# ---- sar_adc_scan_sequencer_flat ----
==> sar_adc_scan_sequencer_flat/registers.png <==
Scale bar: 20 um. Other sequential cells in the stronger gray, the rest of the logic in the fainter gray.
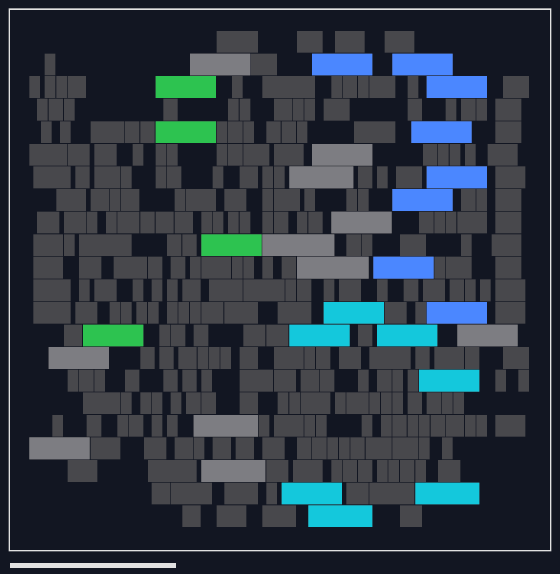
==> sar_adc_scan_sequencer_flat/final_clocks.png <==
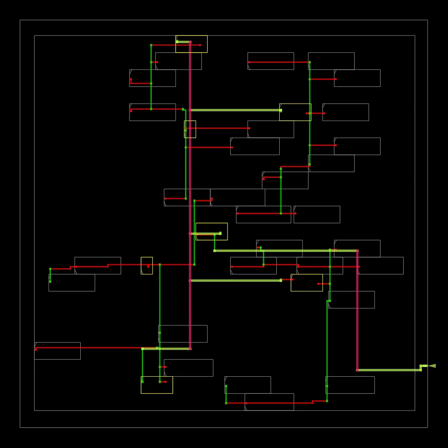
==> sar_adc_scan_sequencer_flat/metal_stack.png <==
Two of the layers only.
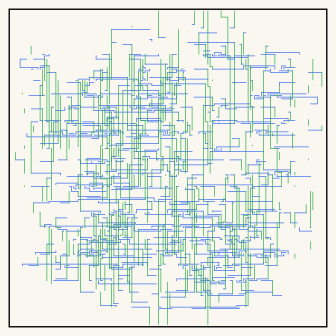
==> config.mk <==
export PLATFORM = sky130hd
export DESIGN_NAME = sar_adc_scan_sequencer_flat
export DESIGN_NICKNAME = d
export VERILOG_FILES = /design/src/rtl/sar_seq_pkg.sv /design/src/rtl/sar_adc_scan_sequencer_if.sv /design/src/rtl/sar_seq_next_ch.sv /design/src/rtl/sar_adc_scan_sequencer.sv /design/src/flat_wrapper.sv
export SDC_FILE = /design/constraint.sdc
export NUM_CORES = 1
export LEC_CHECK = 0
export ABC_AREA = 1
export CORE_MARGIN = 2
export CORE_UTILIZATION = 45
export DETAILED_ROUTE_END_ITERATION = 12
export PLACE_DENSITY = 0.79
export SYNTH_ARGS = -nofsm -noshare
export SYNTH_HDL_FRONTEND = slang
export SYNTH_HIERARCHICAL = 1
export SYNTH_SLANG_ARGS = --single-unit
==> constraint.sdc <==
create_clock -name clk -period 1.5 [get_ports clk]
set_input_delay 0.3 -clock clk [delete_from_list [all_inputs] [get_ports clk]]
set_output_delay 0.3 -clock clk [all_outputs]
set_load 0.03 [all_outputs]
==> src/rtl/sar_seq_pkg.sv <==
// Shared types and sizing helpers for the SAR ADC scan sequencer.
package sar_seq_pkg;

  typedef enum logic [2:0] {
    S_IDLE,
    S_SETTLE,
    S_START,
    S_WAIT,
    S_EMIT
  } state_e;

  localparam int DEF_N              = 8;
  localparam int DEF_NUM_CH         = 4;
  localparam int DEF_SETTLE_CYCLES  = 2;
  localparam int DEF_TIMEOUT_CYCLES = 64;

  // Width of a select/index bus; never below one bit even for tiny counts.
  function automatic int clog2_min1(input int value);
    return (value <= 2) ? 1 : $clog2(value);
  endfunction

  // Width of a counter that must be able to hold max_count.
  function automatic int cnt_width(input int max_count);
    return clog2_min1(max_count + 1);
  endfunction

endpackage

==> src/rtl/sar_adc_scan_sequencer_if.sv <==
// Result stream: one tagged conversion result per valid/ready transfer.
interface sar_adc_scan_sequencer_if #(
  parameter int N  = 8,
  parameter int CW = 2
);

  logic          res_valid;
  logic          res_ready;
  logic [CW-1:0] res_ch;
  logic [N-1:0]  res_data;

  modport master (output res_valid, res_ch, res_data, input res_ready);
  modport slave  (input res_valid, res_ch, res_data, output res_ready);

endinterface

==> src/rtl/sar_seq_next_ch.sv <==
// Finds the lowest set mask bit strictly above idx, or the lowest set bit
// overall when from_start is high (a search from index -1).
module sar_seq_next_ch #(
  parameter int NUM_CH = 4,
  parameter int CW     = 2
) (
  input  logic [NUM_CH-1:0] mask,
  input  logic [CW-1:0]     idx,
  input  logic              from_start,
  output logic [CW-1:0]     next_ch,
  output logic              found
);

  // Walking downwards lets the lowest qualifying bit be the last writer.
  always_comb begin
    next_ch = '0;
    found   = 1'b0;
    for (int i = NUM_CH - 1; i >= 0; i--) begin
      if (mask[i] && (from_start || (i > int'(idx)))) begin
        next_ch = CW'(i);
        found   = 1'b1;
      end
    end
  end

endmodule

==> src/rtl/sar_adc_scan_sequencer.sv <==
// Time-shares one SAR converter across NUM_CH mux channels and streams each
// result out tagged with its channel number.
module sar_adc_scan_sequencer
  import sar_seq_pkg::*;
#(
  parameter  int N              = DEF_N,
  parameter  int NUM_CH         = DEF_NUM_CH,
  parameter  int SETTLE_CYCLES  = DEF_SETTLE_CYCLES,
  parameter  int TIMEOUT_CYCLES = DEF_TIMEOUT_CYCLES,
  localparam int CW             = clog2_min1(NUM_CH)
) (
  input  logic                       clk,
  input  logic                       rst_n,
  input  logic                       scan_start,
  input  logic                       continuous,
  input  logic [NUM_CH-1:0]          ch_mask,
  output logic [CW-1:0]              adc_mux_sel,
  output logic                       adc_start,
  input  logic                       adc_done,
  input  logic [N-1:0]               adc_data,
  sar_adc_scan_sequencer_if.master   res,
  output logic                       busy,
  output logic                       scan_done,
  output logic                       err_timeout,
  input  logic                       err_clr
);

  localparam int SETTLE_LEN = (SETTLE_CYCLES < 1) ? 1 : SETTLE_CYCLES;
  localparam int SW         = cnt_width(SETTLE_LEN);
  localparam int TW         = cnt_width(TIMEOUT_CYCLES);
  localparam logic [SW-1:0] SETTLE_LAST  = SW'(SETTLE_LEN - 1);
  localparam logic [TW-1:0] TIMEOUT_LAST = TW'(TIMEOUT_CYCLES - 1);

  state_e            state_q, state_d;
  logic [NUM_CH-1:0] mask_q, mask_d;
  logic [CW-1:0]     ch_q, ch_d;
  logic [SW-1:0]     settle_q, settle_d;
  logic [TW-1:0]     timer_q, timer_d;
  logic [CW-1:0]     res_ch_q;
  logic [N-1:0]      res_data_q;
  logic              capture, timeout, advance, done_pulse;

  logic [CW-1:0] first_ch, next_ch;
  logic          first_found, next_found;

  // Lowest enabled channel of the live mask: used for (re)latching a scan.
  sar_seq_next_ch #(.NUM_CH(NUM_CH), .CW(CW)) u_first (
    .mask       (ch_mask),
    .idx        ('0),
    .from_start (1'b1),
    .next_ch    (first_ch),
    .found      (first_found)
  );

  sar_seq_next_ch #(.NUM_CH(NUM_CH), .CW(CW)) u_next (
    .mask       (mask_q),
    .idx        (ch_q),
    .from_start (1'b0),
    .next_ch    (next_ch),
    .found      (next_found)
  );

  always_comb begin
    // NOTE: every variable gets a default first so no path leaves it unassigned and infers a latch.
    state_d    = state_q;
    mask_d     = mask_q;
    ch_d       = ch_q;
    settle_d   = settle_q;
    timer_d    = timer_q;
    capture    = 1'b0;
    timeout    = 1'b0;
    advance    = 1'b0;
    done_pulse = 1'b0;

    case (state_q)
      S_IDLE: begin
        if (scan_start && first_found) begin
          mask_d   = ch_mask;
          ch_d     = first_ch;
          settle_d = '0;
          state_d  = S_SETTLE;
        end
      end
      S_SETTLE: begin
        if (settle_q == SETTLE_LAST) state_d = S_START;
        else                         settle_d = settle_q + 1'b1;
      end
      S_START: begin
        timer_d = '0;
        state_d = S_WAIT;
      end
      S_WAIT: begin
        if (adc_done) begin
          capture = 1'b1;
          state_d = S_EMIT;
        end else if (timer_q == TIMEOUT_LAST) begin
          timeout = 1'b1;
          advance = 1'b1;
        end else begin
          timer_d = timer_q + 1'b1;
        end
      end
      S_EMIT: begin
        if (res.res_ready) advance = 1'b1;
      end
      default: state_d = S_IDLE;
    endcase

    // Shared exit from EMIT and from a timed-out WAIT.
    if (advance) begin
      settle_d = '0;
      if (next_found) begin
        ch_d    = next_ch;
        state_d = S_SETTLE;
      end else begin
        done_pulse = 1'b1;
        if (continuous && first_found) begin
          mask_d  = ch_mask;
          ch_d    = first_ch;
          state_d = S_SETTLE;
        end else begin
          state_d = S_IDLE;
        end
      end
    end
  end

  // NOTE: non-blocking assignments so every register samples pre-edge values regardless of statement order.
  always_ff @(posedge clk) begin
    if (!rst_n) begin
      state_q     <= S_IDLE;
      mask_q      <= '0;
      ch_q        <= '0;
      settle_q    <= '0;
      timer_q     <= '0;
      res_ch_q    <= '0;
      res_data_q  <= '0;
      scan_done   <= 1'b0;
      err_timeout <= 1'b0;
    end else begin
      state_q   <= state_d;
      mask_q    <= mask_d;
      ch_q      <= ch_d;
      settle_q  <= settle_d;
      timer_q   <= timer_d;
      scan_done <= done_pulse;
      if (capture) begin
        res_ch_q   <= ch_q;
        res_data_q <= adc_data;
      end
      if (timeout)      err_timeout <= 1'b1;
      else if (err_clr) err_timeout <= 1'b0;
    end
  end

  assign adc_mux_sel  = ch_q;
  assign adc_start    = (state_q == S_START);
  assign busy         = (state_q != S_IDLE);
  assign res.res_valid = (state_q == S_EMIT);
  assign res.res_ch   = res_ch_q;
  assign res.res_data = res_data_q;

endmodule

==> src/flat_wrapper.sv <==
// flat-port wrapper written by rule: the top's interface ports become plain ports
module sar_adc_scan_sequencer_flat import sar_seq_pkg::*;
#(
  parameter  int N              = DEF_N,
  parameter  int NUM_CH         = DEF_NUM_CH,
  parameter  int SETTLE_CYCLES  = DEF_SETTLE_CYCLES,
  parameter  int TIMEOUT_CYCLES = DEF_TIMEOUT_CYCLES,
  localparam int CW             = clog2_min1(NUM_CH)
)
  (clk, rst_n, scan_start, continuous, ch_mask, adc_mux_sel, adc_start, adc_done, adc_data, busy, scan_done, err_timeout, err_clr, res_res_valid, res_res_ch, res_res_data, res_res_ready);
  sar_adc_scan_sequencer_if #(.N(N), .CW(2)) res_i ();
  input  logic clk;
  input  logic rst_n;
  input  logic scan_start;
  input  logic continuous;
  input  logic [NUM_CH-1:0] ch_mask;
  output logic [CW-1:0] adc_mux_sel;
  output logic adc_start;
  input  logic adc_done;
  input  logic [N-1:0] adc_data;
  output logic busy;
  output logic scan_done;
  output logic err_timeout;
  input  logic err_clr;
  output wire logic [$bits(res_i.res_valid)-1:0] res_res_valid;
  output wire logic [$bits(res_i.res_ch)-1:0] res_res_ch;
  output wire logic [$bits(res_i.res_data)-1:0] res_res_data;
  input wire logic [$bits(res_i.res_ready)-1:0] res_res_ready;
  assign res_res_valid = res_i.res_valid;
  assign res_res_ch = res_i.res_ch;
  assign res_res_data = res_i.res_data;
  assign res_i.res_ready = res_res_ready;
  sar_adc_scan_sequencer #(.N(N), .NUM_CH(NUM_CH), .SETTLE_CYCLES(SETTLE_CYCLES), .TIMEOUT_CYCLES(TIMEOUT_CYCLES)) u_core (.clk(clk), .rst_n(rst_n), .scan_start(scan_start), .continuous(continuous), .ch_mask(ch_mask), .adc_mux_sel(adc_mux_sel), .adc_start(adc_start), .adc_done(adc_done), .adc_data(adc_data), .res(res_i), .busy(busy), .scan_done(scan_done), .err_timeout(err_timeout), .err_clr(err_clr));
endmodule
==> impl_metrics.yaml <==
# synthesis and place-and-route metrics
drt:
  drtAntennaViolNets: 0
  route.met3.wl_um: 249
logic_synthesis:
  yosys_warnings: 6
  topCellsByArea: "dfxtp_1 36%, nand2_1 18%, a21oi_1 6.3%"
  yosysTopAreaCellShare: 0.358
  synthArstFlopShare: 0
worst_setup_path:
  worstPathRequired_ns: 1.20
  crit_start: "u_core/state_q[0]"
  cp_max_fo: 5
floorplan:
  row_count: 22
  ios: 36
  core_util_floorplan: 0.461
  design.die.area_mm2: 0.00423
final_timing:
  finalCritPeriodShare: 0.976
  rsz0062_at_grt: "yes"
finish:
  nets: 339
run_status:
  status: "completed"
clocking:
  ctsHtreeMaxLevel: 2
Notes on sar_adc_scan_sequencer_flat/registers.png above:
- cyan: u_core/timer_q (placed flops 7)
- blue: u_core/res.res_data (placed flops 8)
- green: u_core/mask_q (placed flops 4)
- not colored: 11
register area: 614 um2
Seq power: 0.980 mW

Notes on sar_adc_scan_sequencer_flat/final_clocks.png above:
FFs & Latches: 30
clkbuf count: 5
clk pwr: 0.615 mW

Notes on sar_adc_scan_sequencer_flat/metal_stack.png above:
- green: met2 (wire length 1920 um)
- blue: met1 (wire length 1770 um)
wire per inst: 10.9 um
DR vias: 1771

cell type report:
class,instances,area (um2)
clock inverter,2,10.0
clock buffer,5,68.8
timing repair buffer,57,508
fill,343,1220
tap,48,60.1
sequential,30,614
multi-input combinational,194,1030
inverter,30,115
cell families after synthesis:
kind of cell             count (synthesis)  synth area share
adder cells (fa/ha/maj)                  2            0.0149
flip-flops                              30             0.358
AND-OR/OR-AND                           43             0.134
multiplexers                             2            0.0119
other                                    2           0.00448
AND/OR/NAND/NOR                        137             0.382
buffers and inverters                   34            0.0836
XOR/XNOR                                 2            0.0104
stage by stage:
step	hold slack, ns	cell area [um2]	TNS [ns]	power [mW]	cells
global placement	0.445	2240	-2.94	1.96	358
detailed placement	0.433	2240	-3.45	1.98	358
CTS	0.448	2320	0	2.61	365
finish	0.398	2410	0	2.66	366
floorplan	0.420	1710	0	1.65	258
global route	0.450	2410	-0.0388	2.86	366
timing repair:
action / 4_1_cts / 5_1_grt
pin swaps: 2 / 7
buffers inserted: 0 / 1
setup endpoints to repair: 26 / 16
gates resized: 23 / 29

# ---- imem_loader ----
[config.mk]
export PLATFORM = sky130hd
export DESIGN_NAME = imem_loader
export DESIGN_NICKNAME = d
export VERILOG_FILES = /design/src/rtl/imem_loader_pkg.sv /design/src/rtl/imem_loader_csum.sv /design/src/rtl/imem_loader.sv
export SDC_FILE = /design/constraint.sdc
export NUM_CORES = 1
export LEC_CHECK = 0
export ABC_AREA = 1
export CAP_MARGIN = 40
export CORE_ASPECT_RATIO = 1.4
export CORE_MARGIN = 1.5
export CORE_UTILIZATION = 49
export CTS_CLUSTER_SIZE = 24
export DETAILED_ROUTE_END_ITERATION = 6
export PLACE_DENSITY = 0.82
export SETUP_SLACK_MARGIN = 0.2
export SYNTH_ARGS = -nofsm -noshare
export SYNTH_HDL_FRONTEND = slang
export SYNTH_SLANG_ARGS = --single-unit
[constraint.sdc]
create_clock -name clk -period 2.4 [get_ports clk]
set_input_delay 0.48 -clock clk [delete_from_list [all_inputs] [get_ports clk]]
set_output_delay 0.48 -clock clk [all_outputs]
set_load 0.01 [all_outputs]
[src/rtl/imem_loader_pkg.sv]
// Shared types and constants for the imem_loader byte-stream program loader.
// Holds the loader state encoding, header size and memory address width.
package imem_loader_pkg;

    typedef enum logic [2:0] {
        IDLE,
        LEN_LO,
        LEN_HI,
        DATA,
        CSUM,
        DONE
    } state_t;

    localparam int HDR_BYTES = 2;
    localparam int ADR_W     = 64;

    // True while a load is consuming bytes from the source.
    function automatic logic is_loading(input state_t s);
        return (s == LEN_LO) || (s == LEN_HI) || (s == DATA) || (s == CSUM);
    endfunction

endpackage

[src/rtl/imem_loader_csum.sv]
// 8-bit running sum of payload bytes with compare against a reference byte.
// Sum updates one cycle after en; match is combinational; no backpressure.
// Only instantiated by imem_loader when IMEM_LOADER_CHECKSUM_EN is defined.
module imem_loader_csum (
    input  logic       clk,
    input  logic       rst,
    input  logic       clr,
    input  logic       en,
    input  logic [7:0] din,
    input  logic [7:0] cmp_byte,
    output logic       match
);

    logic [7:0] sum;

    always_ff @(posedge clk or posedge rst) begin
        if (rst) begin
            sum <= 8'h00;
        end else if (clr) begin
            sum <= 8'h00;
        end else if (en) begin
            sum <= sum + din;
        end
    end

    assign match = (sum == cmp_byte);

endmodule

[src/rtl/imem_loader.sv]
// Loads a length-prefixed byte stream into instruction memory; busy holds the CPU meanwhile.
// Writes appear one cycle after each payload handshake; done/err one cycle after the last byte.
// s_ready is high only while loading; the source may stall freely via s_valid. Macro: IMEM_LOADER_CHECKSUM_EN.
module imem_loader
    import imem_loader_pkg::*;
#(
    parameter int SIZE  = 256,
    parameter int LEN_W = 16
) (
    input  logic             clk,
    input  logic             rst,
    input  logic             start,
    input  logic             s_valid,
    input  logic [7:0]       s_data,
    output logic             s_ready,
    output logic             mem_we,
    output logic [ADR_W-1:0] mem_adr,
    output logic [7:0]       mem_wdata,
    output logic             busy,
    output logic             done,
    output logic             err,
    output logic [LEN_W-1:0] count
);

    state_t state, state_nxt;

    logic [7:0]             len_lo;
    logic [LEN_W-1:0]       len_q;
    logic [8*HDR_BYTES-1:0] hdr_len;
    logic                   hs;
    logic                   start_ok;
    logic                   last_byte;
    logic                   oversize;
    logic                   in_range;

    assign hs        = s_valid && s_ready;
    assign start_ok  = start && ((state == IDLE) || (state == DONE));
    assign hdr_len   = {s_data, len_lo};
    assign last_byte = (count == (len_q - LEN_W'(1)));
    assign oversize  = (32'(hdr_len) > 32'(SIZE));
    assign in_range  = (32'(count) < 32'(SIZE));

`ifdef IMEM_LOADER_CHECKSUM_EN
    localparam state_t TAIL = CSUM;

    logic csum_match;

    imem_loader_csum u_csum (
        .clk      (clk),
        .rst      (rst),
        .clr      (start_ok),
        .en       (hs && (state == DATA)),
        .din      (s_data),
        .cmp_byte (s_data),
        .match    (csum_match)
    );
`else
    localparam state_t TAIL = DONE;
`endif

    always_ff @(posedge clk or posedge rst) begin
        if (rst) begin
            state <= IDLE;
        end else begin
            state <= state_nxt;
        end
    end

    always_comb begin
        state_nxt = state;
        case (state)
            IDLE, DONE: if (start_ok) state_nxt = LEN_LO;
            LEN_LO:     if (hs) state_nxt = LEN_HI;
            LEN_HI:     if (hs) state_nxt = (hdr_len == '0) ? TAIL : DATA;
            DATA:       if (hs && last_byte) state_nxt = TAIL;
            CSUM:       if (hs) state_nxt = DONE;
            default:    state_nxt = IDLE;
        endcase
    end

    always_comb begin
        s_ready = is_loading(state);
        busy    = is_loading(state);
        done    = (state == DONE);
    end

    // Oversize streams are still fully consumed; only the memory write is suppressed.
    always_ff @(posedge clk or posedge rst) begin
        if (rst) begin
            len_lo    <= 8'h00;
            len_q     <= '0;
            count     <= '0;
            err       <= 1'b0;
            mem_we    <= 1'b0;
            mem_adr   <= '0;
            mem_wdata <= 8'h00;
        end else begin
            mem_we <= 1'b0;
            if (start_ok) begin
                count <= '0;
                err   <= 1'b0;
            end
            case (state)
                LEN_LO: begin
                    if (hs) len_lo <= s_data;
                end
                LEN_HI: begin
                    if (hs) begin
                        len_q <= LEN_W'(hdr_len);
                        if (oversize) err <= 1'b1;
                    end
                end
                DATA: begin
                    if (hs) begin
                        count <= count + LEN_W'(1);
                        if (in_range) begin
                            mem_we    <= 1'b1;
                            mem_adr   <= ADR_W'(count);
                            mem_wdata <= s_data;
                        end
                    end
                end
`ifdef IMEM_LOADER_CHECKSUM_EN
                CSUM: begin
                    if (hs && !csum_match) err <= 1'b1;
                end
`endif
                default: ;
            endcase
        end
    end

endmodule
==> imem_loader/zoom.png <==
Window x 0 to 40, y 62 to 102 um. Cells in gray, sequential cells in the stronger gray; small squares are vias.
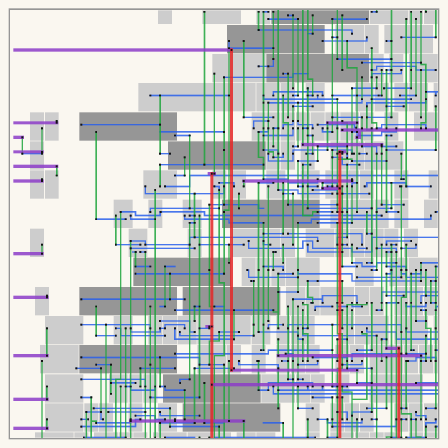
- red: met4
- purple: met3
- green: met2
- blue: met1
- netlist names of flops here include: len_q (7), state (2)
- cells with their middle in the window: 138
- sequential cells in the window: 11
- most frequent: nand2_1 (33), nor2_1 (21), inv_1 (16)

==> imem_loader/final_clocks.png <==
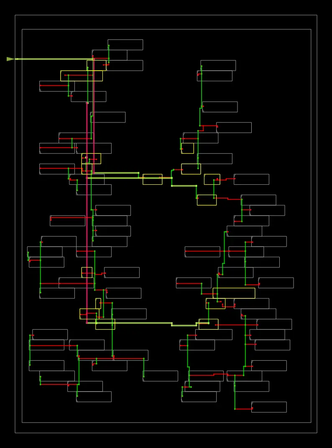
final setup skew: 0.00935 ns
clk pwr: 1.04 mW
clk sinks: 69

==> impl_metrics.yaml <==
# synthesis and place-and-route metrics
logic_synthesis:
  ys_ff: 69
  topCellsByArea: "dfrtp_1 43%, nand2_1 11%, buf_4 9.2%"
  yosysChipArea_mm2: 0.00399
  yosysTopAreaCellShare: 0.432
  synthXorXnorAreaFrac: 0.0285
  ys_sh_mux: 0
drt:
  drtPass1Iterations: 4
  routed-wl-met2_mm: 4.65
  drt-met1-wl_mm: 3.41
  route.detailed.drc: 0
clocking:
  cts.path.max_buffers: 2
  post_cts_buffers: 0
worst_setup_path:
  r2r-start: "count[1]"
  crit_end: "count[11]"
final_timing:
  fin_crit_ns: 1.93
  finalSetupTns_ns: 0
finish:
  mostFrequentLayoutCell: "nand2_1"
  nets: 596
  syn_to_final_growth_pct: 19.3
run_status:
  status: "completed"
pwr:
  p_leak_nw: 2.33
  peakVddDrop_uv: 643
global_routing:
  antenna_found_initial: 0
floorplan:
  tap_cells: 100
[cells in the mapped netlist]
cell type,instances
nor2_2,6
nand3_1,23
o21ai_0,43
o22ai_1,1
clkinv_2,1
dfrtp_1,69
o2111ai_1,1
xor2_1,8
nand2_1,115
nand2_2,6
nor4_1,4
nand2_4,2
nor2_1,55
xnor2_1,5
a22o_1,1
and2_1,1
buf_4,49
nand3b_1,3
nor3_1,8
a211oi_1,1
clkbuf_1,3
a21oi_1,16
inv_1,65
a22oi_1,1
nor2_4,4
ha_1,2
o21ai_1,3
o21ai_2,1
nor3_2,3
buf_2,5
nand4_1,3
nand3_2,4
clkinv_1,1
conb_1,1
nor3_4,1
inv_2,2
nor3b_1,1
[flip-flops by register name, indices dropped and copies added, names as in the netlist]
signal	cells
mem_we	1
state	3
err	1
mem_wdata	8
mem_adr	16
len_lo	8
count	16
len_q	16
[power groups by stage]
| stage | clock (mW) | sequential, mW | combinational (mW) |
|---|---|---|---|
| finish | 1.04 | 1.86 | 2.29 |
| global route | 1.12 | 1.91 | 2.57 |
| CTS | 1.06 | 1.86 | 2.27 |
| detailed placement | 0 | 1.87 | 2.25 |
| global placement | 0 | 1.85 | 2.16 |
| floorplan | 0 | 1.88 | 1.54 |

# ---- exp2 ----
==> exp2/registers.png <==
Scale bar: 50 um. Other sequential cells in the stronger gray, the rest of the logic in the fainter gray.
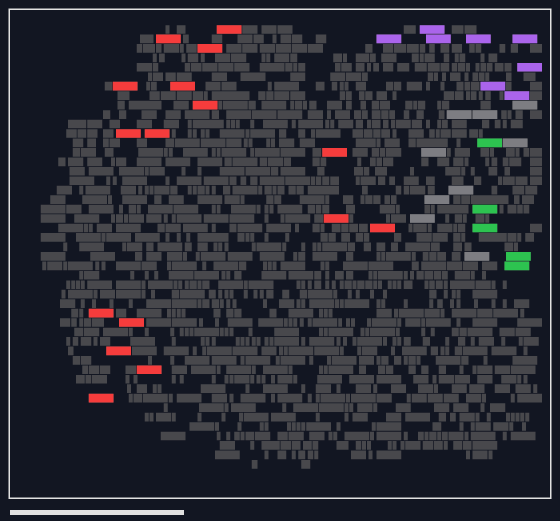
==> exp2/metal_stack.png <==
Two of the layers only.
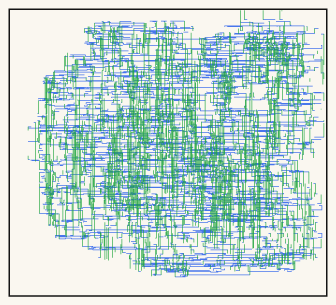
==> exp2/port_nets.png <==
Scale bar: 50 um.
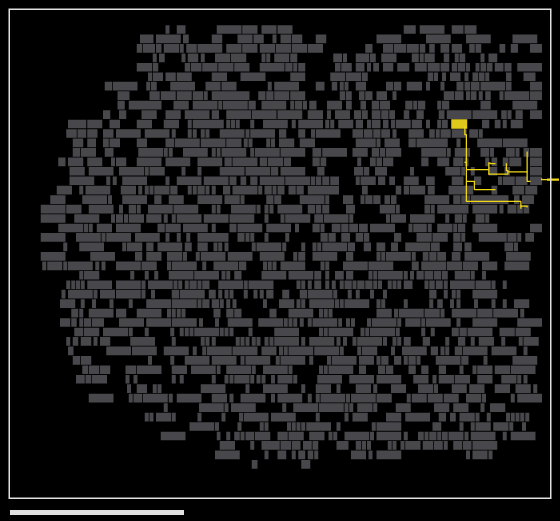
## config.mk

```make
export PLATFORM = sky130hd
export DESIGN_NAME = exp2
export DESIGN_NICKNAME = d
export VERILOG_FILES = /design/src/rtl/exp2_pkg.sv /design/src/rtl/exp2_q15_mul_rnd.sv /design/src/rtl/exp2.sv
export SDC_FILE = /design/constraint.sdc
export NUM_CORES = 1
export LEC_CHECK = 0
export CAP_MARGIN = 25
export CORE_ASPECT_RATIO = 0.9
export CORE_MARGIN = 2
export CORE_UTILIZATION = 50
export CTS_CLUSTER_SIZE = 30
export DETAILED_ROUTE_END_ITERATION = 8
export PLACE_DENSITY = 0.69
export SLEW_MARGIN = 0
export SYNTH_ARGS = -nofsm -noshare
export SYNTH_HDL_FRONTEND = slang
export SYNTH_SLANG_ARGS = --single-unit
```

## constraint.sdc

```tcl
create_clock -name clk_i -period 8.01 [get_ports clk_i]
set_input_delay 2.403 -clock clk_i [delete_from_list [all_inputs] [get_ports clk_i]]
set_output_delay 2.403 -clock clk_i [all_outputs]
set_load 0.01 [all_outputs]
```

## src/rtl/exp2_pkg.sv

```systemverilog
// exp2_pkg: shared types and constants for the exp2 antilog unit.
//   state_e         - engine state encoding (IDLE, CALC, ROUND, DONE)
//   EXP2_FRAC_BITS  - fractional bits of the Q3.5 log2 input
//   EXP2_MANT_WIDTH - width of the unsigned Q1.15 mantissa
//   MANT_ONE        - 1.0 in Q1.15
//   RND_OFFSET      - 0.5 LSB offset used when dropping 15 product bits
//   EXP2_C          - 2^(2^-(i+1)) in Q1.15, rounded to nearest
`timescale 1ns/1ps
package exp2_pkg;

   localparam int unsigned EXP2_FRAC_BITS  = 5;
   localparam int unsigned EXP2_MANT_WIDTH = 16;

   localparam logic [EXP2_MANT_WIDTH-1:0]   MANT_ONE   = 16'h8000;
   localparam logic [2*EXP2_MANT_WIDTH-1:0] RND_OFFSET = 32'd16384;

   typedef enum logic [1:0] {
      IDLE,
      CALC,
      ROUND,
      DONE
   } state_e;

   // Index 0 is applied for the most significant fractional bit.
   localparam logic [EXP2_MANT_WIDTH-1:0] EXP2_C [0:EXP2_FRAC_BITS-1] = '{
      16'd46341,  // 2^(1/2)
      16'd38968,  // 2^(1/4)
      16'd35733,  // 2^(1/8)
      16'd34219,  // 2^(1/16)
      16'd33486   // 2^(1/32)
   };

endpackage

```

## src/rtl/exp2_q15_mul_rnd.sv

```systemverilog
// q15_mul_rnd: combinational unsigned Q1.15 x Q1.15 multiply.
//   a_i [MANT_WIDTH] - multiplicand, Q1.15
//   b_i [MANT_WIDTH] - multiplier, Q1.15
//   p_o [MANT_WIDTH] - (a_i * b_i + 2^14) >> 15, low MANT_WIDTH bits
`timescale 1ns/1ps
module q15_mul_rnd
   import exp2_pkg::*;
#(
   parameter int unsigned MANT_WIDTH = EXP2_MANT_WIDTH
) (
   input  logic [MANT_WIDTH-1:0] a_i,
   input  logic [MANT_WIDTH-1:0] b_i,
   output logic [MANT_WIDTH-1:0] p_o
);

   localparam int unsigned PW = 2 * MANT_WIDTH;

   logic [PW-1:0] prod_w;
   logic [PW-1:0] sum_w;
   logic          unused_bits_w;

   assign prod_w = {{MANT_WIDTH{1'b0}}, a_i} * {{MANT_WIDTH{1'b0}}, b_i};

   // Full-width product plus half an output LSB cannot wrap 2*MANT_WIDTH bits.
   assign sum_w  = prod_w + (PW'(1) << (MANT_WIDTH - 2));

   assign p_o    = sum_w[PW-2 -: MANT_WIDTH];

   assign unused_bits_w = ^{sum_w[PW-1], sum_w[MANT_WIDTH-2:0]};

endmodule

```

## src/rtl/exp2.sv

```systemverilog
// exp2: iterative fixed-point antilog, number_o = round(2^number_i).
//   clk_i    - clock, rising edge
//   rstn_i   - synchronous active-low reset
//   valid_i  - number_i is valid
//   ready_o  - block can accept an input (state == IDLE)
//   number_i - log2 value, unsigned Q3.5
//   valid_o  - number_o holds a result
//   ready_i  - downstream accepts the result
//   number_o - rounded 2^number_i, unsigned integer
// One fractional bit is folded into the mantissa per CALC cycle, MSB first;
// the integer part is applied at ROUND as a rounding right shift.
`timescale 1ns/1ps
module exp2
   import exp2_pkg::*;
#(
   parameter int unsigned DATA_WIDTH = 8,
   parameter int unsigned FRAC_BITS  = EXP2_FRAC_BITS,
   parameter int unsigned MANT_WIDTH = EXP2_MANT_WIDTH
) (
   input  logic                  clk_i,
   input  logic                  rstn_i,
   input  logic                  valid_i,
   output logic                  ready_o,
   input  logic [DATA_WIDTH-1:0] number_i,
   output logic                  valid_o,
   input  logic                  ready_i,
   output logic [DATA_WIDTH-1:0] number_o
);

   localparam int unsigned INT_BITS = DATA_WIDTH - FRAC_BITS;
   localparam int unsigned JW       = $clog2(FRAC_BITS);
   localparam int unsigned SW       = $clog2(MANT_WIDTH);
   localparam int unsigned RW       = MANT_WIDTH + 1;
   localparam logic [JW-1:0] JMAX   = JW'(FRAC_BITS - 1);

   state_e                  state_q, state_d;
   logic [INT_BITS-1:0]     int_q, int_d;
   logic [FRAC_BITS-1:0]    frac_q, frac_d;
   logic [MANT_WIDTH-1:0]   m_q, m_d;
   logic [JW-1:0]           j_q, j_d;
   logic [DATA_WIDTH-1:0]   num_q, num_d;
   logic                    valid_q, valid_d;

   logic [JW-1:0]           cidx_w;
   logic [MANT_WIDTH-1:0]   coef_w;
   logic [MANT_WIDTH-1:0]   mul_p_w;
   logic [SW-1:0]           sh_w;
   logic [RW-1:0]           rnd_off_w;
   logic [RW-1:0]           rnd_w;
   logic                    unused_rnd_w;

   // Single shared multiplier; its coefficient follows the bit being folded.
   assign cidx_w = JMAX - j_q;
   assign coef_w = EXP2_C[cidx_w];

   q15_mul_rnd #(
      .MANT_WIDTH(MANT_WIDTH)
   ) u_mul (
      .a_i(m_q),
      .b_i(coef_w),
      .p_o(mul_p_w)
   );

   // Result = m * 2^int in Q1.15, so drop (15 - int) bits with half-LSB rounding.
   assign sh_w      = SW'(MANT_WIDTH - 1) - SW'(int_q);
   assign rnd_off_w = RW'(1) << (sh_w - SW'(1));
   assign rnd_w     = ({1'b0, m_q} + rnd_off_w) >> sh_w;

   assign unused_rnd_w = ^rnd_w[RW-1:DATA_WIDTH];

   assign ready_o  = (state_q == IDLE);
   assign valid_o  = valid_q;
   assign number_o = num_q;

   always_comb begin
      state_d = state_q;
      int_d   = int_q;
      frac_d  = frac_q;
      m_d     = m_q;
      j_d     = j_q;
      num_d   = num_q;
      valid_d = valid_q;
      unique case (state_q)
         IDLE: begin
            if (valid_i && ready_o) begin
               int_d   = number_i[DATA_WIDTH-1:FRAC_BITS];
               frac_d  = number_i[FRAC_BITS-1:0];
               m_d     = MANT_ONE;
               j_d     = JMAX;
               state_d = CALC;
            end
         end
         CALC: begin
            if (frac_q[j_q]) begin
               m_d = mul_p_w;
            end
            if (j_q == '0) begin
               state_d = ROUND;
            end else begin
               j_d = j_q - JW'(1);
            end
         end
         ROUND: begin
            num_d   = rnd_w[DATA_WIDTH-1:0];
            valid_d = 1'b1;
            state_d = DONE;
         end
         DONE: begin
            if (ready_i) begin
               valid_d = 1'b0;
               state_d = IDLE;
            end
         end
         default: begin
            state_d = IDLE;
         end
      endcase
   end

   always_ff @(posedge clk_i) begin
      if (!rstn_i) begin
         state_q <= IDLE;
         int_q   <= '0;
         frac_q  <= '0;
         m_q     <= MANT_ONE;
         j_q     <= '0;
         num_q   <= '0;
         valid_q <= 1'b0;
      end else begin
         state_q <= state_d;
         int_q   <= int_d;
         frac_q  <= frac_d;
         m_q     <= m_d;
         j_q     <= j_d;
         num_q   <= num_d;
         valid_q <= valid_d;
      end
   end

   a_result_in_range: assert property (
      @(posedge clk_i) disable iff (!rstn_i)
      (state_q == ROUND) |-> (rnd_w[RW-1:DATA_WIDTH] == '0)
   );

endmodule

```

==> impl_metrics.yaml <==
# synthesis and place-and-route metrics
run_status:
  status: "completed"
clocking:
  holdBufCountCts: 0
  clkSinkCount: 38
  cts.path.max_buffers: 2
  root_buffer: "clkbuf_16"
pwr:
  comb-power_mw: 3.41
  power.switching_mw: 2.32
  pwr_density_cell_mw_per_mm2: 370
  total_power_mw: 4.06
  p_leak_nw: 5.87
finish:
  comb_cells: 830
  inv_count: 275
  syn_to_final_growth_pct: 6.41
drt:
  highest_layer: "met4"
  route.detailed.drc: 0
  viasPerCell: 5.45
  drtAntennaViolNets: 0
final_timing:
  fmax_mhz: 133
  clock_skew_ns: 0.0144
  finalCritPeriodShare: 0.939
  max_slew.worst_pin.slew_ns: 0.857
  relSlewSlack: 0.428
floorplan:
  tap_cells: 255
  core_util_floorplan: 0.513
worst_setup_path:
  r2r_cells: 27
  crit_start: "j_q[1]"
  crit_path_top_delay_cell: "fa_1"
logic_synthesis:
  synthArstFlopShare: 0
  ys_sh_simple: 0.159
min_path:
  worstHoldStart: "frac_q[3]"
global_routing:
  grt-ovfl-total: 0
Notes on exp2/registers.png above:
- purple: number_o (placed flops 8; where top right)
- red: m_q (placed flops 16)
- green: frac_q (placed flops 5; where right middle)
- not colored: 9
Seq power: 0.380 mW
register area: 761 um2
Final Util: 0.546

Notes on exp2/metal_stack.png above:
- blue: met1 (wire length 11000 um)
- green: met2 (wire length 10700 um)
wire per inst: 17.0 um
total track usage: 0.239
DR vias: 7858
overall routed net length: 24.5 mm

Notes on exp2/port_nets.png above:
- yellow: ready_o (bits 1; direction output; end cells 1; buffers 1; wire 91.4 um)
number of port buffers: 21
# IOs: 22

[worst max-delay path by stage]
stage	endpoint	depth (start not counted)
floorplan	m_q[15]	29
global placement	m_q[15]	24
global route	m_q[9]	27
CTS	m_q[15]	24
detailed placement	m_q[15]	24
finish	m_q[15]	27
[cell usage in the layout (no fill, tap or decap), types with 3 or more instances in the layout]
cell             count
clkbuf_16            5
nor2_1              23
or3_1                4
nor3_1              13
dfxtp_1             38
o21a_1               4
or2_2                6
xor2_1               9
and2_1              68
xnor2_1             17
o211ai_1             9
a21boi_0            12
nand2b_1            10
fa_1               178
nor2b_1              7
mux2i_1              3
o211a_1              3
o31ai_1              3
a31oi_1              5
a221oi_1             4
o21ai_1              3
nand2_1            137
ha_1               147
clkdlybuf4s50_1     21
o21bai_1             4
o21ai_0             19
conb_1               5
a21oi_1             27
and3_1              28
a21o_1               4
a211oi_1             4
nand3_1             24
a32o_1               3
inv_1              275
a22o_1              10
nand4_1              7
buf_4               14
[repair_timing]
item / 4_1_cts / 5_1_grt
buffers inserted: 0 / 0
resized: 0 / 1
setup endpoints to repair: 0 / 3

# ---- mult_share_arbiter_flat ----
==> src/rtl/mult_share_arbiter_pkg.sv <==
// Shared types and constants for the multiplier-sharing arbiter.
// Optional feature macro: MULT_SHARE_ARBITER_TIMEOUT_EN (WAIT timeout with error response).
package mult_share_arbiter_pkg;

  localparam int DATA_W             = 16;
  localparam int NUM_REQ_DEF        = 4;
  localparam int TIMEOUT_CYCLES_DEF = 16;

  typedef enum logic [1:0] {
    ST_IDLE  = 2'd0,
    ST_ISSUE = 2'd1,
    ST_WAIT  = 2'd2
  } state_t;

endpackage

==> src/rtl/mult_share_arbiter_if.sv <==
// Requester, multiplier and response signals of the multiplier-sharing arbiter.
// slave is the arbiter side; master is the requester/multiplier side.
interface mult_share_arbiter_if
  import mult_share_arbiter_pkg::*;
#(
  parameter int NUM_REQ = NUM_REQ_DEF
);
  localparam int IW = $clog2(NUM_REQ);

  logic [NUM_REQ-1:0]        req_valid;
  logic [DATA_W*NUM_REQ-1:0] req_a;
  logic [DATA_W*NUM_REQ-1:0] req_b;
  logic [NUM_REQ-1:0]        req_ready;

  logic                      mul_enable;
  logic signed [DATA_W-1:0]  mul_a;
  logic signed [DATA_W-1:0]  mul_b;
  logic signed [DATA_W-1:0]  mul_product;
  logic                      mul_done;

  logic                      rsp_valid;
  logic [IW-1:0]             rsp_id;
  logic signed [DATA_W-1:0]  rsp_product;
  logic                      rsp_error;
  logic                      busy;

  modport slave (
    input  req_valid, req_a, req_b, mul_product, mul_done,
    output req_ready, mul_enable, mul_a, mul_b,
           rsp_valid, rsp_id, rsp_product, rsp_error, busy
  );

  modport master (
    output req_valid, req_a, req_b, mul_product, mul_done,
    input  req_ready, mul_enable, mul_a, mul_b,
           rsp_valid, rsp_id, rsp_product, rsp_error, busy
  );

endinterface

==> src/rtl/mult_share_arbiter_rr_priority_picker.sv <==
// Combinational round-robin picker: first requester at or after ptr, wrapping.
// Returns a one-hot grant and its index; any_req flags a non-empty request vector.
module rr_priority_picker #(
  parameter int NUM_REQ = 4,
  parameter int IW      = $clog2(NUM_REQ)
) (
  input  logic [NUM_REQ-1:0] req,
  input  logic [IW-1:0]      ptr,
  output logic [NUM_REQ-1:0] grant,
  output logic [IW-1:0]      idx,
  output logic               any_req
);

  logic [IW-1:0] cand;

  always_comb begin
    idx     = '0;
    any_req = 1'b0;
    cand    = '0;
    for (int i = 0; i < NUM_REQ; i++) begin
      cand = IW'((int'(ptr) + i) % NUM_REQ);
      if (!any_req && req[cand]) begin
        any_req = 1'b1;
        idx     = cand;
      end
    end
    grant = any_req ? (NUM_REQ'(1) << idx) : '0;
  end

endmodule

==> src/rtl/mult_share_arbiter.sv <==
// Round-robin arbiter sharing one fixed-point multiplier among NUM_REQ requesters.
// Define MULT_SHARE_ARBITER_TIMEOUT_EN to abort a WAIT lasting TIMEOUT_CYCLES with rsp_error=1.
module mult_share_arbiter
  import mult_share_arbiter_pkg::*;
#(
  parameter int NUM_REQ        = NUM_REQ_DEF,
  parameter int TIMEOUT_CYCLES = TIMEOUT_CYCLES_DEF
) (
  input  logic                 clk,
  input  logic                 reset_n,
  mult_share_arbiter_if.slave  bus
);

  localparam int IW = $clog2(NUM_REQ);

  if (NUM_REQ < 2 || NUM_REQ > 8 || TIMEOUT_CYCLES < 1) begin : g_bad_param
    $error("mult_share_arbiter: NUM_REQ must be 2..8 and TIMEOUT_CYCLES >= 1");
  end

  state_t state, state_n;

  logic [NUM_REQ-1:0]       grant;
  logic [IW-1:0]            pick_idx;
  logic                     any_req;
  logic [IW-1:0]            rr_ptr;
  logic                     accept;
  logic                     done_ok;
  logic                     timeout;

  logic signed [DATA_W-1:0] a_arr [NUM_REQ];
  logic signed [DATA_W-1:0] b_arr [NUM_REQ];

  logic signed [DATA_W-1:0] op_a_p0;
  logic signed [DATA_W-1:0] op_b_p0;
  logic [IW-1:0]            op_id_p0;

  logic                     vld_p1;
  logic [IW-1:0]            rsp_id_p1;
  logic signed [DATA_W-1:0] rsp_prod_p1;

  for (genvar g = 0; g < NUM_REQ; g++) begin : g_split
    assign a_arr[g] = bus.req_a[g*DATA_W +: DATA_W];
    assign b_arr[g] = bus.req_b[g*DATA_W +: DATA_W];
  end

  rr_priority_picker #(
    .NUM_REQ (NUM_REQ),
    .IW      (IW)
  ) u_picker (
    .req     (bus.req_valid),
    .ptr     (rr_ptr),
    .grant   (grant),
    .idx     (pick_idx),
    .any_req (any_req)
  );

  always_ff @(posedge clk or negedge reset_n) begin
    if (!reset_n) state <= ST_IDLE;
    else          state <= state_n;
  end

  always_comb begin
    state_n = state;
    accept  = 1'b0;
    done_ok = 1'b0;
    case (state)
      ST_IDLE: begin
        if (any_req) begin
          accept  = 1'b1;
          state_n = ST_ISSUE;
        end
      end
      ST_ISSUE: state_n = ST_WAIT;
      ST_WAIT: begin
        if (bus.mul_done) begin
          done_ok = 1'b1;
          state_n = ST_IDLE;
        end else if (timeout) begin
          state_n = ST_IDLE;
        end
      end
      default: state_n = ST_IDLE;
    endcase
  end

  // Accept stage: latch the granted operands and advance the round-robin pointer
  always_ff @(posedge clk or negedge reset_n) begin
    if (!reset_n) begin
      rr_ptr   <= '0;
      op_a_p0  <= '0;
      op_b_p0  <= '0;
      op_id_p0 <= '0;
    end else if (accept) begin
      rr_ptr   <= (pick_idx == IW'(NUM_REQ - 1)) ? '0 : pick_idx + 1'b1;
      op_a_p0  <= a_arr[pick_idx];
      op_b_p0  <= b_arr[pick_idx];
      op_id_p0 <= pick_idx;
    end
  end

  // Response stage: result registered on the WAIT exit, presented in the first IDLE cycle
  always_ff @(posedge clk or negedge reset_n) begin
    if (!reset_n) begin
      vld_p1      <= 1'b0;
      rsp_id_p1   <= '0;
      rsp_prod_p1 <= '0;
    end else begin
      vld_p1 <= done_ok | timeout;
      if (done_ok) begin
        rsp_id_p1   <= op_id_p0;
        rsp_prod_p1 <= bus.mul_product;
      end else if (timeout) begin
        rsp_id_p1   <= op_id_p0;
        rsp_prod_p1 <= '0;
      end
    end
  end

`ifdef MULT_SHARE_ARBITER_TIMEOUT_EN
  localparam int CNT_W = $clog2(TIMEOUT_CYCLES + 1);

  logic [CNT_W-1:0] tmo_cnt;
  logic             rsp_err_p1;

  // The exit decision is taken in the WAIT cycle that makes TIMEOUT_CYCLES in total
  assign timeout = (state == ST_WAIT) && !bus.mul_done &&
                   (tmo_cnt == CNT_W'(TIMEOUT_CYCLES - 1));

  always_ff @(posedge clk or negedge reset_n) begin
    if (!reset_n) begin
      tmo_cnt    <= '0;
      rsp_err_p1 <= 1'b0;
    end else begin
      if (state == ST_ISSUE)     tmo_cnt <= '0;
      else if (state == ST_WAIT) tmo_cnt <= tmo_cnt + 1'b1;
      if (done_ok)      rsp_err_p1 <= 1'b0;
      else if (timeout) rsp_err_p1 <= 1'b1;
    end
  end

  assign bus.rsp_error = rsp_err_p1;
`else
  assign timeout       = 1'b0;
  assign bus.rsp_error = 1'b0;
`endif

  assign bus.req_ready   = (reset_n && state == ST_IDLE) ? grant : '0;
  assign bus.mul_enable  = (state == ST_ISSUE);
  assign bus.mul_a       = op_a_p0;
  assign bus.mul_b       = op_b_p0;
  assign bus.rsp_valid   = vld_p1;
  assign bus.rsp_id      = rsp_id_p1;
  assign bus.rsp_product = rsp_prod_p1;
  assign bus.busy        = (state != ST_IDLE);

endmodule

==> src/flat_wrapper.sv <==
// flat-port wrapper written by rule: the top's interface ports become plain ports
module mult_share_arbiter_flat import mult_share_arbiter_pkg::*;
#(
  parameter int NUM_REQ        = NUM_REQ_DEF,
  parameter int TIMEOUT_CYCLES = TIMEOUT_CYCLES_DEF
)
  (clk, reset_n, bus_req_valid, bus_req_a, bus_req_b, bus_mul_product, bus_mul_done, bus_req_ready, bus_mul_enable, bus_mul_a, bus_mul_b, bus_rsp_valid, bus_rsp_id, bus_rsp_product, bus_rsp_error, bus_busy);
  mult_share_arbiter_if #(.NUM_REQ(NUM_REQ)) bus_i ();
  input  logic clk;
  input  logic reset_n;
  input wire logic [$bits(bus_i.req_valid)-1:0] bus_req_valid;
  input wire logic [$bits(bus_i.req_a)-1:0] bus_req_a;
  input wire logic [$bits(bus_i.req_b)-1:0] bus_req_b;
  input wire logic [$bits(bus_i.mul_product)-1:0] bus_mul_product;
  input wire logic [$bits(bus_i.mul_done)-1:0] bus_mul_done;
  output wire logic [$bits(bus_i.req_ready)-1:0] bus_req_ready;
  output wire logic [$bits(bus_i.mul_enable)-1:0] bus_mul_enable;
  output wire logic [$bits(bus_i.mul_a)-1:0] bus_mul_a;
  output wire logic [$bits(bus_i.mul_b)-1:0] bus_mul_b;
  output wire logic [$bits(bus_i.rsp_valid)-1:0] bus_rsp_valid;
  output wire logic [$bits(bus_i.rsp_id)-1:0] bus_rsp_id;
  output wire logic [$bits(bus_i.rsp_product)-1:0] bus_rsp_product;
  output wire logic [$bits(bus_i.rsp_error)-1:0] bus_rsp_error;
  output wire logic [$bits(bus_i.busy)-1:0] bus_busy;
  assign bus_i.req_valid = bus_req_valid;
  assign bus_i.req_a = bus_req_a;
  assign bus_i.req_b = bus_req_b;
  assign bus_i.mul_product = bus_mul_product;
  assign bus_i.mul_done = bus_mul_done;
  assign bus_req_ready = bus_i.req_ready;
  assign bus_mul_enable = bus_i.mul_enable;
  assign bus_mul_a = bus_i.mul_a;
  assign bus_mul_b = bus_i.mul_b;
  assign bus_rsp_valid = bus_i.rsp_valid;
  assign bus_rsp_id = bus_i.rsp_id;
  assign bus_rsp_product = bus_i.rsp_product;
  assign bus_rsp_error = bus_i.rsp_error;
  assign bus_busy = bus_i.busy;
  mult_share_arbiter #(.NUM_REQ(NUM_REQ), .TIMEOUT_CYCLES(TIMEOUT_CYCLES)) u_core (.clk(clk), .reset_n(reset_n), .bus(bus_i));
endmodule
==> config.mk <==
export PLATFORM = sky130hd
export DESIGN_NAME = mult_share_arbiter_flat
export DESIGN_NICKNAME = d
export VERILOG_FILES = /design/src/rtl/mult_share_arbiter_pkg.sv /design/src/rtl/mult_share_arbiter_if.sv /design/src/rtl/mult_share_arbiter_rr_priority_picker.sv /design/src/rtl/mult_share_arbiter.sv /design/src/flat_wrapper.sv
export SDC_FILE = /design/constraint.sdc
export NUM_CORES = 1
export LEC_CHECK = 0
export CAP_MARGIN = 20
export CORE_MARGIN = 3
export CORE_UTILIZATION = 40
export CTS_BUF_LIST = sky130_fd_sc_hd__clkbuf_8
export DETAILED_ROUTE_END_ITERATION = 8
export GPL_TIMING_DRIVEN = 1
export PLACE_DENSITY = 0.95
export REMOVE_ABC_BUFFERS = 1
export SETUP_SLACK_MARGIN = 0.1
export SYNTH_ARGS = -nofsm -noshare
export SYNTH_HDL_FRONTEND = slang
export SYNTH_SLANG_ARGS = --single-unit
export TNS_END_PERCENT = 1
==> constraint.sdc <==
create_clock -name clk -period 6.2 [get_ports clk]
set_input_delay 0.62 -clock clk [delete_from_list [all_inputs] [get_ports clk]]
set_output_delay 0.62 -clock clk [all_outputs]
set_load 0.005 [all_outputs]
==> impl_metrics.yaml <==
# synthesis and place-and-route metrics
run_status:
  status: "completed"
drt:
  route.met3.wl_um: 842
  drtAntennaViolNets: 0
  viasPerCell: 5.34
finish:
  buffer_area_frac: 0.380
  fin_cells: 645
  seq_area_mm2: 0.00143
  final_area_mm2: 0.00555
pwr:
  peakVddDrop_uv: 199
logic_synthesis:
  synthXorXnorAreaFrac: 0
  yosys_warnings: 0
clocking:
  holdBufCountCts: 0
  cts.path.max_buffers: 2
worst_setup_path:
  worstSetupPathType: "input port to output pin"
run:
  openroad.warnings: 26
floorplan:
  die_w_um: 95.6
placement:
  dp_cells: 627
global_routing:
  use_met2: 0.436
  met3_usage: 0.0521
## where the power goes
group	switching (mW)	internal, mW	leakage (nW)
clock network	0.154	0.225	0.0975
registers	0.110	0.555	0.688
logic	0.540	0.653	1.59
## state kept, by name, summed over array words and instances, names as in the netlist
signal / count
u_core.bus.mul_a: 16
u_core.bus.mul_b: 16
u_core.bus.rsp_id: 2
u_core.bus.rsp_product: 16
u_core.bus.rsp_valid: 1
u_core.op_id_p0: 2
u_core.rr_ptr: 2
u_core.state: 2
## worst max-delay path, stage by stage
cell	delay (ns)
clkdlybuf4s50_1	0.49
nor2_1	0.31
a21o_1	0.69
inv_1	0.58
and3_1	0.35
clkdlybuf4s50_1	0.44
## placed cells by master, fill, tap and decap left out, drive strengths merged, types with 2 or more instances in the layout
master           n
clkdlybuf4s50  206
nand2           62
dfrtp           57
a211oi          33
nor2            22
and3            18
a21oi           18
o21ai           18
mux2i           17
nand3           16
a221o           16
mux2            16
clkbuf           9
buf              6
clkinvlp         4
nor3             3
nand2b           2
a21o             2
nor3b            2
ha               2
bufinv           2
inv              2
or2              2
clkinv           2
==> mult_share_arbiter_flat/zoom.png <==
Window x 4 to 44, y 52 to 92 um. Cells in gray, sequential cells in the stronger gray; small squares are vias.
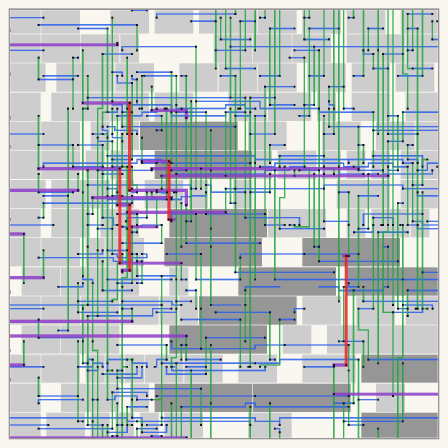
- purple: met3
- red: met4
- blue: met1
- green: met2
- sequential cells in the window: 13
- most frequent: clkdlybuf4s50_1 (52), dfrtp_1 (13), o21ai_0 (12)
- netlist names of flops here include: u_core.bus.mul_b (11)
- cells with their middle in the window: 126

==> mult_share_arbiter_flat/port_nets.png <==
Scale bar: 20 um.
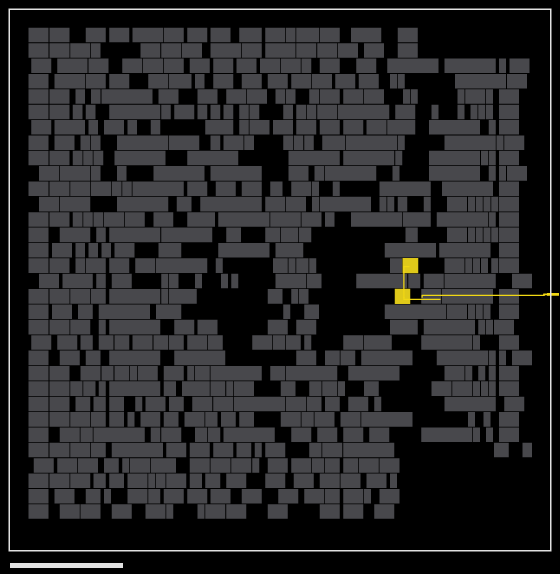
- yellow: bus_mul_done (bits 1; direction input; end cells 2; buffers 1; wire 36.0 um)
# IOs: 209
number of port buffers: 207

==> mult_share_arbiter_flat/final_clocks.png <==
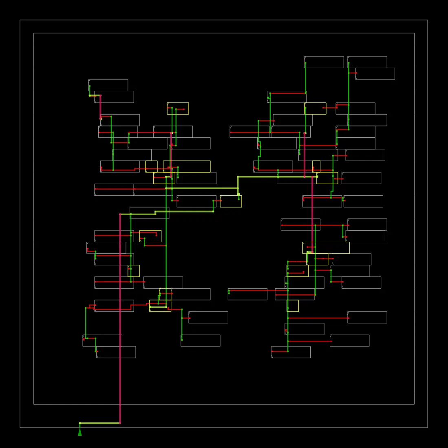
clk sinks: 57
CTS Buf Count: 9


# ---- pin_code_programmer ----
$ cat config.mk
export PLATFORM = sky130hd
export DESIGN_NAME = pin_code_programmer
export DESIGN_NICKNAME = d
export VERILOG_FILES = /design/src/rtl/pin_code_programmer.sv
export SDC_FILE = /design/constraint.sdc
export NUM_CORES = 1
export LEC_CHECK = 0
export ABC_AREA = 1
export CAP_MARGIN = 0
export CORE_MARGIN = 4
export CORE_UTILIZATION = 40
export DETAILED_ROUTE_END_ITERATION = 10
export PLACE_DENSITY = 0.68
export SETUP_SLACK_MARGIN = 0.4
export SKIP_CTS_REPAIR_TIMING = 1
export SLEW_MARGIN = 20
export SYNTH_ARGS = -nofsm -noshare
export SYNTH_HDL_FRONTEND = slang
export SYNTH_SLANG_ARGS = --single-unit
$ cat constraint.sdc
create_clock -name clock -period 2.2 [get_ports clock]
set_input_delay 0.22 -clock clock [delete_from_list [all_inputs] [get_ports clock]]
set_output_delay 0.22 -clock clock [all_outputs]
set_load 0.02 [all_outputs]
$ cat src/rtl/pin_code_programmer.sv
// PIN code programmer: the new code is keyed in twice and committed only if both entries match.
// The committed code feeds the pin checker. All outputs are registered.
module pin_code_programmer #(
  parameter int unsigned DIGITS = 4,
  parameter int unsigned CODE_LENGTH = 4 * DIGITS,
  parameter logic [CODE_LENGTH-1:0] DEFAULT_CODE = '0,
  parameter int unsigned TIMEOUT_CYCLES = 50_000_000
) (
  input  logic                   clock,
  input  logic                   reset,
  input  logic                   unlocked,
  input  logic                   prog,
  input  logic                   cancel,
  input  logic                   digitValid,
  input  logic [3:0]             digit,
  output logic [CODE_LENGTH-1:0] pinCode,
  output logic                   busy,
  output logic                   codeUpdated,
  output logic                   error
);

  localparam int unsigned TimerW = $clog2(TIMEOUT_CYCLES);
  localparam int unsigned CountW = $clog2(DIGITS + 1);
  localparam logic [TimerW-1:0] TimerMax = TimerW'(TIMEOUT_CYCLES - 1);
  localparam logic [CountW-1:0] LastDigit = CountW'(DIGITS - 1);

  typedef enum logic [2:0] {StIdle, StEntry1, StEntry2, StCommit, StFail} state_e;

  state_e                 state_q, state_d;
  logic [CODE_LENGTH-1:0] first_q, first_d;
  logic [CODE_LENGTH-1:0] second_q, second_d;
  logic [CODE_LENGTH-1:0] pin_q, pin_d;
  logic [CountW-1:0]      count_q, count_d;
  logic [TimerW-1:0]      timer_q, timer_d;
  logic                   busy_q, busy_d;
  logic                   upd_q, upd_d;
  logic                   err_q, err_d;

  logic                   digit_ok;
  logic [CODE_LENGTH-1:0] first_shift;
  logic [CODE_LENGTH-1:0] second_shift;

  assign digit_ok     = (digit <= 4'd9);
  assign first_shift  = {first_q[CODE_LENGTH-5:0], digit};
  assign second_shift = {second_q[CODE_LENGTH-5:0], digit};

  // Next-state logic: priority inside the entry states is cancel/lock > timeout > digit.
  always_comb begin
    state_d  = state_q;
    first_d  = first_q;
    second_d = second_q;
    pin_d    = pin_q;
    count_d  = count_q;
    timer_d  = timer_q;

    unique case (state_q)
      StIdle: begin
        if (prog && unlocked) begin
          state_d = StEntry1;
          first_d = '0;
          count_d = '0;
          timer_d = '0;
        end
      end
      StEntry1, StEntry2: begin
        timer_d = timer_q + 1'b1;
        if (cancel || !unlocked) begin
          state_d = StFail;
        end else if (timer_q == TimerMax) begin
          state_d = StFail;
        end else if (digitValid) begin
          if (!digit_ok) begin
            state_d = StFail;
          end else begin
            timer_d = '0;
            count_d = count_q + 1'b1;
            if (state_q == StEntry1) begin
              first_d = first_shift;
              if (count_q == LastDigit) begin
                state_d  = StEntry2;
                count_d  = '0;
                second_d = '0;
              end
            end else begin
              second_d = second_shift;
              if (count_q == LastDigit) begin
                count_d = '0;
                state_d = (second_shift == first_q) ? StCommit : StFail;
              end
            end
          end
        end
      end
      StCommit: begin
        pin_d   = first_q;
        state_d = StIdle;
      end
      StFail: begin
        state_d = StIdle;
      end
      default: begin
        state_d = StIdle;
      end
    endcase
  end

  // Registered status outputs track the state being entered.
  always_comb begin
    busy_d = (state_d == StEntry1) || (state_d == StEntry2);
    upd_d  = (state_d == StCommit);
    err_d  = (state_d == StFail);
  end

  // State and output registers.
  always_ff @(posedge clock or posedge reset) begin
    if (reset) begin
      state_q  <= StIdle;
      first_q  <= '0;
      second_q <= '0;
      pin_q    <= DEFAULT_CODE;
      count_q  <= '0;
      timer_q  <= '0;
      busy_q   <= 1'b0;
      upd_q    <= 1'b0;
      err_q    <= 1'b0;
    end else begin
      state_q  <= state_d;
      first_q  <= first_d;
      second_q <= second_d;
      pin_q    <= pin_d;
      count_q  <= count_d;
      timer_q  <= timer_d;
      busy_q   <= busy_d;
      upd_q    <= upd_d;
      err_q    <= err_d;
    end
  end

  assign pinCode     = pin_q;
  assign busy        = busy_q;
  assign codeUpdated = upd_q;
  assign error       = err_q;

endmodule

==> pin_code_programmer/registers.png <==
Scale bar: 20 um. Other sequential cells in the stronger gray, the rest of the logic in the fainter gray.
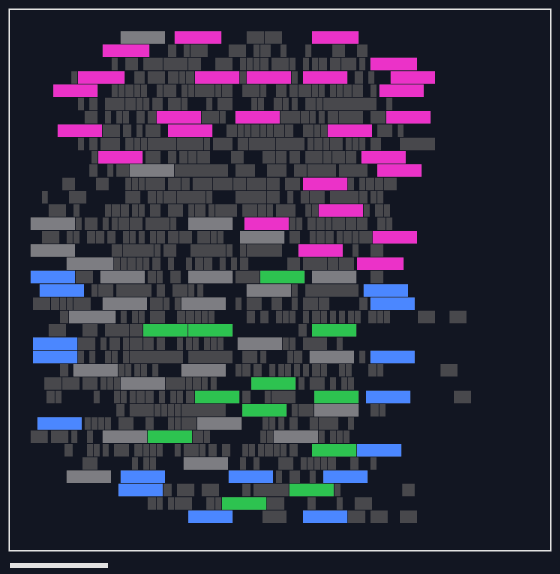
- blue: pinCode (placed flops 16)
- magenta: timer_q (placed flops 26)
- green: second_q (placed flops 12)
register area: 0.00199 mm2
sequential share of cell area: 0.366

report_power, final:
group | internal [mW] | switching [mW] | total [mW] | leakage [nW]
Sequential | 1.55 | 0.0764 | 1.63 | 1.05
Clock | 0.902 | 0.560 | 1.46 | 0.134
Combinational | 0.253 | 0.378 | 0.631 | 1.33
routing by layer:
metal	GRT usage	share of wire
met5	0	0
met4	0.0695	0.019
met3	0.0390	0.057
met2	0.262	0.48
met1	0.240	0.44
cell usage in the layout (no fill, tap or decap), types with 8 or more instances in the layout:
| cell type | n |
|---|---|
| nand2_1 | 141 |
| dfrtp_1 | 71 |
| inv_1 | 69 |
| o21ai_0 | 41 |
| nor2_1 | 39 |
| nand3_1 | 33 |
| buf_4 | 31 |
| clkdlybuf4s50_1 | 28 |
| o21ai_2 | 16 |
| nand2_2 | 11 |
| clkbuf_8 | 10 |
| a21oi_1 | 9 |
| nor2_2 | 8 |
| nand2_4 | 8 |
| dfrtp_2 | 8 |
sequential cells by signal (all words and copies together) (netlist names):
name and cells:
error 1, state_q 3, second_q 12, busy 1, first_q 16, codeUpdated 1
timer_q 26, pinCode 16, count_q 3
==> impl_metrics.yaml <==
# synthesis and place-and-route metrics
worst_setup_path:
  critPathArrivalTime_ns: 2.18
  ff2ff_setup_slack_ns: 0.32
  r2r-end: "first_q[7]"
  critPathTopFamily: "simple AND/OR/NAND/NOR gates"
  end_kind: "register"
  crit_top_cell: "nand2_2"
  crit_cells: 13
  crit_path_top_delay_cell: "dfrtp_1"
  cp-start-kind: "register"
  crit_start: "timer_q[22]"
global_routing:
  antenna_found_initial: 0
  grt_pass1_wl_mm: 16.5
  grt_use_total: 0.173
  grt-ovfl-total: 0
final_timing:
  relSlewSlack: 0.624
  clock_skew_ns: 0.00718
  setup_viol_count_final: 0
finish:
  fin_cells: 745
  dominant_cells: "combinational gates"
  clkbuf_count: 11
  diodes: 0
  nFillCells: 941
  comb_cells: 367
run:
  openroad.warnings: 27
logic_synthesis:
  topCellsByArea: "dfrtp_1 47%, nand2_1 14%, inv_1 6.5%"
  ys_cells: 539
  ys_ff: 79
  ys_sh_simple: 0.303
  adder_share: 0.00597
  ys_sh_mux: 0
  synthXorXnorAreaFrac: 0.0146
  yosysChipArea_mm2: 0.00419
  synth-edff-count: 0
  syn-instance-count: 539
clocking:
  cts_inserted_buffers: 9
  root_buffer: "clkbuf_8"
run_status:
  status: "completed"
floorplan:
  die_y_um: 110
  core_util_floorplan: 0.408
min_path:
  hold_path.class: "input port to asynchronous set/reset pin"
placement:
  io_buffers: 28

# ---- imem_boot_loader ----
--- config.mk ---
export PLATFORM = sky130hd
export DESIGN_NAME = imem_boot_loader
export DESIGN_NICKNAME = d
export VERILOG_FILES = /design/src/rtl/imem_boot_loader.sv
export SDC_FILE = /design/constraint.sdc
export NUM_CORES = 1
export LEC_CHECK = 0
export CORE_MARGIN = 3
export CORE_UTILIZATION = 39
export DETAILED_ROUTE_END_ITERATION = 6
export GPL_TIMING_DRIVEN = 0
export PLACE_DENSITY = 0.7
export SETUP_SLACK_MARGIN = 0.02
export SYNTH_ARGS = -nofsm -noshare
export SYNTH_HDL_FRONTEND = slang
export SYNTH_SLANG_ARGS = --single-unit
--- constraint.sdc ---
create_clock -name clk -period 4.95 [get_ports clk]
set_clock_uncertainty 0.05 [all_clocks]
set_input_delay 1.2375 -clock clk [delete_from_list [all_inputs] [get_ports clk]]
set_output_delay 1.2375 -clock clk [all_outputs]
set_load 0.01 [all_outputs]
--- src/rtl/imem_boot_loader.sv ---
// Boot loader for the 256-word instruction memory: assembles a byte-serial
// host stream into big-endian 32-bit words and drives the memory write port.
//
// Ports:
//   clk, rst_n        rising-edge clock, asynchronous active-low reset
//   load_start        one-cycle load request, honoured only in IDLE
//   load_len          words to load (1..DEPTH), sampled with load_start
//   abort             cancels a load in progress (RECV or WRITE)
//   byte_valid        host byte available
//   byte_data         host byte
//   byte_ready        loader accepts a byte this cycle
//   mem_we            instruction memory write enable
//   mem_waddr         word index being written
//   mem_wdata         word being written
//   cpu_stall         freezes the core while memory contents are invalid
//   busy              high while receiving or writing
//   done              one-cycle pulse when a load completes
//   error             sticky fault (illegal length or abort)

`timescale 1ns/1ps

module imem_boot_loader #(
    parameter int DEPTH      = 256,
    parameter int AW         = 8,
    parameter bit BOOT_STALL = 1'b1
) (
    input  logic          clk,
    input  logic          rst_n,
    input  logic          load_start,
    input  logic [AW:0]   load_len,
    input  logic          abort,
    input  logic          byte_valid,
    input  logic [7:0]    byte_data,
    output logic          byte_ready,
    output logic          mem_we,
    output logic [AW-1:0] mem_waddr,
    output logic [31:0]   mem_wdata,
    output logic          cpu_stall,
    output logic          busy,
    output logic          done,
    output logic          error
);

    typedef enum logic [1:0] {
        IDLE,
        RECV,
        WRITE,
        DONE
    } state_t;

    typedef logic [AW:0]   len_t;
    typedef logic [AW-1:0] idx_t;

    localparam len_t MAX_LEN = len_t'(DEPTH);

    state_t      state;
    state_t      state_nxt;

    len_t        len_q;
    idx_t        index;
    logic [1:0]  count;
    logic [31:0] word;
    logic        stall_q;
    logic        error_q;

    logic        len_ok;
    logic        take;
    logic        last_word;

    assign len_ok    = (load_len != '0) && (load_len <= MAX_LEN);
    assign take      = byte_valid && (state == RECV);
    // Widen the index by one bit so load_len == DEPTH compares cleanly.
    assign last_word = ({1'b0, index} == (len_q - len_t'(1)));

    always_ff @(posedge clk or negedge rst_n) begin
        if (!rst_n) begin
            state <= IDLE;
        end else begin
            state <= state_nxt;
        end
    end

    always_comb begin
        state_nxt  = state;
        byte_ready = 1'b0;
        mem_we     = 1'b0;
        busy       = 1'b0;
        done       = 1'b0;
        unique case (state)
            IDLE: begin
                if (load_start && len_ok) begin
                    state_nxt = RECV;
                end
            end
            RECV: begin
                byte_ready = 1'b1;
                busy       = 1'b1;
                if (abort) begin
                    state_nxt = IDLE;
                end else if (take && (count == 2'd3)) begin
                    state_nxt = WRITE;
                end
            end
            WRITE: begin
                // The write still lands even when abort arrives here.
                mem_we = 1'b1;
                busy   = 1'b1;
                if (abort) begin
                    state_nxt = IDLE;
                end else if (last_word) begin
                    state_nxt = DONE;
                end else begin
                    state_nxt = RECV;
                end
            end
            DONE: begin
                done      = 1'b1;
                state_nxt = IDLE;
            end
            default: begin
                state_nxt = IDLE;
            end
        endcase
    end

    always_ff @(posedge clk or negedge rst_n) begin
        if (!rst_n) begin
            len_q   <= '0;
            index   <= '0;
            count   <= '0;
            word    <= '0;
            stall_q <= BOOT_STALL;
            error_q <= 1'b0;
        end else begin
            unique case (state)
                IDLE: begin
                    if (load_start) begin
                        if (len_ok) begin
                            len_q   <= load_len;
                            index   <= '0;
                            count   <= '0;
                            error_q <= 1'b0;
                            stall_q <= 1'b1;
                        end else begin
                            error_q <= 1'b1;
                        end
                    end
                end
                RECV: begin
                    if (abort) begin
                        error_q <= 1'b1;
                        count   <= '0;
                    end else if (byte_valid) begin
                        word  <= {word[23:0], byte_data};
                        count <= count + 2'd1;
                    end
                end
                WRITE: begin
                    if (abort) begin
                        error_q <= 1'b1;
                        count   <= '0;
                    end else if (!last_word) begin
                        index <= index + idx_t'(1);
                        count <= '0;
                    end
                end
                DONE: begin
                    stall_q <= 1'b0;
                end
                default: begin
                    stall_q <= stall_q;
                end
            endcase
        end
    end

    assign mem_waddr = index;
    assign mem_wdata = word;
    assign cpu_stall = stall_q;
    assign error     = error_q;

endmodule

==> imem_boot_loader/port_nets.png <==
Scale bar: 20 um.
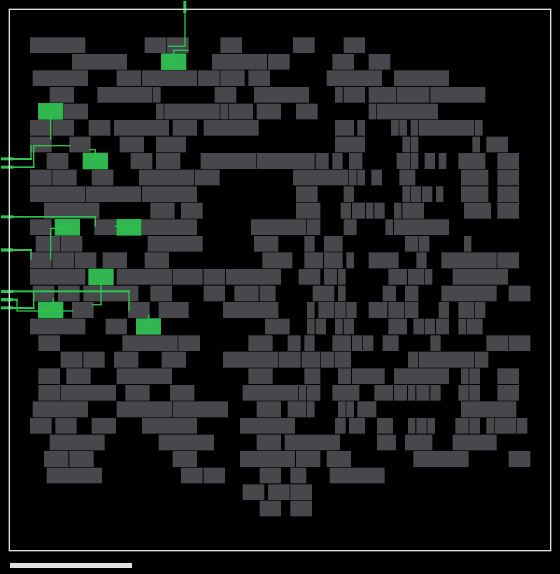
- green: byte_data (bits 8; direction input; end cells 8; buffers 8; wire 116 um)
number of port buffers: 67
# IOs: 68

==> impl_metrics.yaml <==
# synthesis and place-and-route metrics
logic_synthesis:
  synthArstFlopShare: 1.00
  yosysChipArea_mm2: 0.00267
  syn-instance-count: 227
  ys_sh_mux: 0.186
  ys_ff: 55
finish:
  diodes: 0
  inv_count: 10
  mostFrequentLayoutCell: "clkdlybuf4s50_1"
  nets: 331
  nFillCells: 584
pwr:
  p_int_mw: 1.33
  pwr-share-seq: 0.386
drt:
  vias: 1996
  viasPerCell: 5.25
  wl_mm: 5.68
clocking:
  clkSinkCount: 55
  clk_pin_slew_ns: 0.11
run_status:
  status: "completed"
global_routing:
  grt-ovfl-total: 0
min_path:
  hold_path.class: "register to register"
worst_setup_path:
  crit_buf_inv: 2
  r2r-end: "count[0]"
final_timing:
  fin_crit_ns: 3.36
  rsz0062_at_grt: "no"
  finalCritPeriodShare: 0.678
  setup_viol_count_final: 0
  fmax_mhz: 298
## per-layer routing
metal,global-route usage,wire [um],vias up
met5,0,0,-
li1,-,-,967
met2,0.255,2670,52
met1,0.199,2470,970
met3,0.0661,472,7
met4,0.0453,63,0
## stage by stage
step | total power, mW | cell area [um2] | setup WS [ns] | hold slack (ns)
2_1_floorplan | 1.35 | 2670 | 1.90 | 0.447
3_3_place_gp | 1.79 | 3440 | 0.864 | 0.439
3_5_place_dp | 1.82 | 3450 | 1.23 | 0.447
4_1_cts | 2.10 | 3550 | 1.57 | 0.473
5_1_grt | 2.24 | 3550 | 1.29 | 0.487
6_report | 2.07 | 3550 | 1.59 | 0.466
## power by group through the flow
stage               combinational [mW]  clock [mW]  sequential [mW]
finish                           0.998       0.273            0.800
global route                      1.10       0.298            0.836
CTS                               1.01       0.286            0.804
global placement                 0.990           0            0.801
floorplan                        0.506           0            0.845
detailed placement                1.00           0            0.812
## flip-flops by register name, summed over array words and instances (netlist names)
signal     flops
cpu_stall      1
count          2
len_q          9
mem_waddr      8
error          1
mem_wdata     32
state          2
## worst min-delay path: stages (launching register included)
cell     delay, ns
dfstp_2       0.38
nor2b_1       0.09
a21oi_1       0.05

# ---- elevator_call_latch ----
<file path="config.mk">
export PLATFORM = sky130hd
export DESIGN_NAME = elevator_call_latch
export DESIGN_NICKNAME = d
export VERILOG_FILES = /design/src/rtl/elevator_pkg.sv /design/src/rtl/call_debounce.sv /design/src/rtl/elevator_call_latch.sv
export SDC_FILE = /design/constraint.sdc
export NUM_CORES = 1
export LEC_CHECK = 0
export CAP_MARGIN = 20
export CORE_MARGIN = 5
export CORE_UTILIZATION = 44
export CTS_BUF_LIST = sky130_fd_sc_hd__clkbuf_16
export CTS_CLUSTER_SIZE = 16
export DETAILED_ROUTE_END_ITERATION = 8
export GPL_TIMING_DRIVEN = 0
export PLACE_DENSITY = 0.76
export SYNTH_ARGS = -nofsm -noshare
export SYNTH_HDL_FRONTEND = slang
export SYNTH_SLANG_ARGS = --single-unit
</file>
<file path="constraint.sdc">
create_clock -name clk -period 1.9 [get_ports clk]
set_clock_uncertainty 0.05 [all_clocks]
set_input_delay 0.57 -clock clk [delete_from_list [all_inputs] [get_ports clk]]
set_output_delay 0.57 -clock clk [all_outputs]
set_load 0.02 [all_outputs]
</file>
<file path="src/rtl/elevator_pkg.sv">
// Shared encodings for the elevator call latch: floor and direction codes,
// and the bit positions of each call inside the pending-call vector.
package elevator_pkg;

    typedef enum logic [1:0] {
        FLOOR_NONE = 2'b00,
        FLOOR1     = 2'b01,
        FLOOR2     = 2'b10,
        FLOOR3     = 2'b11
    } floor_t;

    typedef enum logic [1:0] {
        DIR_IDLE = 2'b00,
        DIR_UP   = 2'b01,
        DIR_DOWN = 2'b10
    } dir_t;

    localparam int NUM_CALLS = 7;
    localparam int P_U1 = 0;
    localparam int P_U2 = 1;
    localparam int P_D2 = 2;
    localparam int P_D3 = 3;
    localparam int P_F1 = 4;
    localparam int P_F2 = 5;
    localparam int P_F3 = 6;

    // Calls belonging to each floor, used to build the here/above/below summaries.
    localparam logic [NUM_CALLS-1:0] AT_FLOOR1 = 7'b0010001;
    localparam logic [NUM_CALLS-1:0] AT_FLOOR2 = 7'b0100110;
    localparam logic [NUM_CALLS-1:0] AT_FLOOR3 = 7'b1001000;

endpackage

</file>
<file path="src/rtl/call_debounce.sv">
// Turns one raw button level into a single-cycle set strobe per press.
// ELEVATOR_CALL_DEBOUNCE_EN selects the counter-qualified variant.
module call_debounce
    import elevator_pkg::*;
#(
    parameter int DEBOUNCE_CYCLES = 3
) (
    input  logic clk,
    input  logic rst,
    input  logic raw,
    output logic strobe
);

`ifdef ELEVATOR_CALL_DEBOUNCE_EN
    localparam int CW = $clog2(DEBOUNCE_CYCLES + 1);
    localparam logic [CW-1:0] CNT_MAX  = CW'(DEBOUNCE_CYCLES);
    localparam logic [CW-1:0] CNT_LAST = CW'(DEBOUNCE_CYCLES - 1);

    logic [CW-1:0] cnt;

    always_ff @(posedge clk or posedge rst) begin
        if (rst) begin
            cnt <= '0;
        end else if (!raw) begin
            cnt <= '0;
        end else if (cnt != CNT_MAX) begin
            cnt <= cnt + 1'b1;
        end
    end

    // Fires on the edge that completes the run; saturation keeps a held button quiet.
    assign strobe = raw && (cnt == CNT_LAST) && !rst;
`else
    logic prev;
    logic unused_cfg;

    assign unused_cfg = (DEBOUNCE_CYCLES > 0);

    always_ff @(posedge clk or posedge rst) begin
        if (rst) begin
            prev <= 1'b0;
        end else begin
            prev <= raw;
        end
    end

    assign strobe = raw && !prev && !rst;
`endif

endmodule

</file>
<file path="src/rtl/elevator_call_latch.sv">
// Pending-call latch for a three-floor elevator: hall/car buttons set lamps,
// arrival with the door open clears them. Optional debounce: ELEVATOR_CALL_DEBOUNCE_EN.
module elevator_call_latch
    import elevator_pkg::*;
#(
    parameter int DEBOUNCE_CYCLES = 3
) (
    input  logic       clk,
    input  logic       rst,
    input  logic       u1,
    input  logic       u2,
    input  logic       d2,
    input  logic       d3,
    input  logic       f1,
    input  logic       f2,
    input  logic       f3,
    input  logic [1:0] fs,
    input  logic       door,
    input  logic [1:0] dir,
    output logic [6:0] pend,
    output logic       req_here,
    output logic       req_above,
    output logic       req_below
);

    logic [NUM_CALLS-1:0] raw;
    logic [NUM_CALLS-1:0] strobe;
    logic [NUM_CALLS-1:0] clr;
    floor_t               cur_floor;
    dir_t                 last_dir;
    logic                 at1, at2, at3;

    assign raw = {f3, f2, f1, d3, d2, u2, u1};

    for (genvar i = 0; i < NUM_CALLS; i++) begin : g_btn
        call_debounce #(
            .DEBOUNCE_CYCLES(DEBOUNCE_CYCLES)
        ) u_deb (
            .clk   (clk),
            .rst   (rst),
            .raw   (raw[i]),
            .strobe(strobe[i])
        );
    end

    always_ff @(posedge clk or posedge rst) begin
        if (rst) begin
            cur_floor <= FLOOR1;
            last_dir  <= DIR_IDLE;
        end else begin
            if (fs != FLOOR_NONE) cur_floor <= floor_t'(fs);
            if (dir != DIR_IDLE)  last_dir  <= dir_t'(dir);
        end
    end

    // A floor-2 hall call is served when the car travels its way, is idle,
    // or is about to turn around because nothing is pending further on.
    always_comb begin
        clr = '0;
        if (!door && fs != FLOOR_NONE) begin
            case (floor_t'(fs))
                FLOOR1: begin
                    clr[P_F1] = 1'b1;
                    clr[P_U1] = 1'b1;
                end
                FLOOR2: begin
                    clr[P_F2] = 1'b1;
                    case (last_dir)
                        DIR_IDLE: begin
                            clr[P_U2] = 1'b1;
                            clr[P_D2] = 1'b1;
                        end
                        DIR_UP: begin
                            clr[P_U2] = 1'b1;
                            if (!pend[P_F3] && !pend[P_D3]) clr[P_D2] = 1'b1;
                        end
                        DIR_DOWN: begin
                            clr[P_D2] = 1'b1;
                            if (!pend[P_F1] && !pend[P_U1]) clr[P_U2] = 1'b1;
                        end
                        default: ;
                    endcase
                end
                FLOOR3: begin
                    clr[P_F3] = 1'b1;
                    clr[P_D3] = 1'b1;
                end
                default: ;
            endcase
        end
    end

    always_ff @(posedge clk or posedge rst) begin
        if (rst) begin
            pend <= '0;
        end else begin
            pend <= (pend | strobe) & ~clr;
        end
    end

    assign at1 = |(pend & AT_FLOOR1);
    assign at2 = |(pend & AT_FLOOR2);
    assign at3 = |(pend & AT_FLOOR3);

    always_comb begin
        req_here  = 1'b0;
        req_above = 1'b0;
        req_below = 1'b0;
        case (cur_floor)
            FLOOR1: begin
                req_here  = at1;
                req_above = at2 | at3;
            end
            FLOOR2: begin
                req_here  = at2;
                req_above = at3;
                req_below = at1;
            end
            FLOOR3: begin
                req_here  = at3;
                req_below = at1 | at2;
            end
            default: ;
        endcase
    end

endmodule

</file>
==> elevator_call_latch/registers.png <==
Scale bar: 20 um. Other sequential cells in the stronger gray, the rest of the logic in the fainter gray.
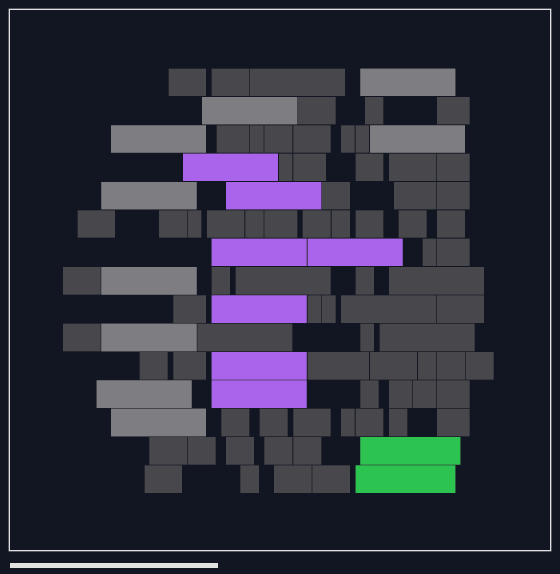
- purple: pend (placed flops 7; where middle)
- green: cur_floor (placed flops 2)
- not colored: 9
Seq power: 0.471 mW
register area: 453 um2
Final Util: 0.679

==> impl_metrics.yaml <==
# synthesis and place-and-route metrics
final_timing:
  setup_slack_ns: -0.155
  setup_viol_count_final: 3
  maxSlewViolCount: 0
finish:
  flop-count: 18
  num-nonclk-buffers: 23
  inv_count: 10
  drive_above_1_share: 0.174
logic_synthesis:
  aoi_share: 0.190
  most_common_cell: "dfrtp_1"
worst_setup_path:
  crit_buf_inv: 2
  critPathTopFamily: "flip-flops"
  crit_end: "req_here"
  crit_path_cell_trace: "inv_4 > ha_4 > o31ai_1 > a31oi_1 > buf_4"
min_path:
  holdPathStages: 2
global_routing:
  antenna_found_initial: 0
run_status:
  status: "complete, but fails checks"
  violations: "negative setup slack"
placement:
  place_congestion: 0.766
pwr:
  total_power_mw: 1.10
  pwr-share-seq: 0.429
  p_int_mw: 0.809
  pwr_density_cell_mw_per_mm2: 958
==> elevator_call_latch/port_nets.png <==
Scale bar: 20 um.
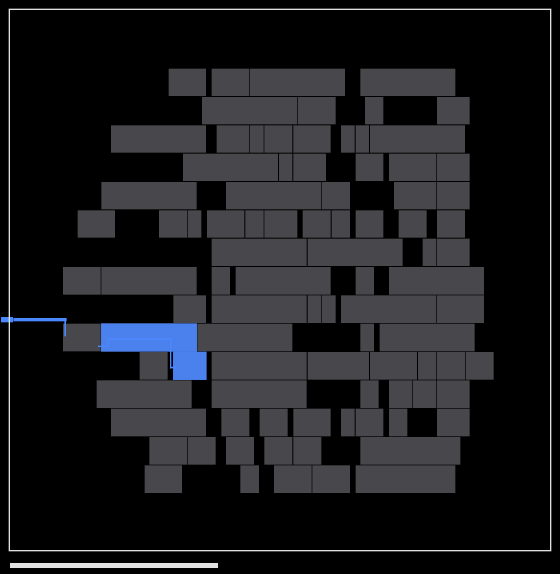
- blue: f1 (bits 1; direction input; end cells 2; buffers 1; wire 17.1 um)
# IOs: 24
number of port buffers: 23

registers in the layout, summed over array words and instances (netlist names):
signal            count
cur_floor             2
g_btn.u_deb.prev      7
last_dir              2
pend                  7
cells in the final DEF (no fill, tap or decap):
master	count
buf_4	3
ha_1	1
or3b_1	3
dfrtp_1	16
dlygate4sd2_1	6
inv_2	1
dfrtp_2	1
a21o_1	2
a31oi_1	1
a32oi_2	1
inv_1	9
dfstp_2	1
dlymetal6s2s_1	1
clkbuf_16	3
nor3b_1	6
o21a_1	2
nor3_1	1
o22ai_2	1
a21boi_2	1
o21ai_0	5
inv_4	1
ha_4	3
nand3b_1	1
a21oi_1	3
clkdlybuf4s50_1	13
a2bb2oi_1	2
o31ai_1	4
logic make-up (layout without fill, tap and decap cells):
family | count (synthesis) | after routing
AOI/OAI and AO/OA | 22 | 22
and+or+nand+nor | 11 | 11
buffers and inverters | 10 | 37
DFF | 18 | 18
adders and majority gates | 4 | 4
per-layer routing:
layer	part of all wire	vias up	global-route usage
met5	0	-	0
met3	0.047	5	0.0258
met2	0.50	18	0.236
li1	-	289	-
met1	0.42	294	0.167
met4	0.026	0	0.0917

# ---- muldiv_sequencer ----
==> muldiv_sequencer/port_nets.png <==
Scale bar: 50 um.
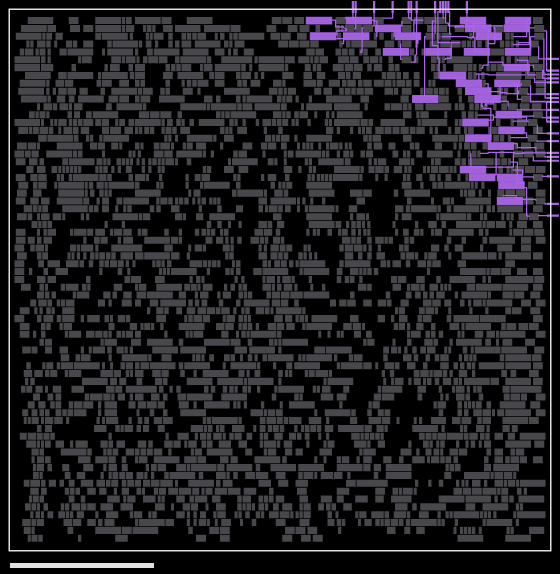
==> muldiv_sequencer/final_clocks.png <==
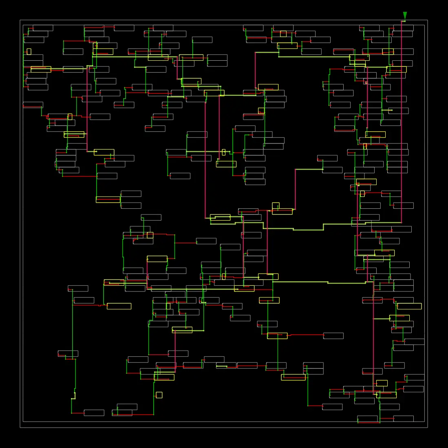
==> muldiv_sequencer/zoom.png <==
Window x 27 to 67, y 120 to 160 um. Cells in gray, sequential cells in the stronger gray; small squares are vias.
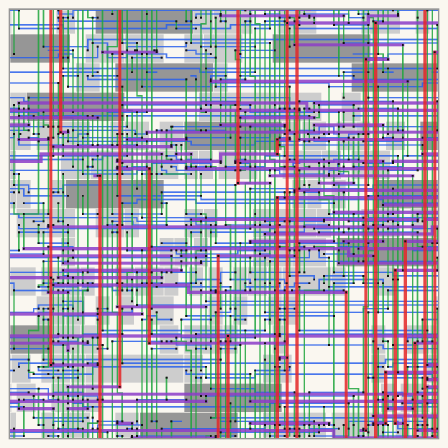
`config.mk`:
```
export PLATFORM = sky130hd
export DESIGN_NAME = muldiv_sequencer
export DESIGN_NICKNAME = d
export VERILOG_FILES = /design/src/rtl/muldiv_sequencer.sv
export SDC_FILE = /design/constraint.sdc
export NUM_CORES = 1
export LEC_CHECK = 0
export ABC_CLOCK_PERIOD_IN_PS = 6700
export CORE_UTILIZATION = 50
export DETAILED_ROUTE_END_ITERATION = 16
export GPL_TIMING_DRIVEN = 0
export MAX_ROUTING_LAYER = met4
export PLACE_DENSITY = 0.69
export SLEW_MARGIN = 20
export SYNTH_ARGS = -nofsm -noshare
export SYNTH_HDL_FRONTEND = slang
export SYNTH_SLANG_ARGS = --single-unit
```
`constraint.sdc`:
```
create_clock -name clk -period 6.7 [get_ports clk]
set_input_delay 1.34 -clock clk [delete_from_list [all_inputs] [get_ports clk]]
set_output_delay 1.34 -clock clk [all_outputs]
set_load 0.01 [all_outputs]
```
`src/rtl/muldiv_sequencer.sv`:
```
// Multi-cycle MULT/MULTU/DIV/DIVU sequencer for the execute stage; owns the HI/LO registers.
// One bit per cycle: shift-add multiply, restoring divide, then a sign-fix/commit cycle.
//
// state | meaning
// IDLE  | waiting for start_e; MTHI/MTLO writes honoured here
// CALC  | PC_BITS iterations of multiply or divide
// FIX   | sign correction and HI/LO commit
module muldiv_sequencer #(
    parameter int PC_BITS = 32
) (
    input  logic               clk,
    input  logic               rst_n,
    input  logic               start_e,
    input  logic [1:0]         op_e,
    input  logic [PC_BITS-1:0] src_a_e,
    input  logic [PC_BITS-1:0] src_b_e,
    input  logic               abort_e,
    input  logic               hi_we,
    input  logic               lo_we,
    input  logic [PC_BITS-1:0] wr_data,
    output logic               busy_e,
    output logic               done_e,
    output logic [PC_BITS-1:0] hi_out,
    output logic [PC_BITS-1:0] lo_out
);
    localparam int W  = PC_BITS;
    localparam int CW = $clog2(PC_BITS) + 1;

    typedef enum logic [1:0] {IDLE, CALC, FIX} state_t;

    state_t         state;
    logic [CW-1:0]  cnt;
    logic [1:0]     op_r;
    logic           sign_a;
    logic           sign_b;
    logic [W-1:0]   a_raw;
    logic [W-1:0]   m_r;
    logic [2*W-1:0] acc;

    logic           in_signed;
    logic [W-1:0]   mag_a;
    logic [W-1:0]   mag_b;
    logic [W:0]     add_sum;
    logic [W:0]     trial;
    logic [2*W-1:0] acc_next;
    logic           r_signed;
    logic           r_div;
    logic [2*W-1:0] prod;
    logic [W-1:0]   quot;
    logic [W-1:0]   rem;
    logic [W-1:0]   res_hi;
    logic [W-1:0]   res_lo;

    always_comb begin
        in_signed = ~op_e[0];
        mag_a = (in_signed && src_a_e[W-1]) ? -src_a_e : src_a_e;
        mag_b = (in_signed && src_b_e[W-1]) ? -src_b_e : src_b_e;
    end

    // Multiply: acc = {partial product, remaining multiplier bits}.
    // Divide:   acc = {partial remainder, dividend bits shifting into quotient}.
    always_comb begin
        add_sum  = {1'b0, acc[2*W-1:W]} + (acc[0] ? {1'b0, m_r} : '0);
        trial    = acc[2*W-1:W-1] - {1'b0, m_r};
        acc_next = '0;
        if (!op_r[1])
            acc_next = {add_sum, acc[W-1:1]};
        else if (!trial[W])
            acc_next = {trial[W-1:0], acc[W-2:0], 1'b1};
        else
            acc_next = {acc[2*W-2:0], 1'b0};
    end

    always_comb begin
        r_signed = ~op_r[0];
        r_div    = op_r[1];
        prod     = (r_signed && (sign_a ^ sign_b)) ? -acc : acc;
        quot     = (r_signed && (sign_a ^ sign_b)) ? -acc[W-1:0] : acc[W-1:0];
        rem      = (r_signed && sign_a) ? -acc[2*W-1:W] : acc[2*W-1:W];
        res_hi   = prod[2*W-1:W];
        res_lo   = prod[W-1:0];
        if (r_div) begin
            if (m_r == '0) begin
                res_hi = a_raw;
                res_lo = '1;
            end else begin
                res_hi = rem;
                res_lo = quot;
            end
        end
    end

    always_ff @(posedge clk or negedge rst_n) begin
        if (!rst_n) begin
            state  <= IDLE;
            cnt    <= '0;
            op_r   <= '0;
            sign_a <= 1'b0;
            sign_b <= 1'b0;
            a_raw  <= '0;
            m_r    <= '0;
            acc    <= '0;
            busy_e <= 1'b0;
            done_e <= 1'b0;
            hi_out <= '0;
            lo_out <= '0;
        end else begin
            done_e <= 1'b0;
            unique case (state)
                IDLE: begin
                    if (hi_we) hi_out <= wr_data;
                    if (lo_we) lo_out <= wr_data;
                    if (start_e && !abort_e) begin
                        op_r   <= op_e;
                        sign_a <= src_a_e[W-1];
                        sign_b <= src_b_e[W-1];
                        a_raw  <= src_a_e;
                        m_r    <= op_e[1] ? mag_b : mag_a;
                        acc    <= {{W{1'b0}}, (op_e[1] ? mag_a : mag_b)};
                        cnt    <= '0;
                        busy_e <= 1'b1;
                        state  <= CALC;
                    end
                end
                CALC: begin
                    if (abort_e) begin
                        busy_e <= 1'b0;
                        state  <= IDLE;
                    end else begin
                        acc <= acc_next;
                        cnt <= cnt + CW'(1);
                        if (cnt == CW'(W - 1)) state <= FIX;
                    end
                end
                FIX: begin
                    busy_e <= 1'b0;
                    state  <= IDLE;
                    if (!abort_e) begin
                        hi_out <= res_hi;
                        lo_out <= res_lo;
                        done_e <= 1'b1;
                    end
                end
                default: begin
                    busy_e <= 1'b0;
                    state  <= IDLE;
                end
            endcase
        end
    end
endmodule

```
==> impl_metrics.yaml <==
# synthesis and place-and-route metrics
run_status:
  status: "completed"
logic_synthesis:
  synthArstFlopShare: 1.00
  synthFlopType: "dfrtp_1"
  ys_ff: 205
  syn-instance-count: 2226
  ys_types: 80
  common_cells: "307 x nand2_1, 220 x nor2_1, 209 x o21ai_0"
  yosysChipArea_mm2: 0.0172
  yosysTopAreaCellShare: 0.299
  fp_nets: 2401
min_path:
  worstHoldStart: "lo_out[14]"
final_timing:
  holdWs_ns: 0.480
  setup_viol_count_final: 0
  max_slew.worst_pin.slew_ns: 1.18
  finalSetupTns_ns: 0
  fin_crit_ns: 5.39
  finalCritPeriodShare: 0.804
worst_setup_path:
  crit_path_cell_trace: "inv_1 > ha_1 > fa_1 > nand2b_1 > a21oi_1 > o211ai_1 > nand2_1 > o211ai_1 > o21ai_0 > xor2_1 > clkbuf_1 > mux2i_1 > o221ai_1"
  worstPathRequired_ns: 7.10
  r2r_cells: 13
  critPathMaxStageDelay_ns: 0.94
drt:
  drtAntennaViolNets: 0
  wl_per_cell_um: 26.0
  drtPass1Iterations: 6
finish:
  mostFrequentLayoutCell: "nand2_1"
  dominant_cells: "combinational gates"
  final_area_mm2: 0.0204
  seq_area_mm2: 0.00513
  comb_cells: 1797
  finish.utilization: 0.607
clocking:
  clk_pin_slew_ns: 0.06
  cts_tree: "built"
  ctsHtreeMaxLevel: 1
floorplan:
  die_y_um: 187
pwr:
  maxPowerGroup: "combinational cells"
  switching_share: 0.473
  p_comb_frac: 0.561
  power.switching_mw: 3.68
global_routing:
  antenna_found_initial: 1
run:
  maxCapViolations: 0
placement:
  place_area_mm2: 0.0195
Notes on muldiv_sequencer/port_nets.png above:
- purple: lo_out (bits 32; direction output; end cells 32; buffers 32; wire 761 um)
number of port buffers: 167
# IOs: 170

Notes on muldiv_sequencer/final_clocks.png above:
clk pwr: 1.56 mW
final setup skew: 0.0202 ns
Clock Latency Late Sink: 0.56 ns

Notes on muldiv_sequencer/zoom.png above:
- red: met4
- green: met2
- purple: met3
- blue: met1
- most frequent: clkbuf_1 (25), nand2_1 (20), o21ai_0 (15)
- netlist names of flops here include: acc (9), m_r (2)
- cells with their middle in the window: 135
- sequential cells in the window: 12

[registers in the layout, indices dropped and copies added, names as in the netlist]
signal and count:
op_r 2, lo_out 32, sign_a 1, cnt 6
acc 64, a_raw 31, hi_out 32, state 2
busy_e 1, sign_b 1, m_r 32, done_e 1
[how the worst max path moves through the flow]
stage          cells after the start  slack, ns       start  endpoint
5_1_grt                           13       1.16     acc[31]   acc[35]
3_3_place_gp                       1      -4.59       rst_n    cnt[2]
4_1_cts                           13       1.46     acc[31]   acc[35]
2_1_floorplan                      9       2.88  src_b_e[5]   acc[25]
6_report                          13       1.31     acc[31]   acc[35]
3_5_place_dp                      13       1.49     acc[31]   acc[35]
[cell families (layout without fill, tap and decap cells)]
family / after synthesis / in the layout / synth area share
simple gates: 759 / 759 / 0.202
compound gates: 699 / 699 / 0.254
buf+inv: 224 / 442 / 0.0501
flops: 205 / 205 / 0.299
xor+xnor: 196 / 196 / 0.100
mux: 72 / 72 / 0.0426
fa+ha+maj: 71 / 71 / 0.0526
[per-layer routing]
metal  vias to the layer above  share of wire
li1                       8381              -
met2                      1296           0.43
met5                         -              0
met4                         0          0.061
met1                      9036           0.40
met3                       250           0.10

# ---- disk_track_loader ----
==> disk_track_loader/registers.png <==
Scale bar: 20 um. Other sequential cells in the stronger gray, the rest of the logic in the fainter gray.
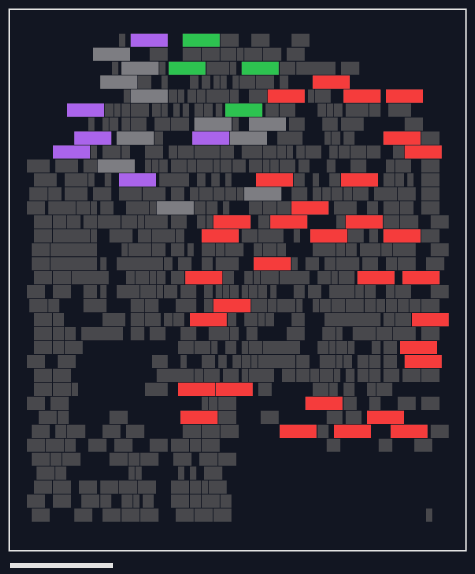
==> disk_track_loader/final_clocks.png <==
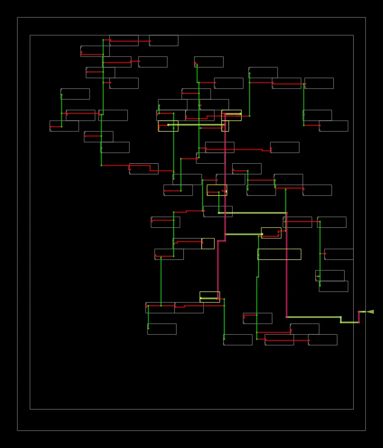
## src/rtl/disk_track_loader.sv

```systemverilog
// Track cache loader: streams one track image between SD blocks and the drive's track buffer.
// Define TRACK_WRITEBACK_EN to enable dirty tracking and write-back (FLUSH) of modified tracks.
module disk_track_loader #(
  parameter int SECTORS_PER_TRACK = 13
) (
  input  logic        clk_sys,
  input  logic        reset,
  input  logic [5:0]  track,
  input  logic        img_mounted,
  input  logic [63:0] img_size,
  input  logic        img_readonly,
  input  logic        disk_we,
  input  logic        sd_ack,
  output logic [31:0] sd_lba,
  output logic        sd_rd,
  output logic        sd_wr,
  output logic [3:0]  track_sec,
  output logic        cpu_wait,
  output logic        busy,
  output logic        dirty
);

  typedef enum logic [1:0] {
    IDLE  = 2'd0,
    FLUSH = 2'd1,
    LOAD  = 2'd2
  } state_t;

  localparam logic [31:0] SPT32    = 32'(SECTORS_PER_TRACK);
  localparam logic [3:0]  LAST_SEC = 4'(SECTORS_PER_TRACK - 1);

  state_t      state_r;
  logic [5:0]  cur_track_r;
  logic [5:0]  target_r;
  logic        valid_r;
  logic        mount_pending_r;
  logic        ack_d_r;
  logic [31:0] sd_lba_r;
  logic        sd_rd_r;
  logic        sd_wr_r;
  logic [3:0]  track_sec_r;
  logic        cpu_wait_r;
  logic        busy_r;
  logic        dirty_r;

  logic ack_rise_s;
  logic ack_fall_s;
  logic last_s;
  logic start_s;
  logic flush_s;

  function automatic logic [31:0] track_lba(input logic [5:0] t);
    return SPT32 * {26'd0, t};
  endfunction

  assign ack_rise_s = sd_ack & ~ack_d_r;
  assign ack_fall_s = ~sd_ack & ack_d_r;
  assign last_s     = (track_sec_r == LAST_SEC);
  assign start_s    = (state_r == IDLE) && (img_size != 64'd0) &&
                      ((track != cur_track_r) || !valid_r || mount_pending_r);

`ifdef TRACK_WRITEBACK_EN
  logic set_dirty_s;
  logic flush_end_s;

  assign flush_s     = dirty_r && !img_readonly;
  assign set_dirty_s = (state_r == IDLE) && !start_s && disk_we && valid_r && !img_readonly;
  assign flush_end_s = (state_r == FLUSH) && ack_fall_s && !sd_wr_r;

  // Write strobe and dirty flag; a new mount discards buffered writes without flushing.
  always_ff @(posedge clk_sys) begin
    if (reset) begin
      sd_wr_r <= 1'b0;
      dirty_r <= 1'b0;
    end else begin
      if (start_s && flush_s) begin
        sd_wr_r <= 1'b1;
      end else if ((state_r == FLUSH) && ack_rise_s && last_s) begin
        sd_wr_r <= 1'b0;
      end else begin
        sd_wr_r <= sd_wr_r;
      end
      if (img_mounted || flush_end_s) begin
        dirty_r <= 1'b0;
      end else if (set_dirty_s) begin
        dirty_r <= 1'b1;
      end else begin
        dirty_r <= dirty_r;
      end
    end
  end
`else
  logic unused_wb;

  assign flush_s   = 1'b0;
  assign sd_wr_r   = 1'b0;
  assign dirty_r   = 1'b0;
  assign unused_wb = &{1'b0, disk_we, img_readonly};
`endif

  // Transfer sequencer: strobe stays high across sectors, each ack pulse advances one block.
  always_ff @(posedge clk_sys) begin
    if (reset) begin
      state_r         <= IDLE;
      cur_track_r     <= 6'd0;
      target_r        <= 6'd0;
      valid_r         <= 1'b0;
      mount_pending_r <= 1'b0;
      ack_d_r         <= 1'b0;
      sd_lba_r        <= 32'd0;
      sd_rd_r         <= 1'b0;
      track_sec_r     <= 4'd0;
      cpu_wait_r      <= 1'b0;
      busy_r          <= 1'b0;
    end else begin
      ack_d_r <= sd_ack;
      case (state_r)
        IDLE: begin
          if (start_s) begin
            target_r        <= track;
            mount_pending_r <= 1'b0;
            cpu_wait_r      <= 1'b1;
            busy_r          <= 1'b1;
            track_sec_r     <= 4'd0;
            if (flush_s) begin
              state_r  <= FLUSH;
              sd_lba_r <= track_lba(cur_track_r);
            end else begin
              state_r  <= LOAD;
              sd_rd_r  <= 1'b1;
              sd_lba_r <= track_lba(track);
            end
          end
        end
        LOAD: begin
          if (ack_rise_s) begin
            sd_lba_r <= sd_lba_r + 32'd1;
            if (last_s) sd_rd_r <= 1'b0;
          end
          if (ack_fall_s) begin
            track_sec_r <= track_sec_r + 4'd1;
            if (!sd_rd_r) begin
              state_r     <= IDLE;
              cur_track_r <= target_r;
              valid_r     <= 1'b1;
              cpu_wait_r  <= 1'b0;
              busy_r      <= 1'b0;
            end
          end
        end
`ifdef TRACK_WRITEBACK_EN
        FLUSH: begin
          if (ack_rise_s) sd_lba_r <= sd_lba_r + 32'd1;
          if (ack_fall_s) begin
            track_sec_r <= track_sec_r + 4'd1;
            if (!sd_wr_r) begin
              // Old track written back; reload the latched target immediately.
              state_r     <= LOAD;
              sd_rd_r     <= 1'b1;
              sd_lba_r    <= track_lba(target_r);
              track_sec_r <= 4'd0;
            end
          end
        end
`endif
        default: begin
          state_r <= IDLE;
        end
      endcase
      // A mount coinciding with a start is served by that load, so it leaves nothing pending.
      if (img_mounted && !start_s) mount_pending_r <= 1'b1;
    end
  end

  assign sd_lba    = sd_lba_r;
  assign sd_rd     = sd_rd_r;
  assign sd_wr     = sd_wr_r;
  assign track_sec = track_sec_r;
  assign cpu_wait  = cpu_wait_r;
  assign busy      = busy_r;
  assign dirty     = dirty_r;

endmodule

```

## config.mk

```make
export PLATFORM = sky130hd
export DESIGN_NAME = disk_track_loader
export DESIGN_NICKNAME = d
export VERILOG_FILES = /design/src/rtl/disk_track_loader.sv
export SDC_FILE = /design/constraint.sdc
export NUM_CORES = 1
export LEC_CHECK = 0
export CORE_ASPECT_RATIO = 1.2
export CORE_MARGIN = 3
export CORE_UTILIZATION = 41
export DETAILED_ROUTE_END_ITERATION = 6
export PLACE_DENSITY = 0.87
export SKIP_CTS_REPAIR_TIMING = 1
export SLEW_MARGIN = 20
export SYNTH_ARGS = -nofsm -noshare
export SYNTH_HDL_FRONTEND = slang
export SYNTH_SLANG_ARGS = --single-unit
```

## constraint.sdc

```tcl
create_clock -name clk_sys -period 2.7 [get_ports clk_sys]
set_input_delay 0.405 -clock clk_sys [delete_from_list [all_inputs] [get_ports clk_sys]]
set_output_delay 0.405 -clock clk_sys [all_outputs]
set_load 0.02 [all_outputs]
```

==> impl_metrics.yaml <==
# synthesis and place-and-route metrics
final_timing:
  fin_crit_ns: 2.60
  max_slew.worst_pin.slew_ns: 0.515
  rsz0062_at_grt: "no"
  relSlewSlack: 0.648
logic_synthesis:
  most_common_cell: "dfxtp_1"
  yosys_warnings: 0
  syn-instance-count: 400
drt:
  wl_per_cell_um: 16.5
  viasPerCell: 6.02
floorplan:
  die_w_um: 88.7
  core_util_floorplan: 0.429
worst_setup_path:
  r2r_cells: 7
  worstSetupPathType: "input port to register"
  r2r-start: "sd_lba[0]"
finish:
  fin_cells: 621
  num-nonclk-buffers: 146
  layout_top_cells: "109 x clkdlybuf4s50_1, 53 x dfxtp_1, 31 x buf_4"
  diodes: 0
pwr:
  p_comb_frac: 0.304
clocking:
  cts_inserted_buffers: 5
placement:
  place_area_mm2: 0.00477
run_status:
  status: "completed"
## Picture notes: disk_track_loader/registers.png
- red: sd_lba (placed flops 32)
- purple: target_r (placed flops 6; where top left)
- green: track_sec (placed flops 4; where top middle)
- not colored: 11
sequential share of cell area: 0.214
Final Util: 0.631
Seq power: 0.854 mW
register area: 0.00106 mm2

## Picture notes: disk_track_loader/final_clocks.png
clkbuf count: 5
clk sinks: 53
FFs & Latches: 53
clk pwr: 0.564 mW
Clock Latency Late Sink: 0.31 ns

## layer usage
metal | vias up | share of wire
met1 | 1759 | 0.39
li1 | 1761 | -
met2 | 183 | 0.52
met4 | 0 | 0.024
met3 | 33 | 0.065
met5 | - | 0
## worst max path at each step
stage          cells after the start  startpoint        end
4_1_cts                           10    track[1]  sd_lba[9]
6_report                          10    track[0]  sd_lba[7]
3_3_place_gp                      10    track[1]  sd_lba[9]
5_1_grt                           10    track[0]  sd_lba[9]
2_1_floorplan                      9    track[1]  sd_lba[9]
3_5_place_dp                      10    track[1]  sd_lba[9]
## logic make-up after synthesis
logic type	share of synthesized area
compound gates	0.234
simple gates	0.251
mux	0.0212
buf+inv	0.0570
other cells	0.00112
xor+xnor	0.0313
flops	0.316
fa+ha+maj	0.0886
## flip-flops by register name (all words and copies together), names as in the netlist
signal,flops
ack_d_r,1
busy,1
sd_lba,32
valid_r,1
mount_pending_r,1
track_sec,4
cur_track_r,6
sd_rd,1
target_r,6
## metrics by stage
step           setup WS, ns  TNS, ns
2_1_floorplan        0.0648        0
3_3_place_gp         -0.512    -1.97
3_5_place_dp         -0.594    -2.31
4_1_cts              -0.236   -0.559
5_1_grt              0.0242        0
6_report             0.0961        0

# ---- keccak_e_feeder ----
<file path="config.mk">
export PLATFORM = sky130hd
export DESIGN_NAME = keccak_e_feeder
export DESIGN_NICKNAME = d
export VERILOG_FILES = /design/src/rtl/keccak_e_feeder.sv
export SDC_FILE = /design/constraint.sdc
export NUM_CORES = 1
export LEC_CHECK = 0
export ABC_AREA = 0
export CORE_ASPECT_RATIO = 1.4
export CORE_UTILIZATION = 39
export DETAILED_ROUTE_END_ITERATION = 7
export GPL_ROUTABILITY_DRIVEN = 0
export HOLD_SLACK_MARGIN = 0.03
export PLACE_DENSITY = 0.78
export SYNTH_ARGS = -nofsm -noshare
export SYNTH_HDL_FRONTEND = slang
export SYNTH_SLANG_ARGS = --single-unit
</file>
<file path="constraint.sdc">
create_clock -name clk -period 1.9 [get_ports clk]
set_clock_uncertainty 0.05 [all_clocks]
set_input_delay 0.285 -clock clk [delete_from_list [all_inputs] [get_ports clk]]
set_output_delay 0.285 -clock clk [all_outputs]
set_load 0.02 [all_outputs]
</file>
<file path="src/rtl/keccak_e_feeder.sv">
// -----------------------------------------------------------------------------
// keccak_e_feeder
//
// Purpose: upstream stage of the SHA3/Keccak core in the ROLLO encrypt
// datapath. Reads the error vector E from a word-addressed memory, packs pairs
// of 32-bit memory words into 64-bit Keccak input words (first byte in
// k_in[63:56]) and hands them to the core, honouring its buffer_full
// backpressure. The last word always carries k_is_last and the number of valid
// bytes; it is empty (k_in = 0, byte_num = 0) when the length is a multiple of
// eight. Keccak padding stays inside the core.
//
// Optional feature: define KFEED_PREFIX_EN to add the k_prefix input; a full
// 64-bit prefix word is then sent ahead of the E words.
//
// Ports:
//   clk            system clock, rising edge
//   rst_b          synchronous reset, active-high (asserted = 1)
//   start          one-cycle request to begin streaming (only honoured in IDLE)
//   mem_rd         memory read enable
//   mem_addr       memory read address
//   mem_dout       read data, valid exactly one cycle after mem_rd
//   k_prefix       prefix word (KFEED_PREFIX_EN only)
//   k_in           Keccak input word
//   k_in_ready     k_in valid
//   k_is_last      marks the final (possibly partial or empty) word
//   k_byte_num     valid bytes in the final word, 0 on other words
//   k_buffer_full  Keccak core cannot accept a word this cycle
//   busy           high from accepted start until done
//   done           one-cycle pulse after the final word is accepted
// -----------------------------------------------------------------------------
module keccak_e_feeder #(
  parameter int MEM_W     = 32,   // must be 32: two memory words per Keccak word
  parameter int AW        = 8,
  parameter int LEN_BYTES = 13,
  parameter int BASE_ADDR = 0
) (
  input  logic             clk,
  input  logic             rst_b,
  input  logic             start,
  output logic             mem_rd,
  output logic [AW-1:0]    mem_addr,
  input  logic [MEM_W-1:0] mem_dout,
`ifdef KFEED_PREFIX_EN
  input  logic [63:0]      k_prefix,
`endif
  output logic [63:0]      k_in,
  output logic             k_in_ready,
  output logic             k_is_last,
  output logic [2:0]       k_byte_num,
  input  logic             k_buffer_full,
  output logic             busy,
  output logic             done
);

`ifdef KFEED_PREFIX_EN
  localparam int PFX = 1;
`else
  localparam int PFX = 0;
`endif
  localparam int NW   = LEN_BYTES / 8;   // full E words
  localparam int TAIL = LEN_BYTES % 8;   // bytes in the terminal word
  localparam int TW   = PFX + NW + 1;    // words presented per stream
  localparam int CW   = AW + 1;

  localparam logic [CW-1:0] LAST_IDX  = CW'(TW - 1);
  localparam logic [2:0]    TAIL_B    = 3'(TAIL);
  // Keeps the top TAIL bytes of the terminal word; all zero for an empty one.
  localparam logic [63:0]   LAST_MASK = (TAIL == 0) ? 64'd0
                                      : ~(64'hFFFF_FFFF_FFFF_FFFF >> (8 * TAIL));

  typedef enum logic [2:0] {
    S_IDLE, S_RD_HI, S_RD_LO, S_CAP, S_PRESENT, S_DONE
  } state_e;

  state_e           state_q;
  logic [CW-1:0]    wcnt_q;       // index of the word being fetched/presented
  logic [AW-1:0]    addr_q;       // next memory address to read
  logic [MEM_W-1:0] hi_q;
  logic             mem_rd_q;
  logic [AW-1:0]    mem_addr_q;
  logic [63:0]      k_in_q;
  logic             k_in_ready_q;
  logic             k_is_last_q;
  logic [2:0]       k_byte_num_q;
  logic             busy_q;
  logic             done_q;

  logic [CW-1:0]    nxt_idx_d;
  logic [MEM_W-1:0] lo_d;
  logic [63:0]      word_d;

  function automatic logic is_last_f(input logic [CW-1:0] idx);
    return idx == LAST_IDX;
  endfunction

  function automatic logic is_pfx_f(input logic [CW-1:0] idx);
    return (PFX != 0) && (idx == '0);
  endfunction

  // High half is needed unless this is the prefix or an empty terminal word.
  function automatic logic need_hi_f(input logic [CW-1:0] idx);
    return !is_pfx_f(idx) && (!is_last_f(idx) || (TAIL != 0));
  endfunction

  // Low half is skipped when the terminal word fits in the high half.
  function automatic logic need_lo_f(input logic [CW-1:0] idx);
    return !is_pfx_f(idx) && (!is_last_f(idx) || (TAIL > 4));
  endfunction

  // NOTE: every signal assigned in always_comb gets a default first, so no
  // path can leave it unassigned and infer a latch.
  always_comb begin
    nxt_idx_d = wcnt_q + 1'b1;
    lo_d      = need_lo_f(wcnt_q) ? mem_dout : '0;
    word_d    = {hi_q, lo_d} & (is_last_f(wcnt_q) ? LAST_MASK : 64'hFFFF_FFFF_FFFF_FFFF);
`ifdef KFEED_PREFIX_EN
    if (is_pfx_f(wcnt_q)) word_d = k_prefix;
`endif
  end

  // Every state word is a register, word on every cycle walks
  // RD_HI -> RD_LO -> CAP -> PRESENT, with reads suppressed where not needed,
  // which also keeps presentations at least three cycles after an acceptance.
  // NOTE: sequential state uses non-blocking assignments only, so all
  // registers update together from pre-edge values.
  always_ff @(posedge clk) begin
    if (rst_b) begin
      // NOTE: every register, including the data holding ones, is reset so
      // that all outputs read zero right after reset.
      state_q      <= S_IDLE;
      wcnt_q       <= '0;
      addr_q       <= '0;
      hi_q         <= '0;
      mem_rd_q     <= 1'b0;
      mem_addr_q   <= '0;
      k_in_q       <= '0;
      k_in_ready_q <= 1'b0;
      k_is_last_q  <= 1'b0;
      k_byte_num_q <= '0;
      busy_q       <= 1'b0;
      done_q       <= 1'b0;
    end else begin
      case (state_q)
        S_IDLE: begin
          if (start) begin
            state_q    <= S_RD_HI;
            busy_q     <= 1'b1;
            wcnt_q     <= '0;
            mem_rd_q   <= need_hi_f('0);
            mem_addr_q <= AW'(BASE_ADDR);
            addr_q     <= AW'(BASE_ADDR) + AW'(need_hi_f('0));
          end
        end
        S_RD_HI: begin
          state_q    <= S_RD_LO;
          mem_rd_q   <= need_lo_f(wcnt_q);
          mem_addr_q <= addr_q;
          addr_q     <= addr_q + AW'(need_lo_f(wcnt_q));
        end
        S_RD_LO: begin
          hi_q     <= mem_dout;   // high-half data returns this cycle
          mem_rd_q <= 1'b0;
          state_q  <= S_CAP;
        end
        S_CAP: begin
          k_in_q       <= word_d;
          k_in_ready_q <= 1'b1;
          k_is_last_q  <= is_last_f(wcnt_q);
          k_byte_num_q <= is_last_f(wcnt_q) ? TAIL_B : 3'd0;
          state_q      <= S_PRESENT;
        end
        S_PRESENT: begin
          // Outputs hold untouched while the core reports buffer_full.
          if (!k_buffer_full) begin
            k_in_ready_q <= 1'b0;
            k_is_last_q  <= 1'b0;
            k_byte_num_q <= '0;
            if (k_is_last_q) begin
              state_q <= S_DONE;
              done_q  <= 1'b1;
              busy_q  <= 1'b0;
            end else begin
              state_q    <= S_RD_HI;
              wcnt_q     <= nxt_idx_d;
              mem_rd_q   <= need_hi_f(nxt_idx_d);
              mem_addr_q <= addr_q;
              addr_q     <= addr_q + AW'(need_hi_f(nxt_idx_d));
            end
          end
        end
        S_DONE: begin
          done_q  <= 1'b0;
          state_q <= S_IDLE;
        end
        default: state_q <= S_IDLE;
      endcase
    end
  end

  assign mem_rd     = mem_rd_q;
  assign mem_addr   = mem_addr_q;
  assign k_in       = k_in_q;
  assign k_in_ready = k_in_ready_q;
  assign k_is_last  = k_is_last_q;
  assign k_byte_num = k_byte_num_q;
  assign busy       = busy_q;
  assign done       = done_q;

endmodule
</file>
==> keccak_e_feeder/metal_stack.png <==
Two of the layers only.
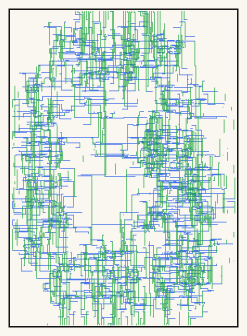
- blue: met1 (wire length 5010 um)
- green: met2 (wire length 6450 um)
DR vias: 4461
wire per inst: 14.3 um
overall routed net length: 12.3 mm
total track usage: 0.199

==> impl_metrics.yaml <==
# synthesis and place-and-route metrics
run_status:
  status: "completed"
finish:
  flop-count: 129
  final-comb-area_mm2: 0.00207
  largest_register_ffs: 64
  layout_top_cells: "155 x nand2_1, 129 x dfxtp_1, 110 x clkdlybuf4s50_1"
  finish.utilization: 0.572
  fin_cells: 858
pwr:
  p_comb_frac: 0.094
  pwr_density_cell_mw_per_mm2: 1000
logic_synthesis:
  syn-instance-count: 588
  synthXorXnorAreaFrac: 0.00180
clocking:
  cts.path.max_buffers: 2
  clk_pin_slew_ns: 0.06
  ctsHtreeMaxLevel: 4
worst_setup_path:
  worstPathRequired_ns: 2.16
  worstSetupPathType: "register to register"
  crit_end: "addr_q[0]"
  critPathMaxStageDelay_ns: 0.55
  crit_path_cell_trace: "or4b_4 > a21o_1 > nor2b_1 > a211oi_1"
final_timing:
  relSlewSlack: 0.575
  finalCritPeriodShare: 0.957
  finalSetupTns_ns: 0
  maxSlewViolCount: 0
  rsz0062_at_grt: "no"
placement:
  place_hpwl_mm: 8.31
floorplan:
  row_count: 47
  core_util_floorplan: 0.405
drt:
  route.detailed.drc: 0
  drtAntennaViolNets: 0
==> metal layers <==
layer	vias to the layer above	wire length, um	GRT usage	part of all wire
li1	2223	-	-	-
met1	2110	5010	0.225	0.41
met2	108	6450	0.346	0.52
met3	20	557	0.0522	0.045
met4	0	276	0.0850	0.022
met5	-	0	0	0
==> cells in the mapped netlist (2+ instances only) <==
cell type / instances / area [um2]
o31ai_1: 2 / 15.0
ha_1: 3 / 37.5
clkbuf_1: 34 / 128
dfxtp_1: 129 / 2580
nor3b_1: 3 / 22.5
nor3_1: 8 / 40.0
a211oi_1: 3 / 22.5
or2_2: 2 / 12.5
buf_2: 7 / 35.0
or4b_1: 2 / 20.0
nand3b_1: 2 / 15.0
a41oi_1: 2 / 17.5
inv_1: 7 / 26.3
a21oi_1: 90 / 450
or3_1: 6 / 37.5
o21ai_0: 11 / 55.1
nor2b_1: 5 / 31.3
nand4_1: 2 / 12.5
nand2_1: 155 / 582
a31oi_1: 4 / 25.0
nor2_1: 36 / 135
nor4b_1: 2 / 17.5
and3_1: 2 / 12.5
o21ai_1: 2 / 10.0
buf_4: 3 / 22.5
a22oi_1: 34 / 255
nand2b_1: 5 / 31.3
nand3_1: 8 / 40.0
o211ai_1: 2 / 15.0

# ---- fbuf_arbiter ----
**src/rtl/fbuf_pkg.sv**
```systemverilog
// Shared defaults, FSM state encoding and clear fill value for the framebuffer arbiter.
// The clear engine is built only when FBUF_CLEAR_EN is defined.
package fbuf_pkg;
  localparam int FB_ADDR_W = 9;
  localparam int FB_DATA_W = 16;
  localparam int FB_DEPTH  = 512;

  // Every bit of a cleared word takes this value.
  localparam logic CLR_FILL = 1'b0;

  typedef enum logic [2:0] {
    IDLE,
    WR_ACK,
    RD_WAIT,
    RD_ACK,
    CLEAR
  } state_t;
endpackage

```
**src/rtl/fbuf_clear.sv**
```systemverilog
// Clear engine: sweep address counter, busy flag and last-word detection.
// Instantiated by fbuf_arbiter only when FBUF_CLEAR_EN is defined.
module fbuf_clear
  import fbuf_pkg::*;
#(
  parameter int ADDR_W = FB_ADDR_W,
  parameter int DEPTH  = FB_DEPTH
) (
  input  logic              clk,
  input  logic              res,
  input  logic              start,
  input  logic              step,
  output logic              busy,
  output logic [ADDR_W-1:0] addr,
  output logic              done
);
  localparam logic [ADDR_W-1:0] LAST = ADDR_W'(DEPTH - 1);

  logic              busy_reg;
  logic [ADDR_W-1:0] cnt_reg;

  // Done fires in the cycle that writes the final word, so the sweep never wraps.
  assign done = busy_reg && step && (cnt_reg == LAST);
  assign busy = busy_reg;
  assign addr = cnt_reg;

  always_ff @(posedge clk or negedge res) begin
    if (!res) begin
      busy_reg <= 1'b0;
      cnt_reg  <= '0;
    end else if (start && !busy_reg) begin
      busy_reg <= 1'b1;
      cnt_reg  <= '0;
    end else if (done) begin
      busy_reg <= 1'b0;
      cnt_reg  <= '0;
    end else if (busy_reg && step) begin
      cnt_reg <= cnt_reg + 1'b1;
    end
  end
endmodule

```
**src/rtl/fbuf_arbiter.sv**
```systemverilog
// Single-port framebuffer arbiter: display reads > CPU handshake > clear sweep.
// Optional clear engine enabled by defining FBUF_CLEAR_EN.
module fbuf_arbiter
  import fbuf_pkg::*;
#(
  parameter int ADDR_W = FB_ADDR_W,
  parameter int DATA_W = FB_DATA_W,
  parameter int DEPTH  = FB_DEPTH
) (
  input  logic              clk,
  input  logic              res,
  input  logic              disp_rd,
  input  logic [ADDR_W-1:0] disp_addr,
  output logic [DATA_W-1:0] disp_data,
  input  logic              cpu_req,
  input  logic              cpu_we,
  input  logic [ADDR_W-1:0] cpu_addr,
  input  logic [DATA_W-1:0] cpu_wdata,
  output logic              cpu_ack,
  output logic [DATA_W-1:0] cpu_rdata,
  input  logic              clr_start,
  output logic              clr_busy,
  output logic [ADDR_W-1:0] ram_addr,
  output logic              ram_we,
  output logic [DATA_W-1:0] ram_wdata,
  input  logic [DATA_W-1:0] ram_rdata
);
  state_t            state_reg;
  logic              cpu_ack_reg;
  logic [DATA_W-1:0] cpu_rdata_reg;

  logic              clr_go;
  logic              clr_step;
  logic              clr_done;
  logic [ADDR_W-1:0] clr_addr;
  logic              grant;

`ifdef FBUF_CLEAR_EN
  assign clr_go   = (state_reg == IDLE) && clr_start;
  assign clr_step = (state_reg == CLEAR) && !disp_rd;

  fbuf_clear #(
    .ADDR_W (ADDR_W),
    .DEPTH  (DEPTH)
  ) u_clear (
    .clk   (clk),
    .res   (res),
    .start (clr_go),
    .step  (clr_step),
    .busy  (clr_busy),
    .addr  (clr_addr),
    .done  (clr_done)
  );
`else
  logic unused_cfg;
  assign unused_cfg = clr_start ^ (DEPTH == 0);
  assign clr_go     = 1'b0;
  assign clr_step   = 1'b0;
  assign clr_done   = 1'b0;
  assign clr_addr   = '0;
  assign clr_busy   = 1'b0;
`endif

  // Grant is qualified with res so a held request cannot drive the RAM during reset.
  assign grant = res && (state_reg == IDLE) && cpu_req && !disp_rd && !clr_go;

  assign disp_data = ram_rdata;
  assign cpu_ack   = cpu_ack_reg;
  assign cpu_rdata = cpu_rdata_reg;

  always_comb begin
    ram_addr  = '0;
    ram_we    = 1'b0;
    ram_wdata = '0;
    if (disp_rd) begin
      ram_addr = disp_addr;
    end else if (grant) begin
      ram_addr = cpu_addr;
      ram_we   = cpu_we;
      if (cpu_we) ram_wdata = cpu_wdata;
    end else if (clr_step) begin
      ram_addr  = clr_addr;
      ram_we    = 1'b1;
      ram_wdata = {DATA_W{CLR_FILL}};
    end
  end

  always_ff @(posedge clk or negedge res) begin
    if (!res) begin
      state_reg     <= IDLE;
      cpu_ack_reg   <= 1'b0;
      cpu_rdata_reg <= '0;
    end else begin
      cpu_ack_reg <= 1'b0;
      case (state_reg)
        IDLE: begin
          if (clr_go) begin
            state_reg <= CLEAR;
          end else if (grant) begin
            if (cpu_we) begin
              state_reg   <= WR_ACK;
              cpu_ack_reg <= 1'b1;
            end else begin
              state_reg <= RD_WAIT;
            end
          end
        end
        // ram_rdata here still belongs to the address presented in the grant cycle.
        RD_WAIT: begin
          cpu_rdata_reg <= ram_rdata;
          cpu_ack_reg   <= 1'b1;
          state_reg     <= RD_ACK;
        end
        WR_ACK:  state_reg <= IDLE;
        RD_ACK:  state_reg <= IDLE;
        CLEAR:   if (clr_done) state_reg <= IDLE;
        default: state_reg <= IDLE;
      endcase
    end
  end
endmodule

```
**config.mk**
```make
export PLATFORM = sky130hd
export DESIGN_NAME = fbuf_arbiter
export DESIGN_NICKNAME = d
export VERILOG_FILES = /design/src/rtl/fbuf_pkg.sv /design/src/rtl/fbuf_clear.sv /design/src/rtl/fbuf_arbiter.sv
export SDC_FILE = /design/constraint.sdc
export NUM_CORES = 1
export LEC_CHECK = 0
export ABC_AREA = 1
export CORE_ASPECT_RATIO = 0.5
export CORE_MARGIN = 3
export CORE_UTILIZATION = 30
export DETAILED_ROUTE_END_ITERATION = 8
export PLACE_DENSITY = 0.88
export SLEW_MARGIN = 20
export SYNTH_ARGS = -nofsm -noshare
export SYNTH_HDL_FRONTEND = slang
export SYNTH_SLANG_ARGS = --single-unit
```
**constraint.sdc**
```tcl
create_clock -name clk -period 2.9 [get_ports clk]
set_input_delay 0.58 -clock clk [delete_from_list [all_inputs] [get_ports clk]]
set_output_delay 0.58 -clock clk [all_outputs]
set_load 0.02 [all_outputs]
```
==> fbuf_arbiter/wire_density.png <==
The die is cut into 19 by 10 equal tiles; dark blue is low, red is high, scaled to the fullest tile. Values are wire area over tile area, all layers added.
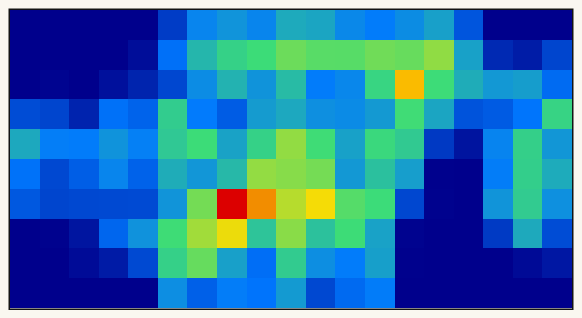
- fullest tile: 0.52
- mean over tiles: 0.14
- densest ninth of the die: middle
- nearly empty tiles: 22%
DR vias: 1378
total track usage: 0.173
overall routed net length: 4.46 mm
wire per inst: 14.2 um

==> impl_metrics.yaml <==
# synthesis and place-and-route metrics
run_status:
  status: "completed"
logic_synthesis:
  synthFlopType: "dfrtp_1"
  top_logic_kind: "simple AND/OR/NAND/NOR gates"
  most_common_cell: "nand2_1"
  ys_sh_simple: 0.391
drt:
  highest_layer: "met4"
floorplan:
  design.die.area_mm2: 0.00500
finish:
  final_area_mm2: 0.00236
  syn_to_final_growth_pct: 90.3
  largest_register_ffs: 16
  layout_top_cells: "92 x clkdlybuf4s50_1, 53 x nand2_1, 25 x nand3_1"
  finish.utilization: 0.640
clocking:
  cts.path.max_buffers: 2
  holdBufCountCts: 0
worst_setup_path:
  worstPathRequired_ns: 2.32
global_routing:
  grt_pass1_wl_mm: 6.93
final_timing:
  rsz0062_at_grt: "no"
min_path:
  hold_path.class: "register to register"
==> fbuf_arbiter/registers.png <==
Scale bar: 20 um. Other sequential cells in the stronger gray, the rest of the logic in the fainter gray.
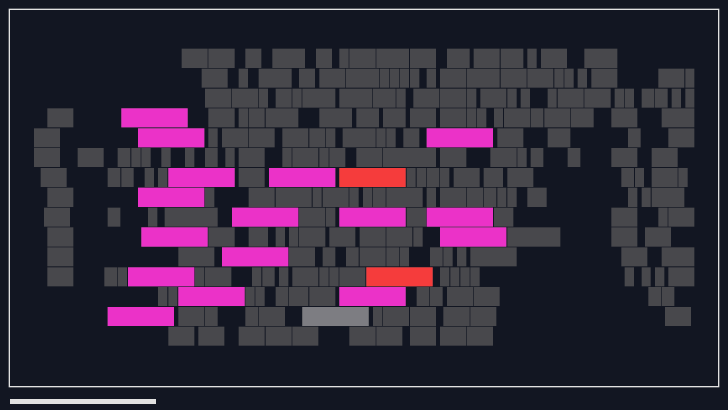
- magenta: cpu_rdata (placed flops 16)
- red: state_reg (placed flops 2)
- not colored: 1
sequential share of cell area: 0.201
Seq power: 0.480 mW

-- area by class of cell --
class                      count  area share
clock buffer                   3      0.0175
clock inverter                 1     0.00212
inverter                      20      0.0328
multi-input combinational    102       0.211
sequential                    19       0.201
tap                           51      0.0270
timing repair buffer         119       0.508
-- power by group --
group / internal, mW / switching, mW / total (mW)
Sequential: 0.394 / 0.0858 / 0.480
Clock: 0.0955 / 0.0870 / 0.182
Combinational: 0.425 / 0.534 / 0.960
-- worst register-to-register path, cell delays in order, from the launching register on --
cell and delay (ns):
dfrtp_1 0.47, nor2_8 0.21, nand3_4 0.21, buf_4 0.23
buf_4 0.14, nand2_1 0.07
-- path summary, 6_finish.rpt --
| path | from | to | slack (ns) | cells past startpoint |
|---|---|---|---|---|
| setup reg to reg | state_reg[0] | cpu_ack | 1.51 | 5 |
| hold / removal | cpu_rdata[7] | cpu_rdata[7] | 0.47 | 2 |
| hold reg to reg | cpu_rdata[7] | cpu_rdata[7] | 0.47 | 2 |
| max in group asynchronous | res | cpu_rdata[2] | 1.92 | 2 |
| min in group asynchronous | res | cpu_rdata[3] | 0.78 | 2 |
| setup / recovery | res | ram_addr[5] | 0.05 | 7 |


==> gallery <==
Wiring by layer.
Two of the layers only.
Plate I
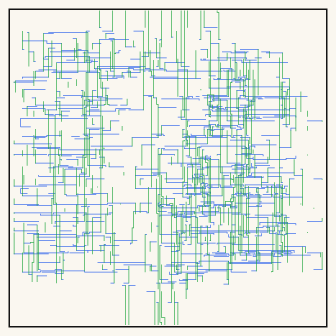
Plate II
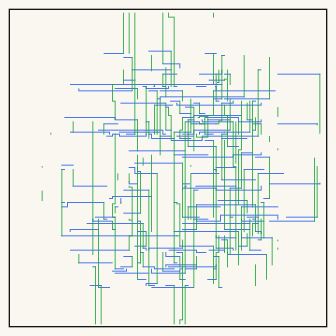
Plate III
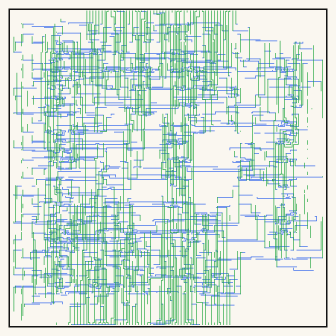
Plate IV
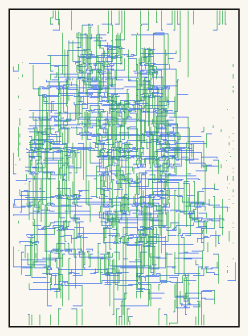
Plate V
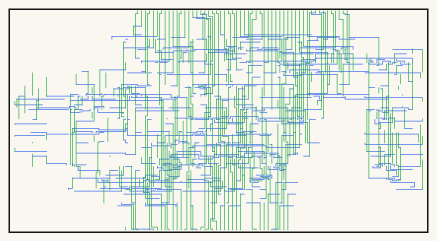
Plate VI
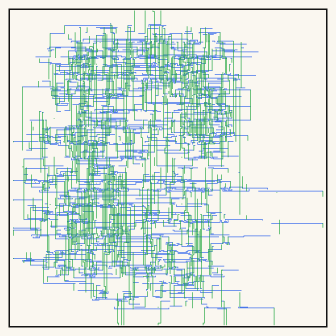
The one with the least wire is Plate II.
Plate IV -> imem_loader
Plate VI -> pin_code_programmer
Plate III -> mult_share_arbiter_flat
Plate I -> imem_boot_loader
Plate II -> elevator_call_latch
Plate V -> fbuf_arbiter


==> layout pictures side by side <==
Clock nets.
(a)
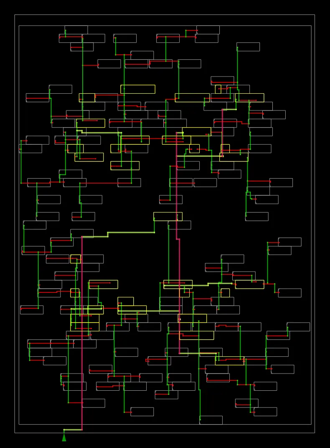
(b)
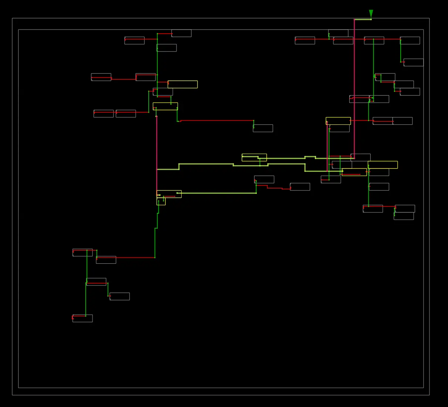
(c)
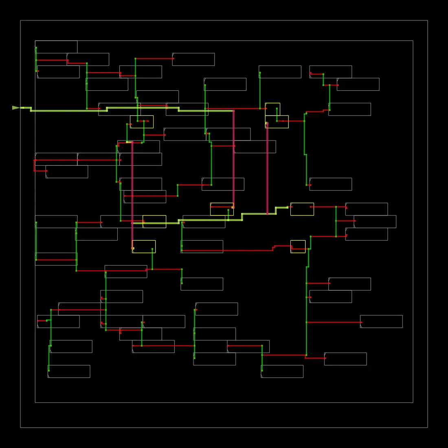
(d)
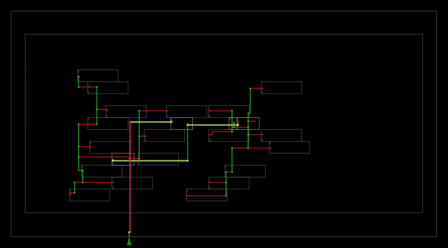
(e)
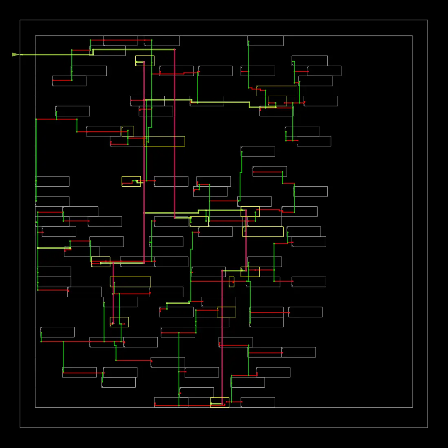
(f)
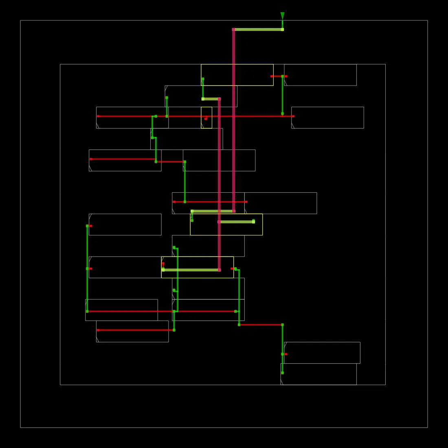
(f) comes from elevator_call_latch.
(b) comes from exp2.
(a) comes from keccak_e_feeder.
(e) comes from pin_code_programmer.
(d) comes from fbuf_arbiter.
(c) comes from imem_boot_loader.

Power is estimated from default activity; no workload was simulated.
